# ---- block 1 ----
Figure 1. Placed standard cells (block 1).
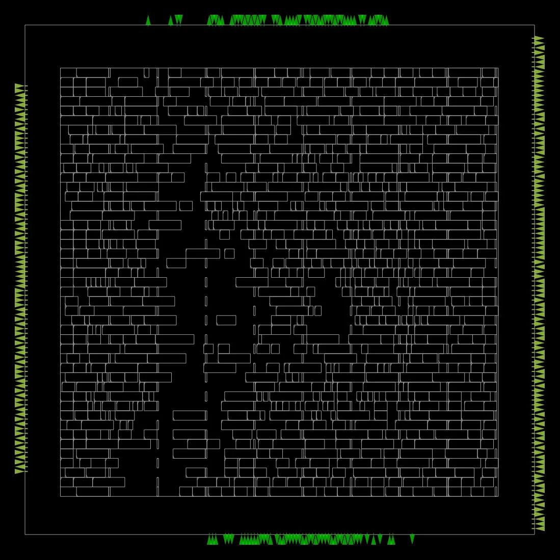

==> src/rtl/mem_access_stage_if.sv <==
// mem_access_stage_if: data-memory request/response bus between the MEM stage and data memory
interface mem_access_stage_if #(
  parameter int size = 32
);
  logic            req;
  logic            we;
  logic [size-1:0] addr;
  logic [3:0]      be;
  logic [size-1:0] wdata;
  logic            ack;
  logic [size-1:0] rdata;
  modport master (output req, we, addr, be, wdata, input ack, rdata);
  modport slave  (input req, we, addr, be, wdata, output ack, rdata);
endinterface

==> src/rtl/mem_access_stage.sv <==
// mem_access_stage: EX/MEM register, data-memory access FSM and MEM/WB register; DMEM_TIMEOUT_EN bounds the ack wait
module mem_access_stage #(
  parameter int size    = 32,
  parameter int TIMEOUT = 15
) (
  input  logic               clk,
  input  logic               reset,
  input  logic               valid_i,
  input  logic [size-1:0]    FU_i,
  input  logic [size-1:0]    RAM_DATA_i,
  input  logic [size-1:0]    PCplus_i,
  input  logic [11:0]        Control_Signal_i,
  output logic               stall_o,
  mem_access_stage_if.master dmem,
  output logic [size-1:0]    Data_MEM_o,
  output logic [size-1:0]    WB_data_o,
  output logic [4:0]         WB_rd_o,
  output logic               WB_we_o,
  output logic               misaligned_o,
  output logic               bus_err_o
);
  typedef enum logic {IDLE, WAIT} state_t;
  state_t          r_state, w_next;
  logic            r_valid;
  logic [size-1:0] r_fu, r_sd, r_pc;
  logic [11:0]     r_ctl;
  logic [1:0]      w_off, w_sz;
  logic            w_memop, w_go, w_to;
  logic [15:0]     w_lane;
  logic [size-1:0] w_load;

  assign w_off        = r_fu[1:0];
  assign w_sz         = r_ctl[2:1];
  assign w_memop      = r_valid & (r_ctl[5] | r_ctl[4]);
  assign misaligned_o = w_memop & (((w_sz == 2'b01) & w_off[0]) | ((w_sz == 2'b10) & (|w_off)));
  assign w_go         = w_memop & ~misaligned_o;
  assign Data_MEM_o   = r_ctl[0] ? r_pc : r_fu;

  assign dmem.req   = (r_state == WAIT) | w_go;
  assign dmem.we    = r_ctl[5];
  assign dmem.addr  = {r_fu[size-1:2], 2'b00};
  assign dmem.be    = (w_sz == 2'b00) ? 4'b0001 << w_off : (w_sz == 2'b01) ? 4'b0011 << w_off : 4'b1111;
  assign dmem.wdata = (w_sz == 2'b00) ? {4{r_sd[7:0]}} : (w_sz == 2'b01) ? {2{r_sd[15:0]}} : r_sd;

  assign w_lane = 16'(dmem.rdata >> {w_off, 3'b000});
  assign w_load = w_to ? '0 :
                  (w_sz == 2'b00) ? {{24{w_lane[7] & ~r_ctl[3]}}, w_lane[7:0]} :
                  (w_sz == 2'b01) ? {{16{w_lane[15] & ~r_ctl[3]}}, w_lane[15:0]} : dmem.rdata;

`ifdef DMEM_TIMEOUT_EN
  localparam int CW = $clog2(TIMEOUT + 1);
  logic [CW-1:0] r_cnt;
  assign w_to = (r_state == WAIT) & ~dmem.ack & (r_cnt == CW'(TIMEOUT));
  // count stall cycles of the access in flight
  always_ff @(posedge clk or posedge reset)
    if (reset) r_cnt <= '0;
    else r_cnt <= (w_next == WAIT) ? r_cnt + 1'b1 : '0;
`else
  assign w_to = 1'b0;
`endif
  assign bus_err_o = w_to;

  // stall while a request is outstanding; the ack (or timeout) cycle completes it
  always_comb begin
    stall_o = (r_state == WAIT) ? ~(dmem.ack | w_to) : w_go & ~dmem.ack;
    w_next  = stall_o ? WAIT : IDLE;
  end

  // access FSM state
  always_ff @(posedge clk or posedge reset)
    if (reset) r_state <= IDLE;
    else r_state <= w_next;

  // EX/MEM register, frozen while the access is pending
  always_ff @(posedge clk or posedge reset)
    if (reset) begin
      r_valid <= 1'b0;
      r_fu    <= '0;
      r_sd    <= '0;
      r_pc    <= '0;
      r_ctl   <= '0;
    end else if (!stall_o) begin
      r_valid <= valid_i;
      r_fu    <= FU_i;
      r_sd    <= RAM_DATA_i;
      r_pc    <= PCplus_i;
      r_ctl   <= Control_Signal_i;
    end

  // MEM/WB register, takes a bubble while stalled or for dropped/failed accesses
  always_ff @(posedge clk or posedge reset)
    if (reset) begin
      WB_data_o <= '0;
      WB_rd_o   <= '0;
      WB_we_o   <= 1'b0;
    end else begin
      WB_data_o <= r_ctl[4] ? w_load : Data_MEM_o;
      WB_rd_o   <= r_ctl[11:7];
      WB_we_o   <= ~stall_o & r_valid & r_ctl[6] & ~misaligned_o & ~w_to & (|r_ctl[11:7]);
    end
endmodule

==> src/flat_wrapper.sv <==
// flat-port wrapper written by rule: the top's interface ports become plain ports
module mem_access_stage_flat 
#(
  parameter int size    = 32,
  parameter int TIMEOUT = 15
)
  (clk, reset, valid_i, FU_i, RAM_DATA_i, PCplus_i, Control_Signal_i, stall_o, Data_MEM_o, WB_data_o, WB_rd_o, WB_we_o, misaligned_o, bus_err_o, dmem_req, dmem_we, dmem_addr, dmem_be, dmem_wdata, dmem_ack, dmem_rdata);
  mem_access_stage_if #(.size(size)) dmem_i ();
  input  logic clk;
  input  logic reset;
  input  logic valid_i;
  input  logic [size-1:0] FU_i;
  input  logic [size-1:0] RAM_DATA_i;
  input  logic [size-1:0] PCplus_i;
  input  logic [11:0] Control_Signal_i;
  output logic stall_o;
  output logic [size-1:0] Data_MEM_o;
  output logic [size-1:0] WB_data_o;
  output logic [4:0] WB_rd_o;
  output logic WB_we_o;
  output logic misaligned_o;
  output logic bus_err_o;
  output wire logic [$bits(dmem_i.req)-1:0] dmem_req;
  output wire logic [$bits(dmem_i.we)-1:0] dmem_we;
  output wire logic [$bits(dmem_i.addr)-1:0] dmem_addr;
  output wire logic [$bits(dmem_i.be)-1:0] dmem_be;
  output wire logic [$bits(dmem_i.wdata)-1:0] dmem_wdata;
  input wire logic [$bits(dmem_i.ack)-1:0] dmem_ack;
  input wire logic [$bits(dmem_i.rdata)-1:0] dmem_rdata;
  assign dmem_req = dmem_i.req;
  assign dmem_we = dmem_i.we;
  assign dmem_addr = dmem_i.addr;
  assign dmem_be = dmem_i.be;
  assign dmem_wdata = dmem_i.wdata;
  assign dmem_i.ack = dmem_ack;
  assign dmem_i.rdata = dmem_rdata;
  mem_access_stage #(.size(size), .TIMEOUT(TIMEOUT)) u_core (.clk(clk), .reset(reset), .valid_i(valid_i), .FU_i(FU_i), .RAM_DATA_i(RAM_DATA_i), .PCplus_i(PCplus_i), .Control_Signal_i(Control_Signal_i), .stall_o(stall_o), .dmem(dmem_i), .Data_MEM_o(Data_MEM_o), .WB_data_o(WB_data_o), .WB_rd_o(WB_rd_o), .WB_we_o(WB_we_o), .misaligned_o(misaligned_o), .bus_err_o(bus_err_o));
endmodule
==> config.mk <==
export PLATFORM = sky130hd
export DESIGN_NAME = mem_access_stage_flat
export DESIGN_NICKNAME = d
export VERILOG_FILES = /design/src/rtl/mem_access_stage_if.sv /design/src/rtl/mem_access_stage.sv /design/src/flat_wrapper.sv
export SDC_FILE = /design/constraint.sdc
export NUM_CORES = 1
export LEC_CHECK = 0
export CORE_MARGIN = 10
export CORE_UTILIZATION = 49
export CTS_CLUSTER_DIAMETER = 100
export DETAILED_ROUTE_END_ITERATION = 7
export PLACE_DENSITY = 0.84
export SYNTH_ARGS = -nofsm -noshare
export SYNTH_HDL_FRONTEND = slang
export SYNTH_SLANG_ARGS = --single-unit
==> constraint.sdc <==
create_clock -name clk -period 10.1 [get_ports clk]
set_input_delay 1.515 -clock clk [delete_from_list [all_inputs] [get_ports clk]]
set_output_delay 1.515 -clock clk [all_outputs]
set_load 0.05 [all_outputs]
# ---- block 2 ----
## config.mk

```make
export PLATFORM = sky130hd
export DESIGN_NAME = decode_output_queue_flat
export DESIGN_NICKNAME = d
export VERILOG_FILES = /design/src/rtl/decode_output_queue_if.sv /design/src/rtl/decode_output_queue.sv /design/src/flat_wrapper.sv
export SDC_FILE = /design/constraint.sdc
export NUM_CORES = 1
export LEC_CHECK = 0
export ABC_AREA = 1
export CAP_MARGIN = 20
export CORE_MARGIN = 2
export CORE_UTILIZATION = 53
export DETAILED_ROUTE_END_ITERATION = 8
export PLACE_DENSITY = 0.86
export SYNTH_ARGS = -nofsm -noshare
export SYNTH_HDL_FRONTEND = slang
export SYNTH_SLANG_ARGS = --single-unit
export TNS_END_PERCENT = 100
```

## constraint.sdc

```tcl
create_clock -name clk_i -period 9.1 [get_ports clk_i]
set_clock_uncertainty 0.05 [all_clocks]
set_input_delay 1.82 -clock clk_i [delete_from_list [all_inputs] [get_ports clk_i]]
set_output_delay 1.82 -clock clk_i [all_outputs]
set_load 0.01 [all_outputs]
```

## src/rtl/decode_output_queue_if.sv

```systemverilog
// Decode/dispatch handshake bundle carrying one decoded instruction per lane.
interface pip_decode_interface;
    logic        valid;
    logic        ready;
    logic [31:0] pc;
    logic [31:0] insn;
    logic [4:0]  rd;
    logic        rd_we;

    modport master (output valid, pc, insn, rd, rd_we, input ready);
    modport slave  (input valid, pc, insn, rd, rd_we, output ready);
endinterface

```

## src/rtl/decode_output_queue.sv

```systemverilog
// Two-lane program-ordered decode output queue: alternating bank FIFOs steered by a 1-bit write pointer.
// Optional same-cycle bypass of an empty bank when DECODE_QUEUE_BYPASS_EN is defined.
module decode_output_queue #(
    parameter int unsigned DEPTH = 4
) (
    input  logic               clk_i,
    input  logic               arst_i,
    input  logic               flush_i,
    pip_decode_interface.slave  dec_sif0,
    pip_decode_interface.slave  dec_sif1,
    pip_decode_interface.master disp_mif0,
    pip_decode_interface.master disp_mif1
);
    localparam int unsigned AW = $clog2(DEPTH);
    localparam int unsigned CW = AW + 1;
    localparam int unsigned PW = 70;

    typedef logic [PW-1:0] payload_t;

    logic          wptr;
    logic [CW-1:0] bank_cnt  [2];
    logic [CW-1:0] bank_rptr [2];
    logic [CW-1:0] bank_wptr [2];
    payload_t      mem       [2][DEPTH];

    payload_t in_data   [2];
    payload_t push_data [2];
    payload_t head_data [2];
    payload_t out_data  [2];
    logic [1:0] full, empty, push, out_valid, out_ready, byp_take, wr_en, rd_en;
    logic rdy0, rdy1, acc0, acc1;

    always_comb begin
        in_data[0] = {dec_sif0.pc, dec_sif0.insn, dec_sif0.rd, dec_sif0.rd_we};
        in_data[1] = {dec_sif1.pc, dec_sif1.insn, dec_sif1.rd, dec_sif1.rd_we};
        out_ready  = {disp_mif1.ready, disp_mif0.ready};
        full       = '0;
        empty      = '0;
        for (int unsigned b = 0; b < 2; b++) begin
            full[b]      = (bank_cnt[b] == CW'(DEPTH));
            empty[b]     = (bank_cnt[b] == '0);
            head_data[b] = mem[b][bank_rptr[b][AW-1:0]];
        end
    end

    // Younger lane is only accepted alongside the older one, so program order holds.
    always_comb begin
        rdy0         = ~full[wptr];
        rdy1         = rdy0 & ~full[~wptr];
        acc0         = dec_sif0.valid & rdy0;
        acc1         = dec_sif1.valid & dec_sif0.valid & rdy1;
        push[0]      = wptr ? acc1 : acc0;
        push[1]      = wptr ? acc0 : acc1;
        push_data[0] = wptr ? in_data[1] : in_data[0];
        push_data[1] = wptr ? in_data[0] : in_data[1];
    end

    always_comb begin
        out_valid = '0;
        byp_take  = '0;
        for (int unsigned b = 0; b < 2; b++) begin
`ifdef DECODE_QUEUE_BYPASS_EN
            out_valid[b] = ~empty[b] | (push[b] & ~flush_i);
            out_data[b]  = empty[b] ? push_data[b] : head_data[b];
            byp_take[b]  = empty[b] & push[b] & out_ready[b] & ~flush_i;
`else
            out_valid[b] = ~empty[b];
            out_data[b]  = head_data[b];
`endif
        end
    end

    always_comb begin
        wr_en = push & ~byp_take & {2{~flush_i}};
        rd_en = out_valid & out_ready & ~empty & {2{~flush_i}};
    end

    always_comb begin
        dec_sif0.ready  = rdy0;
        dec_sif1.ready  = rdy1;
        disp_mif0.valid = out_valid[0];
        disp_mif1.valid = out_valid[1];
        {disp_mif0.pc, disp_mif0.insn, disp_mif0.rd, disp_mif0.rd_we} = out_data[0];
        {disp_mif1.pc, disp_mif1.insn, disp_mif1.rd, disp_mif1.rd_we} = out_data[1];
    end

    always_ff @(posedge clk_i or posedge arst_i) begin
        if (arst_i) begin
            wptr <= 1'b0;
            for (int unsigned b = 0; b < 2; b++) begin
                bank_cnt[b]  <= '0;
                bank_rptr[b] <= '0;
                bank_wptr[b] <= '0;
            end
        end else if (flush_i) begin
            wptr <= 1'b0;
            for (int unsigned b = 0; b < 2; b++) begin
                bank_cnt[b]  <= '0;
                bank_rptr[b] <= '0;
                bank_wptr[b] <= '0;
            end
        end else begin
            wptr <= wptr ^ acc0 ^ acc1;
            for (int unsigned b = 0; b < 2; b++) begin
                if (wr_en[b]) bank_wptr[b] <= bank_wptr[b] + CW'(1);
                if (rd_en[b]) bank_rptr[b] <= bank_rptr[b] + CW'(1);
                bank_cnt[b] <= bank_cnt[b] + CW'(wr_en[b]) - CW'(rd_en[b]);
            end
        end
    end

    always_ff @(posedge clk_i) begin
        for (int unsigned b = 0; b < 2; b++) begin
            if (wr_en[b]) mem[b][bank_wptr[b][AW-1:0]] <= push_data[b];
        end
    end

    a_younger_needs_older: assert property (
        @(posedge clk_i) disable iff (arst_i) dec_sif1.valid |-> dec_sif0.valid);

endmodule

```

## src/flat_wrapper.sv

```systemverilog
// flat-port wrapper written by rule: the top's interface ports become plain ports
module decode_output_queue_flat 
#(
    parameter int unsigned DEPTH = 4
)
  (clk_i, arst_i, flush_i, dec_sif0_valid, dec_sif0_pc, dec_sif0_insn, dec_sif0_rd, dec_sif0_rd_we, dec_sif0_ready, dec_sif1_valid, dec_sif1_pc, dec_sif1_insn, dec_sif1_rd, dec_sif1_rd_we, dec_sif1_ready, disp_mif0_valid, disp_mif0_pc, disp_mif0_insn, disp_mif0_rd, disp_mif0_rd_we, disp_mif0_ready, disp_mif1_valid, disp_mif1_pc, disp_mif1_insn, disp_mif1_rd, disp_mif1_rd_we, disp_mif1_ready);
  pip_decode_interface dec_sif0_i ();
  pip_decode_interface dec_sif1_i ();
  pip_decode_interface disp_mif0_i ();
  pip_decode_interface disp_mif1_i ();
  input  logic clk_i;
  input  logic arst_i;
  input  logic flush_i;
  input wire logic [$bits(dec_sif0_i.valid)-1:0] dec_sif0_valid;
  input wire logic [$bits(dec_sif0_i.pc)-1:0] dec_sif0_pc;
  input wire logic [$bits(dec_sif0_i.insn)-1:0] dec_sif0_insn;
  input wire logic [$bits(dec_sif0_i.rd)-1:0] dec_sif0_rd;
  input wire logic [$bits(dec_sif0_i.rd_we)-1:0] dec_sif0_rd_we;
  output wire logic [$bits(dec_sif0_i.ready)-1:0] dec_sif0_ready;
  input wire logic [$bits(dec_sif1_i.valid)-1:0] dec_sif1_valid;
  input wire logic [$bits(dec_sif1_i.pc)-1:0] dec_sif1_pc;
  input wire logic [$bits(dec_sif1_i.insn)-1:0] dec_sif1_insn;
  input wire logic [$bits(dec_sif1_i.rd)-1:0] dec_sif1_rd;
  input wire logic [$bits(dec_sif1_i.rd_we)-1:0] dec_sif1_rd_we;
  output wire logic [$bits(dec_sif1_i.ready)-1:0] dec_sif1_ready;
  output wire logic [$bits(disp_mif0_i.valid)-1:0] disp_mif0_valid;
  output wire logic [$bits(disp_mif0_i.pc)-1:0] disp_mif0_pc;
  output wire logic [$bits(disp_mif0_i.insn)-1:0] disp_mif0_insn;
  output wire logic [$bits(disp_mif0_i.rd)-1:0] disp_mif0_rd;
  output wire logic [$bits(disp_mif0_i.rd_we)-1:0] disp_mif0_rd_we;
  input wire logic [$bits(disp_mif0_i.ready)-1:0] disp_mif0_ready;
  output wire logic [$bits(disp_mif1_i.valid)-1:0] disp_mif1_valid;
  output wire logic [$bits(disp_mif1_i.pc)-1:0] disp_mif1_pc;
  output wire logic [$bits(disp_mif1_i.insn)-1:0] disp_mif1_insn;
  output wire logic [$bits(disp_mif1_i.rd)-1:0] disp_mif1_rd;
  output wire logic [$bits(disp_mif1_i.rd_we)-1:0] disp_mif1_rd_we;
  input wire logic [$bits(disp_mif1_i.ready)-1:0] disp_mif1_ready;
  assign dec_sif0_i.valid = dec_sif0_valid;
  assign dec_sif0_i.pc = dec_sif0_pc;
  assign dec_sif0_i.insn = dec_sif0_insn;
  assign dec_sif0_i.rd = dec_sif0_rd;
  assign dec_sif0_i.rd_we = dec_sif0_rd_we;
  assign dec_sif0_ready = dec_sif0_i.ready;
  assign dec_sif1_i.valid = dec_sif1_valid;
  assign dec_sif1_i.pc = dec_sif1_pc;
  assign dec_sif1_i.insn = dec_sif1_insn;
  assign dec_sif1_i.rd = dec_sif1_rd;
  assign dec_sif1_i.rd_we = dec_sif1_rd_we;
  assign dec_sif1_ready = dec_sif1_i.ready;
  assign disp_mif0_valid = disp_mif0_i.valid;
  assign disp_mif0_pc = disp_mif0_i.pc;
  assign disp_mif0_insn = disp_mif0_i.insn;
  assign disp_mif0_rd = disp_mif0_i.rd;
  assign disp_mif0_rd_we = disp_mif0_i.rd_we;
  assign disp_mif0_i.ready = disp_mif0_ready;
  assign disp_mif1_valid = disp_mif1_i.valid;
  assign disp_mif1_pc = disp_mif1_i.pc;
  assign disp_mif1_insn = disp_mif1_i.insn;
  assign disp_mif1_rd = disp_mif1_i.rd;
  assign disp_mif1_rd_we = disp_mif1_i.rd_we;
  assign disp_mif1_i.ready = disp_mif1_ready;
  decode_output_queue #(.DEPTH(DEPTH)) u_core (.clk_i(clk_i), .arst_i(arst_i), .flush_i(flush_i), .dec_sif0(dec_sif0_i), .dec_sif1(dec_sif1_i), .disp_mif0(disp_mif0_i), .disp_mif1(disp_mif1_i));
endmodule
```

# ---- block 3 ----
==> src/rtl/usb_pkg.sv <==
// Shared definitions for the RXPU token engine.
//   - PID byte values for the tokens the engine answers
//   - bit positions of the address/endpoint/CRC fields in token bytes 1 and 2
//   - FSM state and token-kind enums
//   - PID check-nibble helper
package usb_pkg;

  localparam logic [7:0] PID_IN    = 8'h69;
  localparam logic [7:0] PID_OUT   = 8'hE1;
  localparam logic [7:0] PID_SETUP = 8'h2D;

  // byte1 = {endp[0], addr[6:0]}; byte2 = {crc5, endp[3:1]}
  localparam int B1_ADDR_LSB  = 0;
  localparam int B1_ADDR_MSB  = 6;
  localparam int B1_ENDP0_BIT = 7;
  localparam int B2_ENDP_LSB  = 0;
  localparam int B2_ENDP_MSB  = 2;
  localparam int B2_CRC_LSB   = 3;
  localparam int B2_CRC_MSB   = 7;

  typedef enum logic [2:0] {
    ST_IDLE,
    ST_FLUSH,
    ST_WAIT_PID,
    ST_GET_B1,
    ST_GET_B2,
    ST_CHECK_TOKEN,
    ST_DRAIN,
    ST_RESPOND
  } state_t;

  typedef enum logic [1:0] {
    KIND_NONE,
    KIND_IN,
    KIND_OUT,
    KIND_SETUP
  } kind_t;

  // The upper nibble of a PID is the ones' complement of the lower nibble.
  function automatic logic pid_valid(input logic [7:0] pid);
    return pid[7:4] == ~pid[3:0];
  endfunction

endpackage

==> src/rtl/usb_crc5.sv <==
// Combinational USB token CRC5 (x^5 + x^2 + 1, seed 5'b11111, complemented).
// Ports:
//   data       in  11  {endp[3:0], addr[6:0]}; bit 0 is the first bit on the wire
//   crc_field  out  5  CRC laid out as it sits in token byte2[7:3]
//                      (crc_field[0] = byte2[3] = first CRC bit transmitted)
module usb_crc5 (
  input  logic [10:0] data,
  output logic [4:0]  crc_field
);

  logic [4:0] lfsr;

  always_comb begin
    lfsr = 5'b11111;
    for (int i = 0; i < 11; i++) begin
      lfsr = {lfsr[3:0], 1'b0} ^ ({5{lfsr[4] ^ data[i]}} & 5'b00101);
    end
    lfsr = ~lfsr;
    // The register MSB leaves the wire first, and token bytes go out LSB
    // first, so the field in byte2 is the register bit-reversed.
    crc_field = {lfsr[0], lfsr[1], lfsr[2], lfsr[3], lfsr[4]};
  end

endmodule

==> src/rtl/rxpu_token_engine.sv <==
// Receive-side token engine: pulls PID/addr/endp/CRC bytes from the receive
// FIFO, qualifies the token, and issues a single one-cycle handshake or
// token-accepted pulse once the packet's EOP is seen.
//
// state           | meaning
// ----------------+---------------------------------------------------------
// ST_IDLE         | decide between flushing (TX busy) and waiting for a PID
// ST_FLUSH        | discard receive bytes while the TX unit is active
// ST_WAIT_PID     | wait for first byte, classify it as IN/OUT/SETUP/foreign
// ST_GET_B1       | capture addr + endp[0]
// ST_GET_B2       | capture endp[3:1] + CRC5
// ST_CHECK_TOKEN  | compare addr/CRC/endp, latch accept decision
// ST_DRAIN        | discard remaining bytes until EOP
// ST_RESPOND      | one-cycle response for an accepted token
//
// Ports:
//   clk, n_rst                  clock (rising edge), async active-low reset
//   dev_addr[6:0]               device address
//   is_tx_active                TX unit transmitting
//   is_rcv_empty, rcv_bus[7:0]  FWFT receive FIFO status / head byte
//   is_eop_rcvd                 one-cycle EOP pulse from the receiver
//   ep_ready, ep_halt           per-endpoint IN-data-available / halted
//   read_rcv_fifo               pop FIFO head
//   send_data/nak/stall         one-cycle TX handshake requests
//   out_token, setup_token      one-cycle token-accepted pulses
//   tx_ep[3:0]                  endpoint of the last accepted token
//   crc_err, timeout            one-cycle error pulses
module rxpu_token_engine
  import usb_pkg::*;
#(
  parameter int NUM_EP         = 4,
  parameter int TIMEOUT_CYCLES = 1024
) (
  input  logic              clk,
  input  logic              n_rst,
  input  logic [6:0]        dev_addr,
  input  logic              is_tx_active,
  input  logic              is_rcv_empty,
  input  logic              is_eop_rcvd,
  input  logic [7:0]        rcv_bus,
  input  logic [NUM_EP-1:0] ep_ready,
  input  logic [NUM_EP-1:0] ep_halt,
  output logic              read_rcv_fifo,
  output logic              send_data,
  output logic              send_nak,
  output logic              send_stall,
  output logic              out_token,
  output logic              setup_token,
  output logic [3:0]        tx_ep,
  output logic              crc_err,
  output logic              timeout
);

  localparam int CNT_W = $clog2(TIMEOUT_CYCLES + 1);

  state_t     state, next_state;
  kind_t      kind, pid_kind;
  logic [7:0] byte1, byte2;
  logic       match_q;
  logic [CNT_W-1:0] idle_cnt;

  logic [6:0]  tok_addr;
  logic [3:0]  tok_endp;
  logic [4:0]  crc_calc;
  logic        crc_ok, token_match, counting, cnt_at_limit;
  logic [15:0] ready_ext, halt_ext;

  assign tok_addr = byte1[B1_ADDR_MSB:B1_ADDR_LSB];
  assign tok_endp = {byte2[B2_ENDP_MSB:B2_ENDP_LSB], byte1[B1_ENDP0_BIT]};

  usb_crc5 u_crc5 (
    .data      ({tok_endp, tok_addr}),
    .crc_field (crc_calc)
  );

  assign crc_ok      = (crc_calc == byte2[B2_CRC_MSB:B2_CRC_LSB]);
  assign token_match = (tok_addr == dev_addr) && crc_ok &&
                       ({1'b0, tok_endp} < 5'(NUM_EP));

  // Widened so tx_ep can index any endpoint count without a width mismatch;
  // tx_ep is always < NUM_EP when used.
  assign ready_ext = 16'(ep_ready);
  assign halt_ext  = 16'(ep_halt);

  assign counting     = (state == ST_GET_B1) || (state == ST_GET_B2) ||
                        (state == ST_DRAIN);
  assign cnt_at_limit = (idle_cnt == CNT_W'(TIMEOUT_CYCLES - 1));

  always_comb begin
    pid_kind = KIND_NONE;
    if (pid_valid(rcv_bus)) begin
      case (rcv_bus)
        PID_IN:    pid_kind = KIND_IN;
        PID_OUT:   pid_kind = KIND_OUT;
        PID_SETUP: pid_kind = KIND_SETUP;
        default:   pid_kind = KIND_NONE;
      endcase
    end
  end

  always_ff @(posedge clk or negedge n_rst) begin
    if (!n_rst) begin
      state <= ST_IDLE;
    end else begin
      state <= next_state;
    end
  end

  always_comb begin
    next_state    = state;
    read_rcv_fifo = 1'b0;
    send_data     = 1'b0;
    send_nak      = 1'b0;
    send_stall    = 1'b0;
    out_token     = 1'b0;
    setup_token   = 1'b0;
    crc_err       = 1'b0;
    timeout       = 1'b0;
    case (state)
      ST_IDLE: begin
        next_state = is_tx_active ? ST_FLUSH : ST_WAIT_PID;
      end
      ST_FLUSH: begin
        read_rcv_fifo = ~is_rcv_empty;
        if (!is_tx_active) next_state = ST_IDLE;
      end
      ST_WAIT_PID: begin
        if (!is_rcv_empty) begin
          read_rcv_fifo = 1'b1;
          next_state    = (pid_kind == KIND_NONE) ? ST_DRAIN : ST_GET_B1;
        end
      end
      ST_GET_B1, ST_GET_B2: begin
        // EOP before the token is complete is a short packet: drop silently.
        if (is_eop_rcvd) begin
          next_state = ST_IDLE;
        end else if (!is_rcv_empty) begin
          read_rcv_fifo = 1'b1;
          next_state    = (state == ST_GET_B1) ? ST_GET_B2 : ST_CHECK_TOKEN;
        end else if (cnt_at_limit) begin
          timeout    = 1'b1;
          next_state = ST_IDLE;
        end
      end
      ST_CHECK_TOKEN: begin
        crc_err    = ~crc_ok;
        next_state = ST_DRAIN;
      end
      ST_DRAIN: begin
        read_rcv_fifo = ~is_rcv_empty;
        if (is_eop_rcvd) begin
          next_state = match_q ? ST_RESPOND : ST_IDLE;
        end else if (is_rcv_empty && cnt_at_limit) begin
          timeout    = 1'b1;
          next_state = ST_IDLE;
        end
      end
      ST_RESPOND: begin
        case (kind)
          KIND_IN: begin
            if (halt_ext[tx_ep])       send_stall = 1'b1;
            else if (ready_ext[tx_ep]) send_data  = 1'b1;
            else                       send_nak   = 1'b1;
          end
          KIND_OUT:   out_token   = 1'b1;
          KIND_SETUP: setup_token = 1'b1;
          default: ;
        endcase
        next_state = ST_IDLE;
      end
      default: next_state = ST_IDLE;
    endcase
  end

  always_ff @(posedge clk or negedge n_rst) begin
    if (!n_rst) begin
      idle_cnt <= '0;
      kind     <= KIND_NONE;
      byte1    <= '0;
      byte2    <= '0;
      match_q  <= 1'b0;
      tx_ep    <= '0;
    end else begin
      if (read_rcv_fifo || !counting) begin
        idle_cnt <= '0;
      end else begin
        idle_cnt <= idle_cnt + 1'b1;
      end

      if (state == ST_WAIT_PID) begin
        match_q <= 1'b0;
        if (read_rcv_fifo) kind <= pid_kind;
      end
      if (state == ST_GET_B1 && read_rcv_fifo) byte1 <= rcv_bus;
      if (state == ST_GET_B2 && read_rcv_fifo) byte2 <= rcv_bus;

      if (state == ST_CHECK_TOKEN) begin
        match_q <= token_match;
        if (token_match) tx_ep <= tok_endp;
      end
    end
  end

endmodule
==> config.mk <==
export PLATFORM = sky130hd
export DESIGN_NAME = rxpu_token_engine
export DESIGN_NICKNAME = d
export VERILOG_FILES = /design/src/rtl/usb_pkg.sv /design/src/rtl/usb_crc5.sv /design/src/rtl/rxpu_token_engine.sv
export SDC_FILE = /design/constraint.sdc
export NUM_CORES = 1
export LEC_CHECK = 0
export CAP_MARGIN = 20
export CORE_AREA = 2 2 106 77
export CTS_CLUSTER_DIAMETER = 60
export DETAILED_ROUTE_END_ITERATION = 6
export DIE_AREA = 0 0 108 79
export PLACE_DENSITY = 0.53
export REMOVE_ABC_BUFFERS = 1
export SLEW_MARGIN = 40
export SYNTH_ARGS = -nofsm -noshare
export SYNTH_HDL_FRONTEND = slang
export SYNTH_SLANG_ARGS = --single-unit
==> constraint.sdc <==
create_clock -name clk -period 2.2 [get_ports clk]
set_input_delay 0.44 -clock clk [delete_from_list [all_inputs] [get_ports clk]]
set_output_delay 0.44 -clock clk [all_outputs]
set_load 0.02 [all_outputs]
# ---- block 4 ----
**src/rtl/alu_if.sv**
```systemverilog
// Operand/result bundle for the 4-bit registered ALU.
interface alu_if;
  logic [3:0] A;
  logic [3:0] B;
  logic [3:0] ALU_Sel;
  logic [3:0] ALU_Out;
  logic       CarryOut;

  modport master (output A, B, ALU_Sel, input ALU_Out, CarryOut);
  modport slave  (input A, B, ALU_Sel, output ALU_Out, CarryOut);
endinterface

```
**src/rtl/alu.sv**
```systemverilog
// 4-bit unsigned ALU, 16 opcodes, single registered stage (latency 1, no stall).
module alu (
  input  logic clk,
  input  logic rst,
  alu_if.slave bus
);

  typedef enum logic [3:0] {
    OP_ADD  = 4'h0, OP_SUB  = 4'h1, OP_MUL  = 4'h2, OP_DIV  = 4'h3,
    OP_SHL  = 4'h4, OP_SHR  = 4'h5, OP_ROL  = 4'h6, OP_ROR  = 4'h7,
    OP_AND  = 4'h8, OP_OR   = 4'h9, OP_XOR  = 4'hA, OP_NOR  = 4'hB,
    OP_NAND = 4'hC, OP_XNOR = 4'hD, OP_GT   = 4'hE, OP_EQ   = 4'hF
  } op_e;

  typedef struct packed {
    logic [3:0] out;
    logic       carry;
  } res_t;

  op_e        op;
  logic [4:0] sum;
  logic [4:0] diff;
  logic [7:0] prod;
  logic [3:0] quot;
  res_t       nxt;
  res_t       res_q;

  assign op   = op_e'(bus.ALU_Sel);
  assign sum  = {1'b0, bus.A} + {1'b0, bus.B};
  // Bit 4 of the 5-bit difference is the borrow (set iff A < B).
  assign diff = {1'b0, bus.A} - {1'b0, bus.B};
  assign prod = {4'h0, bus.A} * {4'h0, bus.B};
  assign quot = (bus.B == 4'h0) ? 4'hF : (bus.A / bus.B);

  always_comb begin
    nxt = '0;
    unique case (op)
      OP_ADD:  begin nxt.out = sum[3:0];  nxt.carry = sum[4];          end
      OP_SUB:  begin nxt.out = diff[3:0]; nxt.carry = diff[4];         end
      OP_MUL:  begin nxt.out = prod[3:0]; nxt.carry = |prod[7:4];      end
      OP_DIV:  begin nxt.out = quot;      nxt.carry = (bus.B == 4'h0); end
      OP_SHL:  begin nxt.out = {bus.A[2:0], 1'b0}; nxt.carry = bus.A[3]; end
      OP_SHR:  begin nxt.out = {1'b0, bus.A[3:1]}; nxt.carry = bus.A[0]; end
      OP_ROL:  nxt.out = {bus.A[2:0], bus.A[3]};
      OP_ROR:  nxt.out = {bus.A[0], bus.A[3:1]};
      OP_AND:  nxt.out = bus.A & bus.B;
      OP_OR:   nxt.out = bus.A | bus.B;
      OP_XOR:  nxt.out = bus.A ^ bus.B;
      OP_NOR:  nxt.out = ~(bus.A | bus.B);
      OP_NAND: nxt.out = ~(bus.A & bus.B);
      OP_XNOR: nxt.out = ~(bus.A ^ bus.B);
      OP_GT:   nxt.out = {3'b000, (bus.A > bus.B)};
      OP_EQ:   nxt.out = {3'b000, (bus.A == bus.B)};
      default: nxt = '0;
    endcase
  end

  always_ff @(posedge clk or posedge rst) begin
    if (rst) res_q <= '0;
    else     res_q <= nxt;
  end

  assign bus.ALU_Out  = res_q.out;
  assign bus.CarryOut = res_q.carry;

endmodule

```
**src/flat_wrapper.sv**
```systemverilog
// flat-port wrapper written by rule: the top's interface ports become plain ports
module alu_flat 
  (clk, rst, bus_A, bus_B, bus_ALU_Sel, bus_ALU_Out, bus_CarryOut);
  alu_if bus_i ();
  input  logic clk;
  input  logic rst;
  input wire logic [$bits(bus_i.A)-1:0] bus_A;
  input wire logic [$bits(bus_i.B)-1:0] bus_B;
  input wire logic [$bits(bus_i.ALU_Sel)-1:0] bus_ALU_Sel;
  output wire logic [$bits(bus_i.ALU_Out)-1:0] bus_ALU_Out;
  output wire logic [$bits(bus_i.CarryOut)-1:0] bus_CarryOut;
  assign bus_i.A = bus_A;
  assign bus_i.B = bus_B;
  assign bus_i.ALU_Sel = bus_ALU_Sel;
  assign bus_ALU_Out = bus_i.ALU_Out;
  assign bus_CarryOut = bus_i.CarryOut;
  alu u_core (.clk(clk), .rst(rst), .bus(bus_i));
endmodule
```
**config.mk**
```make
export PLATFORM = sky130hd
export DESIGN_NAME = alu_flat
export DESIGN_NICKNAME = d
export VERILOG_FILES = /design/src/rtl/alu_if.sv /design/src/rtl/alu.sv /design/src/flat_wrapper.sv
export SDC_FILE = /design/constraint.sdc
export NUM_CORES = 1
export LEC_CHECK = 0
export CAP_MARGIN = 10
export CORE_MARGIN = 2
export CORE_UTILIZATION = 52
export CTS_BUF_LIST = sky130_fd_sc_hd__clkbuf_4 sky130_fd_sc_hd__clkbuf_8
export DETAILED_ROUTE_END_ITERATION = 8
export PLACE_DENSITY = 0.71
export RECOVER_POWER = 25
export SLEW_MARGIN = 5
export SYNTH_ARGS = -nofsm -noshare
export SYNTH_HDL_FRONTEND = slang
export SYNTH_SLANG_ARGS = --single-unit
```
**constraint.sdc**
```tcl
create_clock -name clk -period 0.8 [get_ports clk]
set_input_delay 0.16 -clock clk [delete_from_list [all_inputs] [get_ports clk]]
set_output_delay 0.16 -clock clk [all_outputs]
set_load 0.05 [all_outputs]
```
Figure 2. Signal metal coverage by tile (block 2).
The die is cut into 21 by 21 equal tiles; black is low, pale yellow is high, scaled to the fullest tile. Values are wire area over tile area, all layers added.
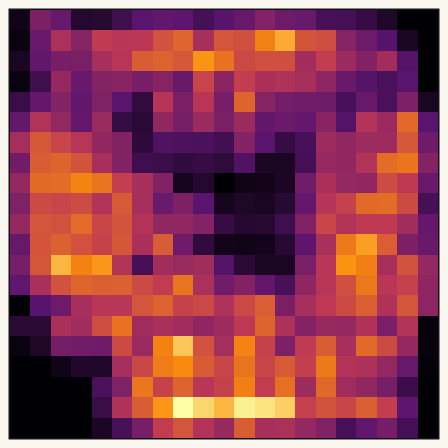
tiles over half the peak = 31%
densest ninth of the die = south
fullest tile = 0.57
nearly empty tiles = 5.9%
mean over tiles = 0.22

==> impl_metrics.tcl, block 2 <==
# implementation run metrics
set metrics [dict create \
    postRouteAntennaNets 0 \
    synth_cell_types 22 \
    ys_area_um2 23300 \
    ff_type "edfxtp_1" \
    num_vias 16100 \
    die_y_um 214 \
    first_iter_violations 1879 \
    wl_mm 60.7 \
    p_total_mw 7.81 \
    common_cells "560 x edfxtp_1, 402 x o21ai_0, 305 x nor2_1, 161 x nand2_1, 140 x o22ai_1" \
    finalCriticalPeriod_ps 5770 \
    yosys_warnings 0 \
    cts_htree_levels 2 \
    criticalPathCategory "flip-flop to output port" \
    floorplan.nets 2031 \
    synth_top_area_share_pct 72.3 \
    start_kind "flip-flop" \
    holdPathStages 2 \
    nets 2273 \
    wl_met1_mm 23.2 \
    hold_buffers 0 \
    clockRootBuffer "clkbuf_16" \
    io_pins 291 \
    topCellsByArea "edfxtp_1 72%, o21ai_0 8.6%, nor2_1 4.9%" \
    postCtsSetupRepairBufs 0 \
    portBuffers 290 \
    rsz0062_at_grt "false" \
    path_max_fanout 75 \
    cts_buffers 54 \
    setup_ws_ps 3330 \
    leakage_nw 9.78 \
    postPlaceCellArea_um2 26500 \
    hp-class "flip-flop to flip-flop" \
    run_status "finished, final reports clean" \
    worstSkewPairLatency_ps 580 \
    endpoint "disp_mif1_pc[5]" \
    overflow 0 \
    power.share.clock_pct 28.6 \
    top_layer "met4" \
    antenna_found_initial 0 \
    ir_drop_v 0.000180 \
    cts_resized 0 \
    grt_pass1_wl_mm 89.8 \
    wl_met2_mm 30.3 \
    cp.arrival_ps 3900 \
    timing.setup.tns_ps 0 \
    powerSeq_mw 3.39 \
    initCoreUtil_pct 53.9 \
    grt_max_degree 93 \
    syn2layout_area_growth_pct 21.6 \
    p_seq_share_pct 43.4 \
    top_logic_kind "AND-OR/OR-AND gates" \
    comb_power_share_pct 28.0 \
]
block 2: flip-flops by register name (all words and copies together) (netlist names):
name,count
u_core.mem,560
u_core.bank_rptr,4
u_core.bank_wptr,4
u_core.bank_cnt,6
u_core.wptr,1
block 2: critical path, cell delays in order (launching register included):
cell and delay (ps):
dfrtp_4 740, inv_4 650, buf_4 700, o21ai_0 230, o22ai_1 330, clkdlybuf4s50_1 610
block 2: area by class of cell:
| cell class | count | area, µm² | area share (%) |
|---|---|---|---|
| multi-input combinational | 1066 | 5130 | 18.1 |
| inverter | 106 | 405 | 1.43 |
| clock buffer | 71 | 1480 | 5.23 |
| sequential | 575 | 17200 | 60.8 |
| clock inverter | 28 | 283 | 0.999 |
| tap | 585 | 732 | 2.59 |
| timing repair buffer | 309 | 3070 | 10.8 |
block 2: placed cells by master, fill, tap and decap left out, drive strengths merged, types with 6 or more instances in the layout:
master         instances
nand3                  6
dfrtp                 15
edfxtp               560
clkbuf                71
nand2                164
clkinv                20
bufinv                 6
o21ai                425
clkdlybuf4s50        290
o22ai                140
ha                    12
nor2                 305
buf                   19
inv                  107
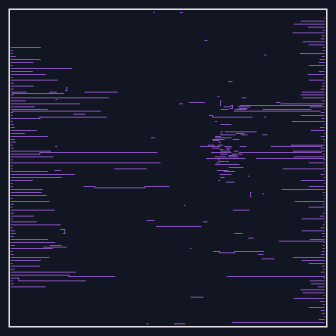
Figure 3: block 1, M3 wires.
share of all routed wire = 9.1%
longest straight run = 68.8 µm
main direction = horizontal
wire length on this layer = 2260 µm
met3 usage: 8.72%
total number of vias: 5802
final WL: 24.9 mm

Figure 4. Sequential cells coloured by netlist name (block 1).
Other sequential cells in the stronger grey, the rest of the logic in the fainter grey.
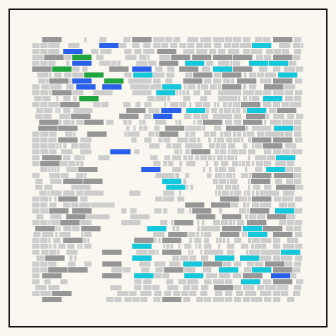
u_core.WB_rd_o -> green  # flops 5, where north-west
u_core.r_pc -> cyan  # flops 32
u_core.r_ctl -> blue  # flops 12
not coloured = 99

About Figure 1:
Flops: 148
fillers: 1053

==> impl_metrics.tcl, block 1 <==
# implementation run metrics
set metrics [dict create \
    run_status "finished, final reports clean" \
    overflow 0 \
    io_pins 287 \
    ys_sh_adder_pct 0.648 \
    dieArea_um2 21200 \
    postCtsSetupRepairBufs 0 \
    clockRootBuffer "clkbuf_16" \
    path_buffers 3 \
    cts_htree_levels 4 \
    switching_share_pct 41.5 \
    cp.arrival_ps 4130 \
    synthArstFlopShare_pct 100 \
    cts_max_path_buffers 2 \
    rrSetupSlack_ps 5910 \
    utilization_pct 71.0 \
    yosys.area_share.simple_pct 6.80 \
    p_total_mw 2.81 \
    grt_util_all_layers_pct 23.1 \
    common_cells "148 x dfrtp_1, 100 x mux2_4, 59 x nand2_1, 46 x mux2_2, 42 x buf_4" \
    start_kind "flip-flop" \
    hold_buffers 0 \
    wl_met1_mm 9.90 \
    ir_drop_v 0.000150 \
    r2r-end "u_core.r_sd[18]" \
    synth_cells 608 \
    period_used_pct 55.9 \
    comb_power_share_pct 47.5 \
    synth_top_area_share_pct 47.9 \
    wl_met2_mm 12.1 \
    p_seq_share_pct 28.7 \
    finalHoldViolCount 0 \
    pg_clk_uw 669 \
    powerSeq_uw 807 \
    top_layer "met4" \
    nets 987 \
    place_inst 1031 \
    setup_viol 0 \
    power_switching_mw 1.17 \
    leakage_nw 4.68 \
    finClkSkew_ps 17.3 \
    cts_buffers 17 \
    clock_sink_count 148 \
    endpoint "stall_o" \
    cp_cell_sequence "inv_1 > ha_1 > nor3b_1 > a211o_1 > a21oi_4 > buf_4 > clkdlybuf4s50_1" \
    use_met1_pct 26.8 \
    worstSkewPairLatency_ps 430 \
    min_from "u_core.r_ctl[8]" \
    yosys_warnings 0 \
]
## block 1: placed cells by master (no fill, tap or decap), types with 3 or more instances in the layout
master | netlist | final
mux2_2 | 46 | 46
inv_1 | 4 | 3
ha_1 | 4 | 4
clkinv_2 | 0 | 4
clkinvlp_4 | 0 | 3
mux2i_1 | 15 | 15
bufinv_16 | 0 | 4
a222oi_1 | 7 | 7
dfrtp_1 | 148 | 146
a221o_1 | 5 | 5
nor3_1 | 4 | 4
conb_1 | 1 | 3
buf_4 | 42 | 6
clkbuf_16 | 0 | 17
o22ai_1 | 8 | 8
clkdlybuf4s50_1 | 0 | 283
and3_1 | 5 | 5
o2bb2ai_1 | 7 | 7
nor2b_1 | 3 | 3
nand2b_1 | 4 | 4
mux2_4 | 100 | 100
nor2_1 | 35 | 35
o21ai_0 | 20 | 20
a21oi_1 | 29 | 29
nand2_1 | 59 | 59
## block 1: final cells by class
| class | instances | area (µm²) |
|---|---|---|
| fill | 1053 | 4440 |
| clock inverter | 13 | 180 |
| antenna | 1 | 2.50 |
| tap | 211 | 264 |
| clock buffer | 19 | 443 |
| sequential | 148 | 3710 |
| timing repair buffer | 289 | 2880 |
| multi-input combinational | 377 | 3370 |
| inverter | 6 | 27.5 |
Figure 5. Signal metal coverage by tile (block 3).
The die is cut into 22 by 16 equal tiles; black is low, pale yellow is high, scaled to the fullest tile. Values are wire area over tile area, all layers added.
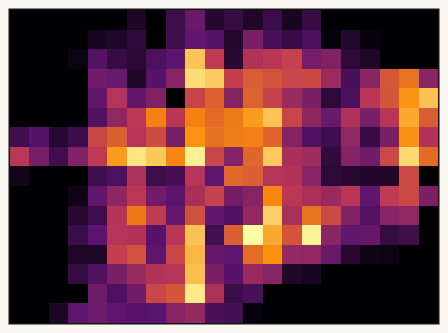
nearly empty tiles = 27%
tiles over half the peak = 22%
mean over tiles = 0.10
densest ninth of the die = centre
emptiest ninth of the die = north-west
final WL: 5.55 mm
total number of vias: 1851
Total GRT Usage: 14.0%
WL/cell: 13.7 µm

==> impl_metrics.tcl, block 3 <==
# implementation run metrics
set metrics [dict create \
    clk_share_pct 3.07 \
    finClkSkew_ps 7.43 \
    hpwl_mm 4.24 \
    maxPowerGroup "combinational logic" \
    cts_tree "yes" \
    layout.cells.most_common "buf_4" \
    power_switching_mw 1.53 \
    log.warning_count 27 \
    path_max_fanout 3 \
    die_w_um 108 \
    violations "negative setup slack" \
    cap_violations 0 \
    num-nonclk-inverters 2 \
    synth_dominant_cell_count "dfrtp_1" \
    drc 0 \
    cp.required_ps 1760 \
    edf_count 0 \
    setup_ws_ps -520 \
    power_density_nw_per_um2 1250 \
    first_iter_violations 58 \
    largest_area_cell "dfrtp_1" \
    fmax_mhz 368 \
    synth_flops 37 \
    seq_share_pct 28.1 \
    finalCriticalPeriod_ps 2720 \
    cpMostUsedCell "xnor3_1" \
    comb_power_mw 2.58 \
    met3_usage_pct 3.37 \
    dieArea_um2 8530 \
    critPathMaxStageDelay_ps 400 \
    setup_viol 7 \
    yosys.area_share.simple_pct 19.1 \
    die_y_um 79 \
    hold_ws_ps 112 \
    bufAreaShareNonClock_pct 24.4 \
    postRouteAntennaNets 0 \
    topCellsByArea "dfrtp_1 42%, mux2_2 9.2%, xor2_1 6.7%" \
    run_status "finished with violations" \
]
-- block 3: flip-flops by register name, summed over array words and instances, names as in the netlist --
name / flops
tx_ep: 4
kind: 2
state: 3
match_q: 1
byte2: 8
byte1: 8
idle_cnt: 11
-- block 3: stage by stage --
stage	util (%)	setup TNS (ps)	cells
after floorplan	-	-432	200
after global placement	40.8	-3240	393
after detailed placement	40.8	-3540	393
final	43.4	-1490	405
after global routing	43.4	-2310	405
after CTS	42.6	-1980	404
-- block 3: cells by family after synthesis --
logic type,after synthesis
flip-flops,37
XOR/XNOR,37
buffers and inverters,7
AND-OR/OR-AND,25
adder cells (fa/ha/maj),1
AND/OR/NAND/NOR,77
multiplexers,21
-- block 3: path summary, 6_finish.rpt --
check	start	endpoint	slack, ps	cells after the start
setup / recovery	byte1[3]	crc_err	-520	7
hold reg to reg	byte2[4]	byte2[4]	530	1
max in group asynchronous	n_rst	state[0]	1760	1
min in group clk	byte2[4]	byte2[4]	530	1
setup reg to reg	byte1[3]	tx_ep[1]	-220	7
hold / removal	n_rst	idle_cnt[9]	110	1
Figure 6. M3 wires (block 4).
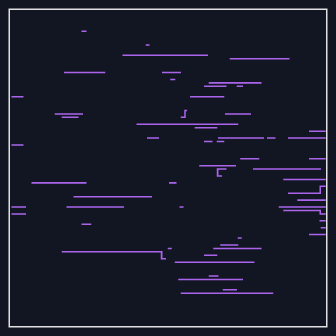
wire length on this layer = 337 µm
nets with wire on the layer = 47

==> impl_metrics.tcl, block 4 <==
# implementation run metrics
set metrics [dict create \
    run_status "finished with violations" \
    violations "negative setup slack" \
    fmax_mhz 280 \
    synth_flops 5 \
    cts_htree_levels 1 \
    setup_ws_ps -2770 \
    slowest_stage "or4b_4" \
    worst-path-stages 19 \
    hold_buffers 0 \
    common_cells "37 x ha_1, 27 x nor2_1, 26 x inv_1, 17 x a21oi_1, 17 x nand2_1" \
    endpoint "u_core.bus.ALU_Out[0]" \
    first_iter_violations 133 \
    rsz0062_at_grt "true" \
    setup_viol 10 \
    num_vias 2074 \
    switching_share_pct 42.4 \
    p_total_mw 2.58 \
    cts_tree "yes" \
    nets 379 \
    path_delay_family "AND-OR/OR-AND gates" \
]
[block 4: layer usage]
| metal | part of all wire [%] | track usage [%] | vias to the layer above |
|---|---|---|---|
| met5 | 0 | 0 | - |
| met4 | 3.7 | 14.4 | 0 |
| met3 | 5.6 | 3.80 | 20 |
| met2 | 50 | 57.9 | 85 |
| met1 | 41 | 38.0 | 958 |
| li1 | - | - | 1011 |
[block 4: flip-flops by register name, summed over array words and instances, names as in the netlist]
signal,count
u_core.bus.ALU_Out,4
u_core.bus.CarryOut,1
[block 4: layout make-up]
class	count	area (µm²)
repair buffers	94	810
flip-flops and latches	5	125
clock buffers	4	30.0
multi-input cells	192	1600
inverters	26	116
well taps	46	57.6
fillers	209	572
[block 4: power groups by stage]
| stage | logic [mW] | clock network [mW] | registers, mW |
|---|---|---|---|
| 2_1_floorplan | 0.827 | 0 | 0.430 |
| 3_3_place_gp | 1.69 | 0 | 0.323 |
| 3_5_place_dp | 1.72 | 0 | 0.324 |
| 4_1_cts | 1.82 | 0.337 | 0.322 |
| 5_1_grt | 2.09 | 0.343 | 0.325 |
| 6_report | 1.92 | 0.338 | 0.321 |

# ---- block 5 ----
Figure 7. Sequential cells coloured by netlist name (block 5).
Other sequential cells in the stronger grey, the rest of the logic in the fainter grey.
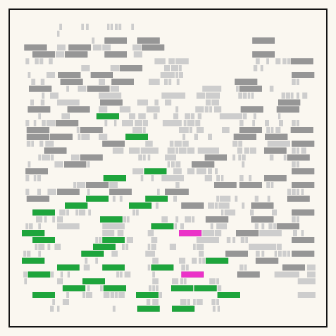

### config.mk
export PLATFORM = sky130hd
export DESIGN_NAME = sub_seq_32
export DESIGN_NICKNAME = d
export VERILOG_FILES = /design/src/rtl/sub_seq_32.sv
export SDC_FILE = /design/constraint.sdc
export NUM_CORES = 1
export LEC_CHECK = 0
export ABC_AREA = 0
export CELL_PAD_IN_SITES_DETAIL_PLACEMENT = 0
export CELL_PAD_IN_SITES_GLOBAL_PLACEMENT = 1
export CORE_MARGIN = 4
export CORE_UTILIZATION = 35
export CTS_CLUSTER_SIZE = 10
export DETAILED_ROUTE_END_ITERATION = 7
export DONT_BUFFER_PORTS = 1
export PLACE_DENSITY_LB_ADDON = 0.08
export SYNTH_ARGS = -nofsm -noshare
export SYNTH_HDL_FRONTEND = slang
export SYNTH_SLANG_ARGS = --single-unit
### constraint.sdc
create_clock -name clock -period 3.4 [get_ports clock]
set_input_delay 0.68 -clock clock [delete_from_list [all_inputs] [get_ports clock]]
set_output_delay 0.68 -clock clock [all_outputs]
set_load 0.05 [all_outputs]
### src/rtl/sub_seq_32.sv
// sub_seq_32: byte-serial two's-complement subtractor (A - B).
// Each RUN cycle one SLICE-wide chunk of A + ~B + carry is formed by a
// carry-select adder slice; the slice carry-out is held in r_carry for the
// next chunk. Compare flags are produced on the last chunk.
//
// state  | meaning
// -------+--------------------------------------------------------------
// IDLE   | ready for operands; in_ready=1
// RUN    | one slice per cycle, r_idx = slice being processed
// DONE   | result and flags valid; held until out_ready
module sub_seq_32 #(
    parameter int WIDTH = 32,
    parameter int SLICE = 8
) (
    input  logic             clock,
    input  logic             reset_n,
    input  logic             in_valid,
    output logic             in_ready,
    input  logic [WIDTH-1:0] data_operandA,
    input  logic [WIDTH-1:0] data_operandB,
    output logic             out_valid,
    input  logic             out_ready,
    output logic [WIDTH-1:0] data_result,
    output logic             isNotEqual,
    output logic             isLessThan,
    output logic             overflow
);

    localparam int NSLICE = WIDTH / SLICE;
    localparam int IDXW   = (NSLICE > 1) ? $clog2(NSLICE) : 1;
    localparam logic [IDXW-1:0] LAST_IDX = IDXW'(NSLICE - 1);

    typedef enum logic [1:0] {
        S_IDLE = 2'd0,
        S_RUN  = 2'd1,
        S_DONE = 2'd2
    } state_t;

    state_t           r_state;
    state_t           w_state_nxt;

    // Operands are shifted right each RUN cycle so the active chunk is
    // always in the low SLICE bits; B is stored already inverted.
    logic [WIDTH-1:0] r_a;
    logic [WIDTH-1:0] r_b_n;
    logic             r_carry;
    logic [IDXW-1:0]  r_idx;
    logic [WIDTH-1:0] r_result;
    logic             r_ne;
    logic             r_lt;
    logic             r_ovf;

    logic             w_accept;
    logic             w_last;
    logic [SLICE-1:0] w_a_slice;
    logic [SLICE-1:0] w_b_slice;
    logic [SLICE:0]   w_sum0;
    logic [SLICE:0]   w_sum1;
    logic [SLICE:0]   w_sum;
    logic             w_cin_msb;
    logic             w_ovf;
    logic [WIDTH-1:0] w_result_nxt;

    assign w_accept  = (r_state == S_IDLE) && in_valid;
    assign w_last    = (r_idx == LAST_IDX);
    assign w_a_slice = r_a[SLICE-1:0];
    assign w_b_slice = r_b_n[SLICE-1:0];

    // Carry-select slice: both carry-in cases precomputed, registered carry picks one.
    always_comb begin
        w_sum0    = {1'b0, w_a_slice} + {1'b0, w_b_slice};
        w_sum1    = {1'b0, w_a_slice} + {1'b0, w_b_slice} + {{SLICE{1'b0}}, 1'b1};
        w_sum     = r_carry ? w_sum1 : w_sum0;
        // Carry into the slice MSB recovered from the MSB sum bit.
        w_cin_msb = w_a_slice[SLICE-1] ^ w_b_slice[SLICE-1] ^ w_sum[SLICE-1];
        w_ovf     = w_cin_msb ^ w_sum[SLICE];
    end

    // Result with the current chunk merged in; higher chunks keep old contents.
    always_comb begin
        w_result_nxt = r_result;
        for (int k = 0; k < NSLICE; k++) begin
            if (r_idx == IDXW'(k)) begin
                w_result_nxt[k*SLICE +: SLICE] = w_sum[SLICE-1:0];
            end
        end
    end

    // State register.
    always_ff @(posedge clock or negedge reset_n) begin
        if (!reset_n) begin
            r_state <= S_IDLE;
        end else begin
            r_state <= w_state_nxt;
        end
    end

    // Next-state logic.
    always_comb begin
        w_state_nxt = r_state;
        case (r_state)
            S_IDLE: if (in_valid)  w_state_nxt = S_RUN;
            S_RUN:  if (w_last)    w_state_nxt = S_DONE;
            S_DONE: if (out_ready) w_state_nxt = S_IDLE;
            default:               w_state_nxt = S_IDLE;
        endcase
    end

    // Handshake outputs are pure state decodes.
    always_comb begin
        in_ready  = 1'b0;
        out_valid = 1'b0;
        case (r_state)
            S_IDLE:  in_ready  = 1'b1;
            S_DONE:  out_valid = 1'b1;
            default: ;
        endcase
    end

    // Datapath: operand capture, per-slice accumulation, flags on the last slice.
    always_ff @(posedge clock or negedge reset_n) begin
        if (!reset_n) begin
            r_a      <= '0;
            r_b_n    <= '0;
            r_carry  <= 1'b1;
            r_idx    <= '0;
            r_result <= '0;
            r_ne     <= 1'b0;
            r_lt     <= 1'b0;
            r_ovf    <= 1'b0;
        end else if (w_accept) begin
            r_a     <= data_operandA;
            r_b_n   <= ~data_operandB;
            r_carry <= 1'b1;
            r_idx   <= '0;
        end else if (r_state == S_RUN) begin
            r_a      <= r_a >> SLICE;
            r_b_n    <= r_b_n >> SLICE;
            r_carry  <= w_sum[SLICE];
            r_result <= w_result_nxt;
            if (w_last) begin
                r_idx <= '0;
                r_ovf <= w_ovf;
                r_lt  <= w_sum[SLICE-1] ^ w_ovf;
                r_ne  <= |w_result_nxt;
            end else begin
                r_idx <= r_idx + 1'b1;
            end
        end
    end

    assign data_result = r_result;
    assign isNotEqual  = r_ne;
    assign isLessThan  = r_lt;
    assign overflow    = r_ovf;

endmodule

# ---- block 6 ----
===== config.mk =====
export PLATFORM = sky130hd
export DESIGN_NAME = matrix_loader_flat
export DESIGN_NICKNAME = d
export VERILOG_FILES = /design/src/rtl/matrix_loader_if.sv /design/src/rtl/matrix_loader.sv /design/src/flat_wrapper.sv
export SDC_FILE = /design/constraint.sdc
export NUM_CORES = 1
export LEC_CHECK = 0
export CORE_MARGIN = 8
export CORE_UTILIZATION = 50
export DETAILED_ROUTE_END_ITERATION = 6
export PLACE_DENSITY_LB_ADDON = 0.2
export SLEW_MARGIN = 20
export SYNTH_ARGS = -nofsm -noshare
export SYNTH_HDL_FRONTEND = slang
export SYNTH_SLANG_ARGS = --single-unit

===== constraint.sdc =====
create_clock -name clk -period 11.65 [get_ports clk]
set_clock_uncertainty 0.1 [all_clocks]
set_input_delay 2.33 -clock clk [delete_from_list [all_inputs] [get_ports clk]]
set_output_delay 2.33 -clock clk [all_outputs]
set_load 0.05 [all_outputs]

===== src/rtl/matrix_loader_if.sv =====
// matrix_loader_if: byte-stream input handshake plus the parallel 3x3 A/B
// frame outputs and status strobes of matrix_loader.
//   in_data/in_valid/in_last : element stream from the producer (master)
//   in_ready                 : loader can take an element this cycle
//   A00..A22, B00..B22       : registered frame outputs, row-major naming
//   Load                     : one-cycle strobe, outputs hold a new frame
//   busy                     : hold window active
//   frame_err                : one-cycle pulse, malformed frame dropped
interface matrix_loader_if;
    logic [7:0] in_data;
    logic       in_valid;
    logic       in_last;
    logic       in_ready;

    logic [7:0] A00, A01, A02, A10, A11, A12, A20, A21, A22;
    logic [7:0] B00, B01, B02, B10, B11, B12, B20, B21, B22;

    logic       Load;
    logic       busy;
    logic       frame_err;

    modport master (
        output in_data, in_valid, in_last,
        input  in_ready,
        input  A00, A01, A02, A10, A11, A12, A20, A21, A22,
        input  B00, B01, B02, B10, B11, B12, B20, B21, B22,
        input  Load, busy, frame_err
    );

    modport slave (
        input  in_data, in_valid, in_last,
        output in_ready,
        output A00, A01, A02, A10, A11, A12, A20, A21, A22,
        output B00, B01, B02, B10, B11, B12, B20, B21, B22,
        output Load, busy, frame_err
    );
endinterface


===== src/rtl/matrix_loader.sv =====
// matrix_loader: assembles an 18-element frame (A row-major, then B
// row-major) from a valid/ready byte stream into a shadow buffer and moves a
// complete frame to the parallel A/B outputs, pulsing Load. After a transfer
// the outputs are held for HOLD_CYCLES cycles (busy high); the next frame's
// first 17 elements may be prefetched meanwhile, only its final element is
// stalled until the hold window has expired.
// Ports:
//   clk   : system clock, rising edge
//   Reset : asynchronous, active-high reset
//   bus   : matrix_loader_if slave modport (stream in, frame/status out)
// Parameters:
//   HOLD_CYCLES : hold window length including the Load cycle, 1..255
module matrix_loader #(
    parameter int unsigned HOLD_CYCLES = 8
) (
    input  logic            clk,
    input  logic            Reset,
    matrix_loader_if.slave  bus
);

    localparam logic [4:0] LAST_IDX = 5'd17;

    logic [4:0] idx_q,  idx_d;
    logic [7:0] hold_q, hold_d;
    // Only 17 shadow slots: the 18th element goes straight from in_data to
    // the outputs on the completing edge.
    logic [7:0] shadow_q [17];
    logic [7:0] shadow_d [17];
    logic [7:0] out_q [18];
    logic [7:0] out_d [18];
    logic       load_q, load_d;
    logic       err_q,  err_d;
    logic       ready;
    logic       accept;

    always_comb begin
        ready    = !Reset && !(idx_q == LAST_IDX && hold_q != '0);
        accept   = bus.in_valid && ready;

        idx_d    = idx_q;
        shadow_d = shadow_q;
        out_d    = out_q;
        load_d   = 1'b0;
        err_d    = 1'b0;
        hold_d   = (hold_q != '0) ? hold_q - 8'd1 : '0;

        if (accept) begin
            if (idx_q != LAST_IDX) begin
                if (bus.in_last) begin
                    // Early end: drop frame, partial shadow is overwritten later.
                    err_d = 1'b1;
                    idx_d = '0;
                end else begin
                    for (int unsigned i = 0; i < 17; i++) begin
                        if (idx_q == 5'(i)) begin
                            shadow_d[i] = bus.in_data;
                        end
                    end
                    idx_d = idx_q + 5'd1;
                end
            end else if (bus.in_last) begin
                for (int unsigned i = 0; i < 17; i++) begin
                    out_d[i] = shadow_q[i];
                end
                out_d[17] = bus.in_data;
                idx_d     = '0;
                hold_d    = 8'(HOLD_CYCLES);
                load_d    = 1'b1;
            end else begin
                // Missing end marker on the 18th element.
                err_d = 1'b1;
                idx_d = '0;
            end
        end
    end

    always_ff @(posedge clk or posedge Reset) begin
        if (Reset) begin
            idx_q    <= '0;
            hold_q   <= '0;
            shadow_q <= '{default: '0};
            out_q    <= '{default: '0};
            load_q   <= 1'b0;
            err_q    <= 1'b0;
        end else begin
            idx_q    <= idx_d;
            hold_q   <= hold_d;
            shadow_q <= shadow_d;
            out_q    <= out_d;
            load_q   <= load_d;
            err_q    <= err_d;
        end
    end

    assign bus.in_ready  = ready;
    assign bus.Load      = load_q;
    assign bus.frame_err = err_q;
    assign bus.busy      = (hold_q != '0);

    assign bus.A00 = out_q[0];
    assign bus.A01 = out_q[1];
    assign bus.A02 = out_q[2];
    assign bus.A10 = out_q[3];
    assign bus.A11 = out_q[4];
    assign bus.A12 = out_q[5];
    assign bus.A20 = out_q[6];
    assign bus.A21 = out_q[7];
    assign bus.A22 = out_q[8];
    assign bus.B00 = out_q[9];
    assign bus.B01 = out_q[10];
    assign bus.B02 = out_q[11];
    assign bus.B10 = out_q[12];
    assign bus.B11 = out_q[13];
    assign bus.B12 = out_q[14];
    assign bus.B20 = out_q[15];
    assign bus.B21 = out_q[16];
    assign bus.B22 = out_q[17];

endmodule


===== src/flat_wrapper.sv =====
// flat-port wrapper written by rule: the top's interface ports become plain ports
module matrix_loader_flat 
#(
    parameter int unsigned HOLD_CYCLES = 8
)
  (clk, Reset, bus_in_data, bus_in_valid, bus_in_last, bus_in_ready, bus_A00, bus_A01, bus_A02, bus_A10, bus_A11, bus_A12, bus_A20, bus_A21, bus_A22, bus_B00, bus_B01, bus_B02, bus_B10, bus_B11, bus_B12, bus_B20, bus_B21, bus_B22, bus_Load, bus_busy, bus_frame_err);
  matrix_loader_if bus_i ();
  input  logic clk;
  input  logic Reset;
  input wire logic [$bits(bus_i.in_data)-1:0] bus_in_data;
  input wire logic [$bits(bus_i.in_valid)-1:0] bus_in_valid;
  input wire logic [$bits(bus_i.in_last)-1:0] bus_in_last;
  output wire logic [$bits(bus_i.in_ready)-1:0] bus_in_ready;
  output wire logic [$bits(bus_i.A00)-1:0] bus_A00;
  output wire logic [$bits(bus_i.A01)-1:0] bus_A01;
  output wire logic [$bits(bus_i.A02)-1:0] bus_A02;
  output wire logic [$bits(bus_i.A10)-1:0] bus_A10;
  output wire logic [$bits(bus_i.A11)-1:0] bus_A11;
  output wire logic [$bits(bus_i.A12)-1:0] bus_A12;
  output wire logic [$bits(bus_i.A20)-1:0] bus_A20;
  output wire logic [$bits(bus_i.A21)-1:0] bus_A21;
  output wire logic [$bits(bus_i.A22)-1:0] bus_A22;
  output wire logic [$bits(bus_i.B00)-1:0] bus_B00;
  output wire logic [$bits(bus_i.B01)-1:0] bus_B01;
  output wire logic [$bits(bus_i.B02)-1:0] bus_B02;
  output wire logic [$bits(bus_i.B10)-1:0] bus_B10;
  output wire logic [$bits(bus_i.B11)-1:0] bus_B11;
  output wire logic [$bits(bus_i.B12)-1:0] bus_B12;
  output wire logic [$bits(bus_i.B20)-1:0] bus_B20;
  output wire logic [$bits(bus_i.B21)-1:0] bus_B21;
  output wire logic [$bits(bus_i.B22)-1:0] bus_B22;
  output wire logic [$bits(bus_i.Load)-1:0] bus_Load;
  output wire logic [$bits(bus_i.busy)-1:0] bus_busy;
  output wire logic [$bits(bus_i.frame_err)-1:0] bus_frame_err;
  assign bus_i.in_data = bus_in_data;
  assign bus_i.in_valid = bus_in_valid;
  assign bus_i.in_last = bus_in_last;
  assign bus_in_ready = bus_i.in_ready;
  assign bus_A00 = bus_i.A00;
  assign bus_A01 = bus_i.A01;
  assign bus_A02 = bus_i.A02;
  assign bus_A10 = bus_i.A10;
  assign bus_A11 = bus_i.A11;
  assign bus_A12 = bus_i.A12;
  assign bus_A20 = bus_i.A20;
  assign bus_A21 = bus_i.A21;
  assign bus_A22 = bus_i.A22;
  assign bus_B00 = bus_i.B00;
  assign bus_B01 = bus_i.B01;
  assign bus_B02 = bus_i.B02;
  assign bus_B10 = bus_i.B10;
  assign bus_B11 = bus_i.B11;
  assign bus_B12 = bus_i.B12;
  assign bus_B20 = bus_i.B20;
  assign bus_B21 = bus_i.B21;
  assign bus_B22 = bus_i.B22;
  assign bus_Load = bus_i.Load;
  assign bus_busy = bus_i.busy;
  assign bus_frame_err = bus_i.frame_err;
  matrix_loader #(.HOLD_CYCLES(HOLD_CYCLES)) u_core (.clk(clk), .Reset(Reset), .bus(bus_i));
endmodule

# ---- block 7 ----
[config.mk]
export PLATFORM = sky130hd
export DESIGN_NAME = fpa_operand_feeder
export DESIGN_NICKNAME = d
export VERILOG_FILES = /design/src/rtl/fpa_pkg.sv /design/src/rtl/fpa_calc_timer.sv /design/src/rtl/fpa_operand_feeder.sv
export SDC_FILE = /design/constraint.sdc
export NUM_CORES = 1
export LEC_CHECK = 0
export CORE_ASPECT_RATIO = 1.2
export CORE_MARGIN = 3
export CORE_UTILIZATION = 30
export CTS_CLUSTER_DIAMETER = 200
export CTS_CLUSTER_SIZE = 16
export DETAILED_ROUTE_END_ITERATION = 10
export GPL_TIMING_DRIVEN = 1
export HOLD_SLACK_MARGIN = 0.12
export PLACE_DENSITY = 0.62
export SYNTH_ARGS = -nofsm -noshare
export SYNTH_HDL_FRONTEND = slang
export SYNTH_SLANG_ARGS = --single-unit
[constraint.sdc]
create_clock -name clk -period 1.8 [get_ports clk]
set_input_delay 0.36 -clock clk [delete_from_list [all_inputs] [get_ports clk]]
set_output_delay 0.36 -clock clk [all_outputs]
set_load 0.02 [all_outputs]
[src/rtl/fpa_pkg.sv]
// Shared definitions for the FP16 adder operand feeder.
// Holds the feeder state encoding, the FP16 field widths and a zero-magnitude helper.
package fpa_pkg;

  localparam int unsigned FP16_W     = 16;
  localparam int unsigned FP16_EXP_W = 5;
  localparam int unsigned FP16_MAN_W = 10;
  localparam logic [FP16_W-1:0] FP16_ZERO = 16'h0000;

  typedef enum logic [1:0] {
    S_IN1  = 2'd0,
    S_IN2  = 2'd1,
    S_CALC = 2'd2,
    S_OUT  = 2'd3
  } fpa_state_e;

  // True for +0 and -0: exponent and mantissa both zero, sign ignored.
  function automatic logic fp16_is_zero(input logic [FP16_W-1:0] x);
    return (x[FP16_EXP_W+FP16_MAN_W-1:0] == '0);
  endfunction

endpackage

[src/rtl/fpa_calc_timer.sv]
// Down-counter that times the adder's compute window.
// Ports:
//   clk, rst  clock and synchronous active-high reset
//   load_i    reload the counter with CYCLES-1
//   en_i      count down by one (saturates at zero)
//   done_o    counter has reached zero
module fpa_calc_timer #(
  parameter int unsigned CYCLES = 4
) (
  input  logic clk,
  input  logic rst,
  input  logic load_i,
  input  logic en_i,
  output logic done_o
);

  localparam int unsigned CNT_W = (CYCLES > 1) ? $clog2(CYCLES) : 1;

  logic [CNT_W-1:0] cnt_q;

  // Counter register; holds at zero so done stays asserted until reloaded.
  always_ff @(posedge clk) begin
    if (rst) begin
      cnt_q <= '0;
    end else if (load_i) begin
      cnt_q <= CNT_W'(CYCLES - 1);
    end else if (en_i && (cnt_q != '0)) begin
      cnt_q <= cnt_q - CNT_W'(1);
    end
  end

  assign done_o = (cnt_q == '0);

endmodule

[src/rtl/fpa_operand_feeder.sv]
// Input sequencer for the 3-stage FP16 adder: collects two operand words,
// holds them on Finput1/Finput2 while the adder computes, captures the sum
// and flags, and offers them on a valid/ready result port.
// Ports:
//   clk, rst                          clock, synchronous active-high reset
//   in_data/in_valid/in_ready         operand word stream
//   Finput1, Finput2                  registered operands to the adder
//   FPSUM, ovf, unf                   adder result and flags
//   res_data/res_ovf/res_unf          captured result
//   res_valid/res_ready               result handshake
//   busy                              computing or holding a result
//   op_count                          completed transactions (wraps)
// Build option: FPA_ZERO_BYPASS_EN - a pair containing a zero operand skips
// the compute window and returns the other operand directly.
module fpa_operand_feeder
  import fpa_pkg::*;
#(
  parameter int unsigned CALC_CYCLES = 4,
  parameter int unsigned COUNT_W     = 8
) (
  input  logic               clk,
  input  logic               rst,
  input  logic [FP16_W-1:0]  in_data,
  input  logic               in_valid,
  output logic               in_ready,
  output logic [FP16_W-1:0]  Finput1,
  output logic [FP16_W-1:0]  Finput2,
  input  logic [FP16_W-1:0]  FPSUM,
  input  logic               ovf,
  input  logic               unf,
  output logic [FP16_W-1:0]  res_data,
  output logic               res_ovf,
  output logic               res_unf,
  output logic               res_valid,
  input  logic               res_ready,
  output logic               busy,
  output logic [COUNT_W-1:0] op_count
);

  fpa_state_e         state_q;
  logic [FP16_W-1:0]  fin1_q, fin2_q, res_data_q;
  logic               res_ovf_q, res_unf_q, res_valid_q;
  logic [COUNT_W-1:0] op_count_q;
  logic               timer_load, timer_done;

  // The timer is armed on the second-operand capture edge.
  assign timer_load = (state_q == S_IN2) && in_valid;

  fpa_calc_timer #(.CYCLES(CALC_CYCLES)) u_timer (
    .clk    (clk),
    .rst    (rst),
    .load_i (timer_load),
    .en_i   (state_q == S_CALC),
    .done_o (timer_done)
  );

`ifdef FPA_ZERO_BYPASS_EN
  logic a_zero, b_zero;
  assign a_zero = fp16_is_zero(fin1_q);
  assign b_zero = fp16_is_zero(in_data);
`endif

  // Sequencer FSM with its registered outputs.
  always_ff @(posedge clk) begin
    if (rst) begin
      state_q     <= S_IN1;
      fin1_q      <= FP16_ZERO;
      fin2_q      <= FP16_ZERO;
      res_data_q  <= FP16_ZERO;
      res_ovf_q   <= 1'b0;
      res_unf_q   <= 1'b0;
      res_valid_q <= 1'b0;
      op_count_q  <= '0;
    end else begin
      case (state_q)
        S_IN1: begin
          if (in_valid) begin
            fin1_q  <= in_data;
            state_q <= S_IN2;
          end
        end
        S_IN2: begin
          if (in_valid) begin
            fin2_q  <= in_data;
            state_q <= S_CALC;
`ifdef FPA_ZERO_BYPASS_EN
            if (a_zero || b_zero) begin
              // Both-zero collapses to +0 rather than either signed zero.
              if (a_zero && b_zero) begin
                res_data_q <= FP16_ZERO;
              end else if (a_zero) begin
                res_data_q <= in_data;
              end else begin
                res_data_q <= fin1_q;
              end
              res_ovf_q   <= 1'b0;
              res_unf_q   <= 1'b0;
              res_valid_q <= 1'b1;
              state_q     <= S_OUT;
            end
`endif
          end
        end
        S_CALC: begin
          if (timer_done) begin
            res_data_q  <= FPSUM;
            res_ovf_q   <= ovf;
            res_unf_q   <= unf;
            res_valid_q <= 1'b1;
            state_q     <= S_OUT;
          end
        end
        S_OUT: begin
          if (res_valid_q && res_ready) begin
            res_valid_q <= 1'b0;
            op_count_q  <= op_count_q + COUNT_W'(1);
            state_q     <= S_IN1;
          end
        end
        default: state_q <= S_IN1;
      endcase
    end
  end

  assign in_ready  = (state_q == S_IN1) || (state_q == S_IN2);
  assign busy      = (state_q == S_CALC) || (state_q == S_OUT);
  assign Finput1   = fin1_q;
  assign Finput2   = fin2_q;
  assign res_data  = res_data_q;
  assign res_ovf   = res_ovf_q;
  assign res_unf   = res_unf_q;
  assign res_valid = res_valid_q;
  assign op_count  = op_count_q;

endmodule
# ---- block 8 ----
==> config.mk <==
export PLATFORM = sky130hd
export DESIGN_NAME = reg_file
export DESIGN_NICKNAME = d
export VERILOG_FILES = /design/src/rtl/reg_file.sv
export SDC_FILE = /design/constraint.sdc
export NUM_CORES = 1
export LEC_CHECK = 0
export CAP_MARGIN = 10
export CORE_MARGIN = 2
export CORE_UTILIZATION = 45
export CTS_BUF_LIST = sky130_fd_sc_hd__clkbuf_4 sky130_fd_sc_hd__clkbuf_8
export DETAILED_ROUTE_END_ITERATION = 8
export PLACE_DENSITY = 0.71
export SYNTH_ARGS = -nofsm -noshare
export SYNTH_HDL_FRONTEND = slang
export SYNTH_SLANG_ARGS = --single-unit
export TNS_END_PERCENT = 30
==> constraint.sdc <==
create_clock -name clk -period 4.99 [get_ports clk]
set_input_delay 1.2475 -clock clk [delete_from_list [all_inputs] [get_ports clk]]
set_output_delay 1.2475 -clock clk [all_outputs]
set_load 0.05 [all_outputs]
==> src/rtl/reg_file.sv <==
// reg_file: parametrised register file with one write port, two registered
// read ports (A/B, 1-cycle latency) and a per-register busy scoreboard.
//
// Optional feature: define REG_BYPASS_EN to forward same-cycle write data to
// a read of the same index (even if that register is busy). Without it, such
// a read sees the old stored value, or rbusy if the register is busy.
//
// Ports:
//   clk, rst            clock, synchronous active-high reset
//   we/waddr/wdata      write port; a write clears busy[waddr]
//   set_busy/set_idx    mark a register busy; set wins over a same-cycle clear
//   re_*/raddr_*        read requests, ports A and B
//   rdata_*/rvalid_*/rbusy_*  registered read response (one-cycle pulses)
//   busy_vec            busy bit per register after the most recent edge

// Per-port response register. Captures either the bypassed write data or the
// selected register value; a busy hit pulses rbusy and leaves rdata alone.
module reg_file_rport #(
    parameter int DATA_W = 16
) (
    input  logic              clk,
    input  logic              rst,
    input  logic              i_re,
    input  logic              i_byp,
    input  logic              i_busy,
    input  logic [DATA_W-1:0] i_rdval,
    input  logic [DATA_W-1:0] i_wdata,
    output logic [DATA_W-1:0] o_rdata,
    output logic              o_rvalid,
    output logic              o_rbusy
);
    always_ff @(posedge clk) begin
        if (rst) begin
            o_rdata  <= '0;
            o_rvalid <= 1'b0;
            o_rbusy  <= 1'b0;
        end else begin
            o_rvalid <= 1'b0;
            o_rbusy  <= 1'b0;
            if (i_re) begin
                if (i_byp) begin
                    o_rdata  <= i_wdata;
                    o_rvalid <= 1'b1;
                end else if (i_busy) begin
                    o_rbusy  <= 1'b1;
                end else begin
                    o_rdata  <= i_rdval;
                    o_rvalid <= 1'b1;
                end
            end
        end
    end
endmodule

module reg_file #(
    parameter int DATA_W = 16,
    parameter int IDX_W  = 3
) (
    input  logic                  clk,
    input  logic                  rst,
    input  logic                  we,
    input  logic [IDX_W-1:0]      waddr,
    input  logic [DATA_W-1:0]     wdata,
    input  logic                  set_busy,
    input  logic [IDX_W-1:0]      set_idx,
    input  logic                  re_a,
    input  logic [IDX_W-1:0]      raddr_a,
    input  logic                  re_b,
    input  logic [IDX_W-1:0]      raddr_b,
    output logic [DATA_W-1:0]     rdata_a,
    output logic                  rvalid_a,
    output logic                  rbusy_a,
    output logic [DATA_W-1:0]     rdata_b,
    output logic                  rvalid_b,
    output logic                  rbusy_b,
    output logic [(2**IDX_W)-1:0] busy_vec
);
    localparam int NREG  = 2**IDX_W;
    localparam int NPORT = 2;

    logic [NREG-1:0][DATA_W-1:0]  r_mem;
    logic [NREG-1:0]              r_busy;
    logic [NREG-1:0]              w_busy_nxt;

    logic [NPORT-1:0]             w_re;
    logic [NPORT-1:0][IDX_W-1:0]  w_raddr;
    logic [NPORT-1:0]             w_byp;
    logic [NPORT-1:0][DATA_W-1:0] w_rdata;
    logic [NPORT-1:0]             w_rvalid;
    logic [NPORT-1:0]             w_rbusy;

    // Clear on write first, then set, so a same-cycle set wins.
    always_comb begin
        w_busy_nxt = r_busy;
        if (we)       w_busy_nxt[waddr]   = 1'b0;
        if (set_busy) w_busy_nxt[set_idx] = 1'b1;
    end

    always_ff @(posedge clk) begin
        if (rst) begin
            r_mem  <= '0;
            r_busy <= '0;
        end else begin
            if (we) r_mem[waddr] <= wdata;
            r_busy <= w_busy_nxt;
        end
    end

    assign busy_vec = r_busy;

    assign w_re    = {re_b, re_a};
    assign w_raddr = {raddr_b, raddr_a};

    for (genvar p = 0; p < NPORT; p++) begin : g_port
`ifdef REG_BYPASS_EN
        assign w_byp[p] = we && (waddr == w_raddr[p]);
`else
        assign w_byp[p] = 1'b0;
`endif
        reg_file_rport #(.DATA_W(DATA_W)) u_rport (
            .clk      (clk),
            .rst      (rst),
            .i_re     (w_re[p]),
            .i_byp    (w_byp[p]),
            .i_busy   (r_busy[w_raddr[p]]),
            .i_rdval  (r_mem[w_raddr[p]]),
            .i_wdata  (wdata),
            .o_rdata  (w_rdata[p]),
            .o_rvalid (w_rvalid[p]),
            .o_rbusy  (w_rbusy[p])
        );
    end

    assign rdata_a  = w_rdata[0];
    assign rvalid_a = w_rvalid[0];
    assign rbusy_a  = w_rbusy[0];
    assign rdata_b  = w_rdata[1];
    assign rvalid_b = w_rvalid[1];
    assign rbusy_b  = w_rbusy[1];
endmodule

Figure 8. Sequential cells coloured by netlist name (block 7).
Other sequential cells in the stronger grey, the rest of the logic in the fainter grey.
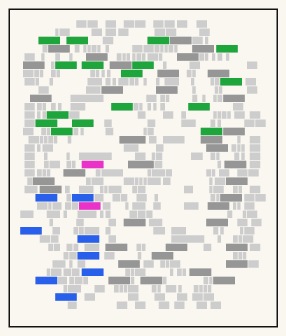
u_timer.cnt_q -> magenta  # flops 2
op_count -> blue  # flops 8, where south-west
Finput1 -> green  # flops 16
not coloured = 37

Figure 9. Placed standard cells (block 7).
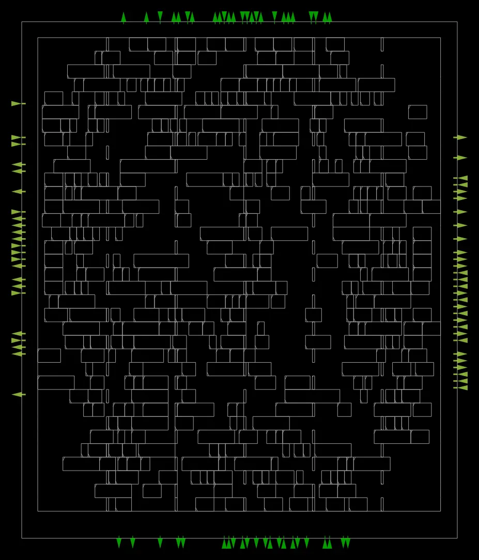
Flops: 63
sequential share of cell area: 33.0%
fillers: 752

==> impl_metrics.tcl, block 7 <==
# implementation run metrics
set metrics [dict create \
    topCellsByArea "dfxtp_1 53%, nand2_1 17%, a21oi_1 12%" \
    cp_cell_sequence "inv_2 > ha_1 > or2_2 > buf_6" \
    register_area_um2 1270 \
    finClkSkew_ps 6.47 \
    crit_path_end_kind "output port" \
    cts_tree "yes" \
    synth_cells 295 \
    edf_count 0 \
    period_used_pct 95.3 \
    finalCriticalPeriod_ps 1720 \
    clockRootBuffer "clkbuf_8" \
    use_met1_pct 18.1 \
    cap_violations 0 \
    run_status "finished, final reports clean" \
    slowest_stage "dfxtp_4" \
    postPlaceCellArea_um2 3560 \
    nNonClkBuffers 114 \
    path_delay_family "flip-flops" \
    cts_htree_levels 3 \
]
block 7: per-stage QoR:
stage	util (%)	instances	worst slack [ps]
after CTS	49.4	501	6.19
after detailed placement	46.3	485	-52.8
after floorplan	-	295	343
final	49.8	501	84.3
after global placement	46.3	485	-24.2
after global routing	49.8	501	9.68
block 7: kinds of logic after synthesis:
| group | synth area share [%] |
|---|---|
| buffers and inverters | 3.97 |
| and+or+nand+nor | 22.6 |
| adders and majority gates | 3.14 |
| AOI/OAI and AO/OA | 15.2 |
| muxes | 1.31 |
| DFF | 52.7 |
| xor gates and xnor gates | 1.10 |
block 7: registers in the layout (all words and copies together) (netlist names):
| name | cells |
|---|---|
| res_unf | 1 |
| u_timer.cnt_q | 2 |
| res_data | 16 |
| op_count | 8 |
| Finput1 | 16 |
| res_ovf | 1 |
| Finput2 | 16 |
| res_valid | 1 |
| state_q | 2 |
block 7: worst register-to-register path, cell delays in order (launching register included):
cell and delay [ps]:
dfxtp_4 360, ha_1 200, buf_4 150, a21boi_0 140
or4_1 480, o211a_1 140
Figure 10. M3 wires (block 6).
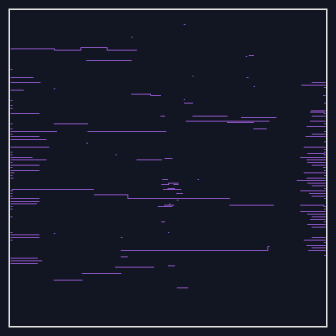
wire length on this layer = 1300 µm
nets with wire on the layer = 110
longest straight run = 77.3 µm
share of all routed wire = 5.3%

Figure 11. Sequential cells coloured by netlist name (block 6).
Other sequential cells in the stronger grey, the rest of the logic in the fainter grey.
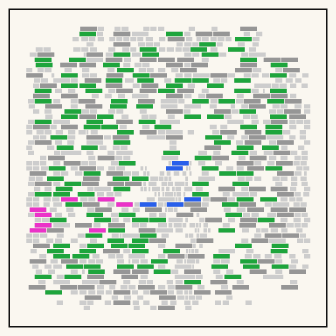
u_core.idx_q -> blue  # flops 5, where centre
u_core.shadow_q -> green  # flops 136, where widely spread
u_core.bus.A20 -> magenta  # flops 8
Sequential Area: 7380 µm²
sequential share of cell area: 52.0%
post-layout util: 63.2%

==> impl_metrics.tcl, block 6 <==
# implementation run metrics
set metrics [dict create \
    largestClassByArea "sequential cells" \
    ys_seq_share_pct 65.3 \
    period_used_pct 54.1 \
    wl_met2_mm 11.5 \
    nets 873 \
    path_max_fanout 4 \
    met3_usage_pct 4.09 \
    xor_area_share_pct 0.233 \
    dr_wl_met3_mm 1.30 \
    coreArea_um2 22400 \
    cts_tree "yes" \
    nWellTaps 285 \
    initCoreUtil_pct 50.4 \
    postRouteAntennaNets 0 \
    run_status "finished, final reports clean" \
    comb_cells 356 \
    cts_htree_levels 1 \
    start_kind "input port" \
    num-nonclk-inverters 8 \
]
-- block 6: final timing paths --
check / startpoint / to / slack [ps] / depth (start not counted)
max in group asynchronous: Reset / u_core.bus.B10[6] / 6990 / 5
worst min-delay path: u_core.hold_q[0] / u_core.hold_q[0] / 380 / 1
worst min register to register: u_core.hold_q[0] / u_core.hold_q[0] / 380 / 1
worst max register to register: u_core.idx_q[1] / u_core.bus.B11[0] / 7790 / 7
min in group asynchronous: Reset / u_core.bus.A11[0] / 2360 / 2
worst max-delay path: Reset / bus_in_ready / 5350 / 3
-- block 6: state kept, by name (all words and copies together) (netlist names) --
signal	count
u_core.shadow_q	136
u_core.bus.A00	8
u_core.bus.A01	8
u_core.bus.A02	8
u_core.bus.A10	8
u_core.bus.A11	8
u_core.bus.A12	8
u_core.bus.A20	8
u_core.bus.A21	8
u_core.bus.A22	8
u_core.bus.B00	8
u_core.bus.B01	8
u_core.bus.B02	8
u_core.bus.B10	8
u_core.bus.B11	8
u_core.bus.B12	8
u_core.bus.B20	8
u_core.bus.B21	8
u_core.bus.B22	8
u_core.hold_q	8
u_core.idx_q	5
u_core.bus.Load	1
u_core.bus.frame_err	1
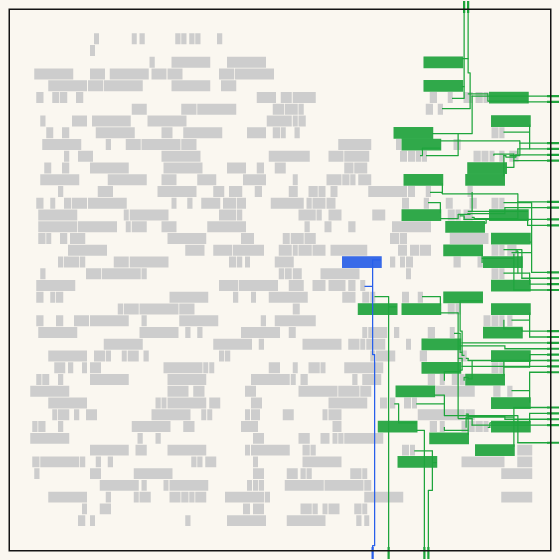
Figure 12: block 5, port wiring.
data_result -> green  # bits 32, direction output, end cells 32, buffers 0, wire 926 µm
overflow -> blue  # bits 1, direction output, end cells 1, buffers 0, wire 71.4 µm
# IOs: 105
Port Buf Inserts: 0

## Picture notes: Figure 7
r_a -> green  # flops 32
r_state -> magenta  # flops 2
not coloured = 70
post-layout util: 39.9%
Sequential Area: 2600 µm²
sequential share of cell area: 48.9%

==> impl_metrics.tcl, block 5 <==
# implementation run metrics
set metrics [dict create \
    run_status "finished, final reports clean" \
    met3_usage_pct 6.35 \
    place.gp.congestion 0.781 \
    clockRootBuffer "clkbuf_16" \
    criticalPathCategory "flip-flop to flip-flop" \
    startpoint "r_a[0]" \
    comb_cells 335 \
    grt.met2_usage_pct 24.7 \
    worst_pin_slew_ps 1170 \
    period_used_pct 86.6 \
    first_iter_violations 120 \
    clk_share_pct 5.75 \
    drt_first_pass_iters 4 \
    initCoreUtil_pct 35.9 \
    finalCriticalPeriod_ps 2940 \
    finClkSkew_ps 5.24 \
    num_rows 42 \
    syn2layout_area_growth_pct 11.2 \
    comb_share_pct 38.5 \
    grt_util_all_layers_pct 15.0 \
    antenna_found_initial 0 \
    antenna_cells 0 \
    cts.clk_slew.worst_paths_ps 70 \
    rsz0062_at_grt "false" \
    layout.cells.most_common "nand2_1" \
    wl_mm 12.1 \
    dieArea_um2 15600 \
    yosys_warnings 0 \
    use_met1_pct 18.3 \
    synth_cells 475 \
]
==> block 5: synthesized netlist by cell type (2+ instances only) <==
| cell type | instances | share of area (%) |
|---|---|---|
| a21o_1 | 2 | 0.31 |
| a21oi_1 | 8 | 0.84 |
| a221o_1 | 24 | 5.0 |
| a22oi_1 | 24 | 3.8 |
| and2b_1 | 2 | 0.31 |
| and3_1 | 2 | 0.26 |
| buf_1 | 5 | 0.39 |
| buf_2 | 2 | 0.21 |
| clkbuf_1 | 21 | 1.6 |
| dfrtp_1 | 103 | 54 |
| ha_1 | 13 | 3.4 |
| inv_1 | 6 | 0.47 |
| mux2_2 | 2 | 0.47 |
| mux2i_1 | 2 | 0.42 |
| nand2_1 | 111 | 8.7 |
| nand2b_1 | 2 | 0.26 |
| nand3_1 | 11 | 1.1 |
| nand4_1 | 2 | 0.26 |
| nor2_1 | 30 | 2.4 |
| nor3_1 | 2 | 0.21 |
| nor4_1 | 8 | 1.0 |
| o21ai_0 | 53 | 5.5 |
| o21ai_1 | 3 | 0.31 |
| o31ai_1 | 2 | 0.31 |
| xnor2_1 | 4 | 0.73 |
| xor2_1 | 6 | 1.1 |
| xor2_2 | 2 | 0.68 |
Figure 13. Sequential cells coloured by netlist name (block 8).
Other sequential cells in the stronger grey, the rest of the logic in the fainter grey.
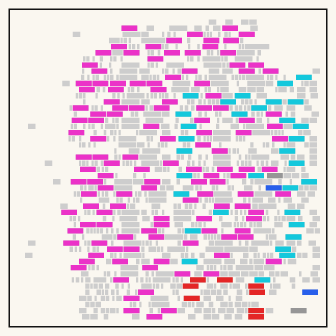
g_port.u_rport.o_rbusy -> blue  # flops 2
r_mem -> magenta  # flops 128
g_port.u_rport.o_rdata -> cyan  # flops 32
busy_vec -> red  # flops 8, where south-east
not coloured = 2

Figure 14. M3 wires (block 8).
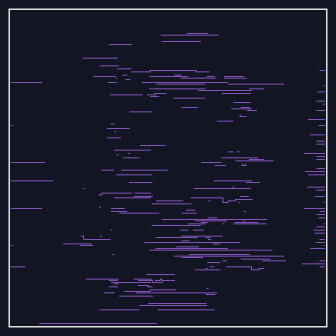
nets with wire on the layer = 109
main direction = horizontal
share of all routed wire = 7.9%
wire length on this layer = 1830 µm
longest straight run = 54.3 µm

==> impl_metrics.tcl, block 8 <==
# implementation run metrics
set metrics [dict create \
    run_status "finished, final reports clean" \
    finalHoldViolCount 0 \
    log.warning_count 28 \
    syn2layout_area_growth_pct 14.2 \
    cap_violations 0 \
    topCellsByArea "dfxtp_1 41%, mux4_2 18%, nand2_1 12%" \
    grt_util_all_layers_pct 24.1 \
    postPlaceCellArea_um2 9090 \
    yosys_warnings 0 \
    clk_share_pct 4.27 \
    clock_sink_count 172 \
    register_area_um2 3440 \
    grt.met2_usage_pct 38.1 \
    cts_max_path_buffers 2 \
    worst_pin_slew_ps 1160 \
    layout-drive-gt1-share_pct 16.1 \
    first_iter_violations 765 \
    endpoint "g_port[0].u_rport.o_rdata[0]" \
    num-nonclk-inverters 2 \
    hp-class "flip-flop to flip-flop" \
    seq_share_pct 36.2 \
    wire_per_inst_um 19.8 \
    nets 968 \
    finalCriticalPeriod_ps 3360 \
    worst-path-stages 6 \
    initCoreUtil_pct 46.2 \
    comb_area_um2 4480 \
    drt_first_pass_iters 6 \
    antenna_cells 0 \
    synthAoiAreaFrac_pct 10.5 \
    cts_resized 0 \
    wl_met1_mm 9.96 \
    ff2ff_path_depth 4 \
    path_delay_family "buffers and inverters" \
    nClkBuffers 22 \
    cp.required_ps 5290 \
    ys_area_um2 8320 \
    die_w_um 140 \
    r2r-end "g_port[1].u_rport.o_rdata[11]" \
    dr_wl_met3_mm 1.83 \
    timing.setup.tns_ps 0 \
    use_met1_pct 32.5 \
    cp.arrival_ps 3660 \
    cp_cell_sequence "clkdlybuf4s50_1 > buf_4 > mux2i_1 > mux4_2 > nand3_1 > a21oi_1" \
    floorplan.nets 942 \
    ys_sh_adder_pct 0 \
]
==> block 8: cells in the mapped netlist <==
master and count:
nand3_1 21, o21ai_1 9, nor3_2 1, mux4_2 66, mux2_4 1, a22oi_1 3
nand2_1 263, buf_2 28, nor2b_1 22, buf_6 5, mux2_1 6, clkbuf_2 3
clkbuf_1 41, mux2_2 29, nand2b_1 4, nor2_1 34, nand4_1 3, nor3b_1 1
dfxtp_1 172, nor3_1 2, buf_1 4, a41o_1 1, o21ai_0 7, buf_4 5
inv_1 2, nand3b_1 2, a32oi_1 4, a21oi_1 145, mux2i_1 24
==> block 8: metrics by stage <==
| stage | setup slack (ps) | utilization (%) | hold slack [ps] |
|---|---|---|---|
| final | 1630 | 52.7 | 468 |
| after detailed placement | 1200 | 50.5 | 457 |
| after global routing | 1590 | 52.7 | 482 |
| after floorplan | 2230 | - | 443 |
| after CTS | 1700 | 52.7 | 469 |
| after global placement | 1240 | 50.5 | 450 |

==> layout pictures side by side <==
Signal metal coverage by tile.
Plate I
The die is cut into 25 by 25 equal tiles; black is low, pale yellow is high, scaled to the fullest tile. Values are wire area over tile area, all layers added.
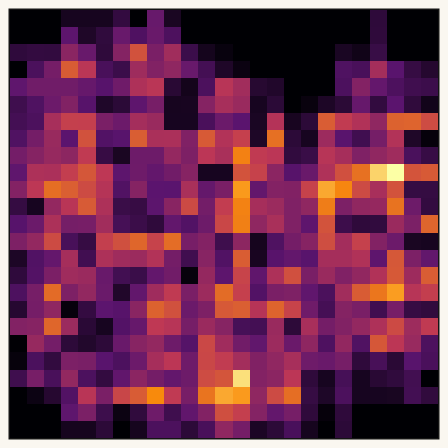
Plate II
The die is cut into 18 by 21 equal tiles; black is low, pale yellow is high, scaled to the fullest tile. Values are wire area over tile area, all layers added.
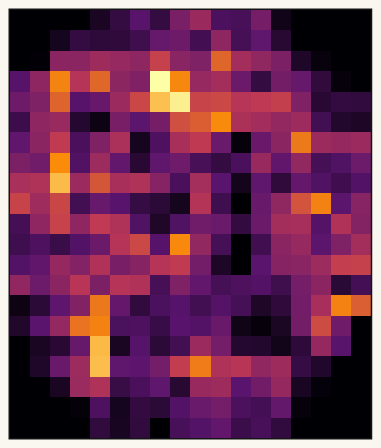
Plate III
The die is cut into 33 by 33 equal tiles; black is low, pale yellow is high, scaled to the fullest tile. Values are wire area over tile area, all layers added.
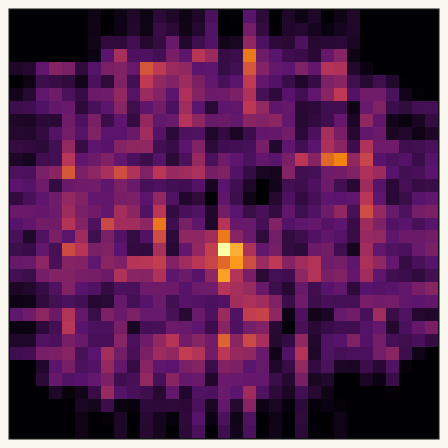
Plate IV
The die is cut into 28 by 28 equal tiles; black is low, pale yellow is high, scaled to the fullest tile. Values are wire area over tile area, all layers added.
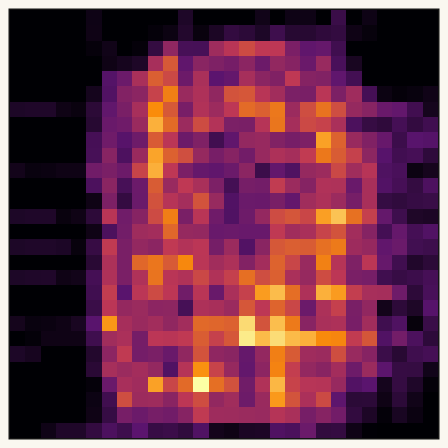
Plate I -> block 5
Plate IV -> block 8
Plate II -> block 7
Plate III -> block 6

Key to Plate II:
nearly empty tiles = 14%
emptiest ninth of the die = south-east
fullest tile = 0.40
mean over tiles = 0.11
densest ninth of the die = north



==> screenshots <==
M3 wires.
shot_01.png
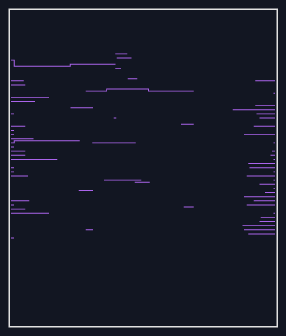
shot_02.png
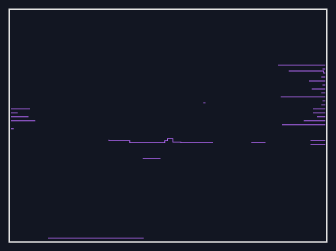
shot_03.png
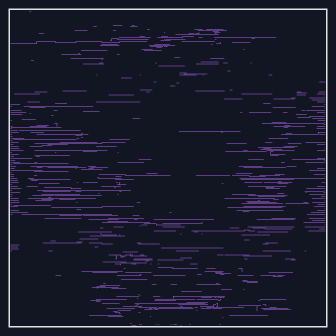
shot_04.png
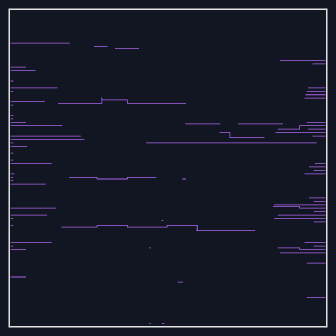
shot_02.png is block 3.
shot_01.png is block 7.
shot_03.png is block 2.
shot_04.png is block 5.


==> screenshots <==
Port wiring.
(a)
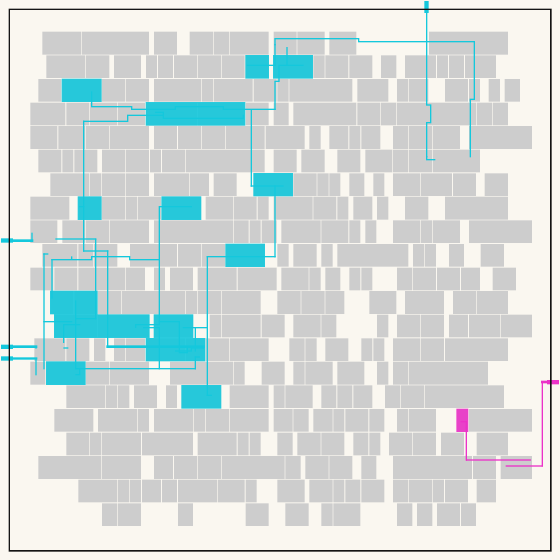
(b)
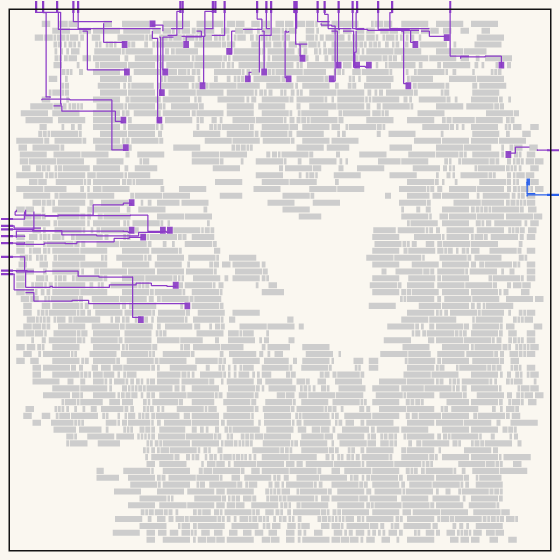
(c)
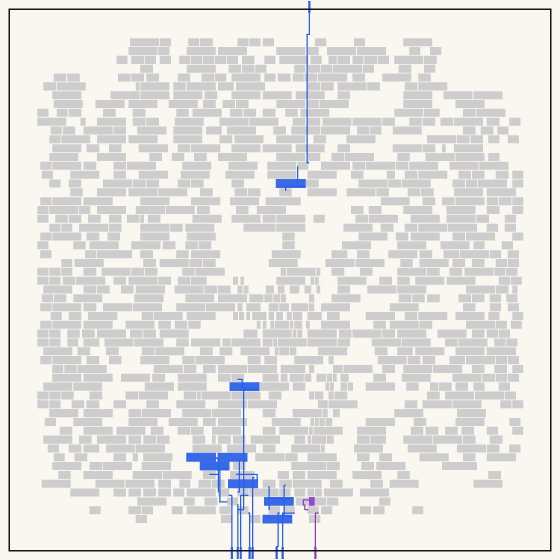
(d)
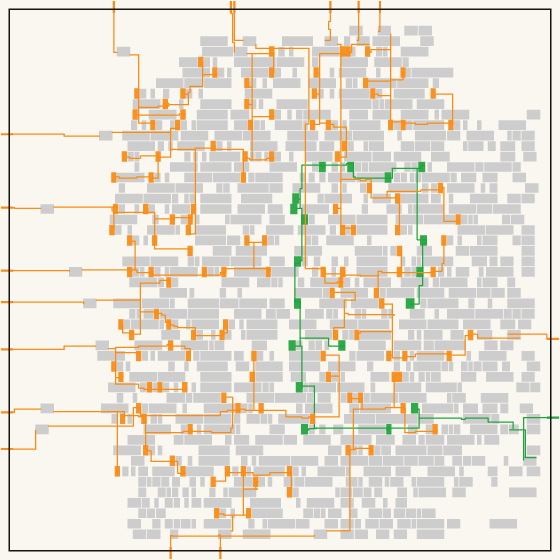
(e)
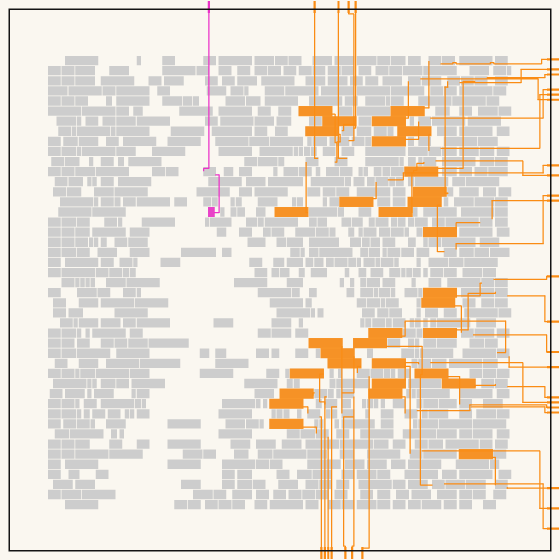
(f)
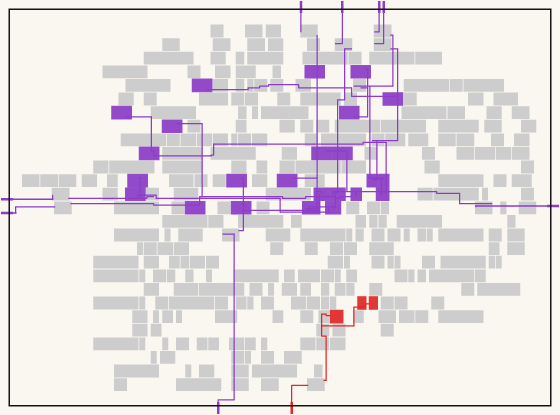
For block 8, see (d).
For block 3, see (f).
For block 4, see (a).
For block 6, see (c).
For block 2, see (b).
For block 1, see (e).
Of these, most cells: (b)

Key to (a):
rst -> magenta  # bits 1, direction input, end cells 1, buffers 1, wire 26.9 µm
bus_B -> cyan  # bits 4, direction input, end cells 18, buffers 8, wire 336 µm

Power is estimated from default activity; no workload was simulated.
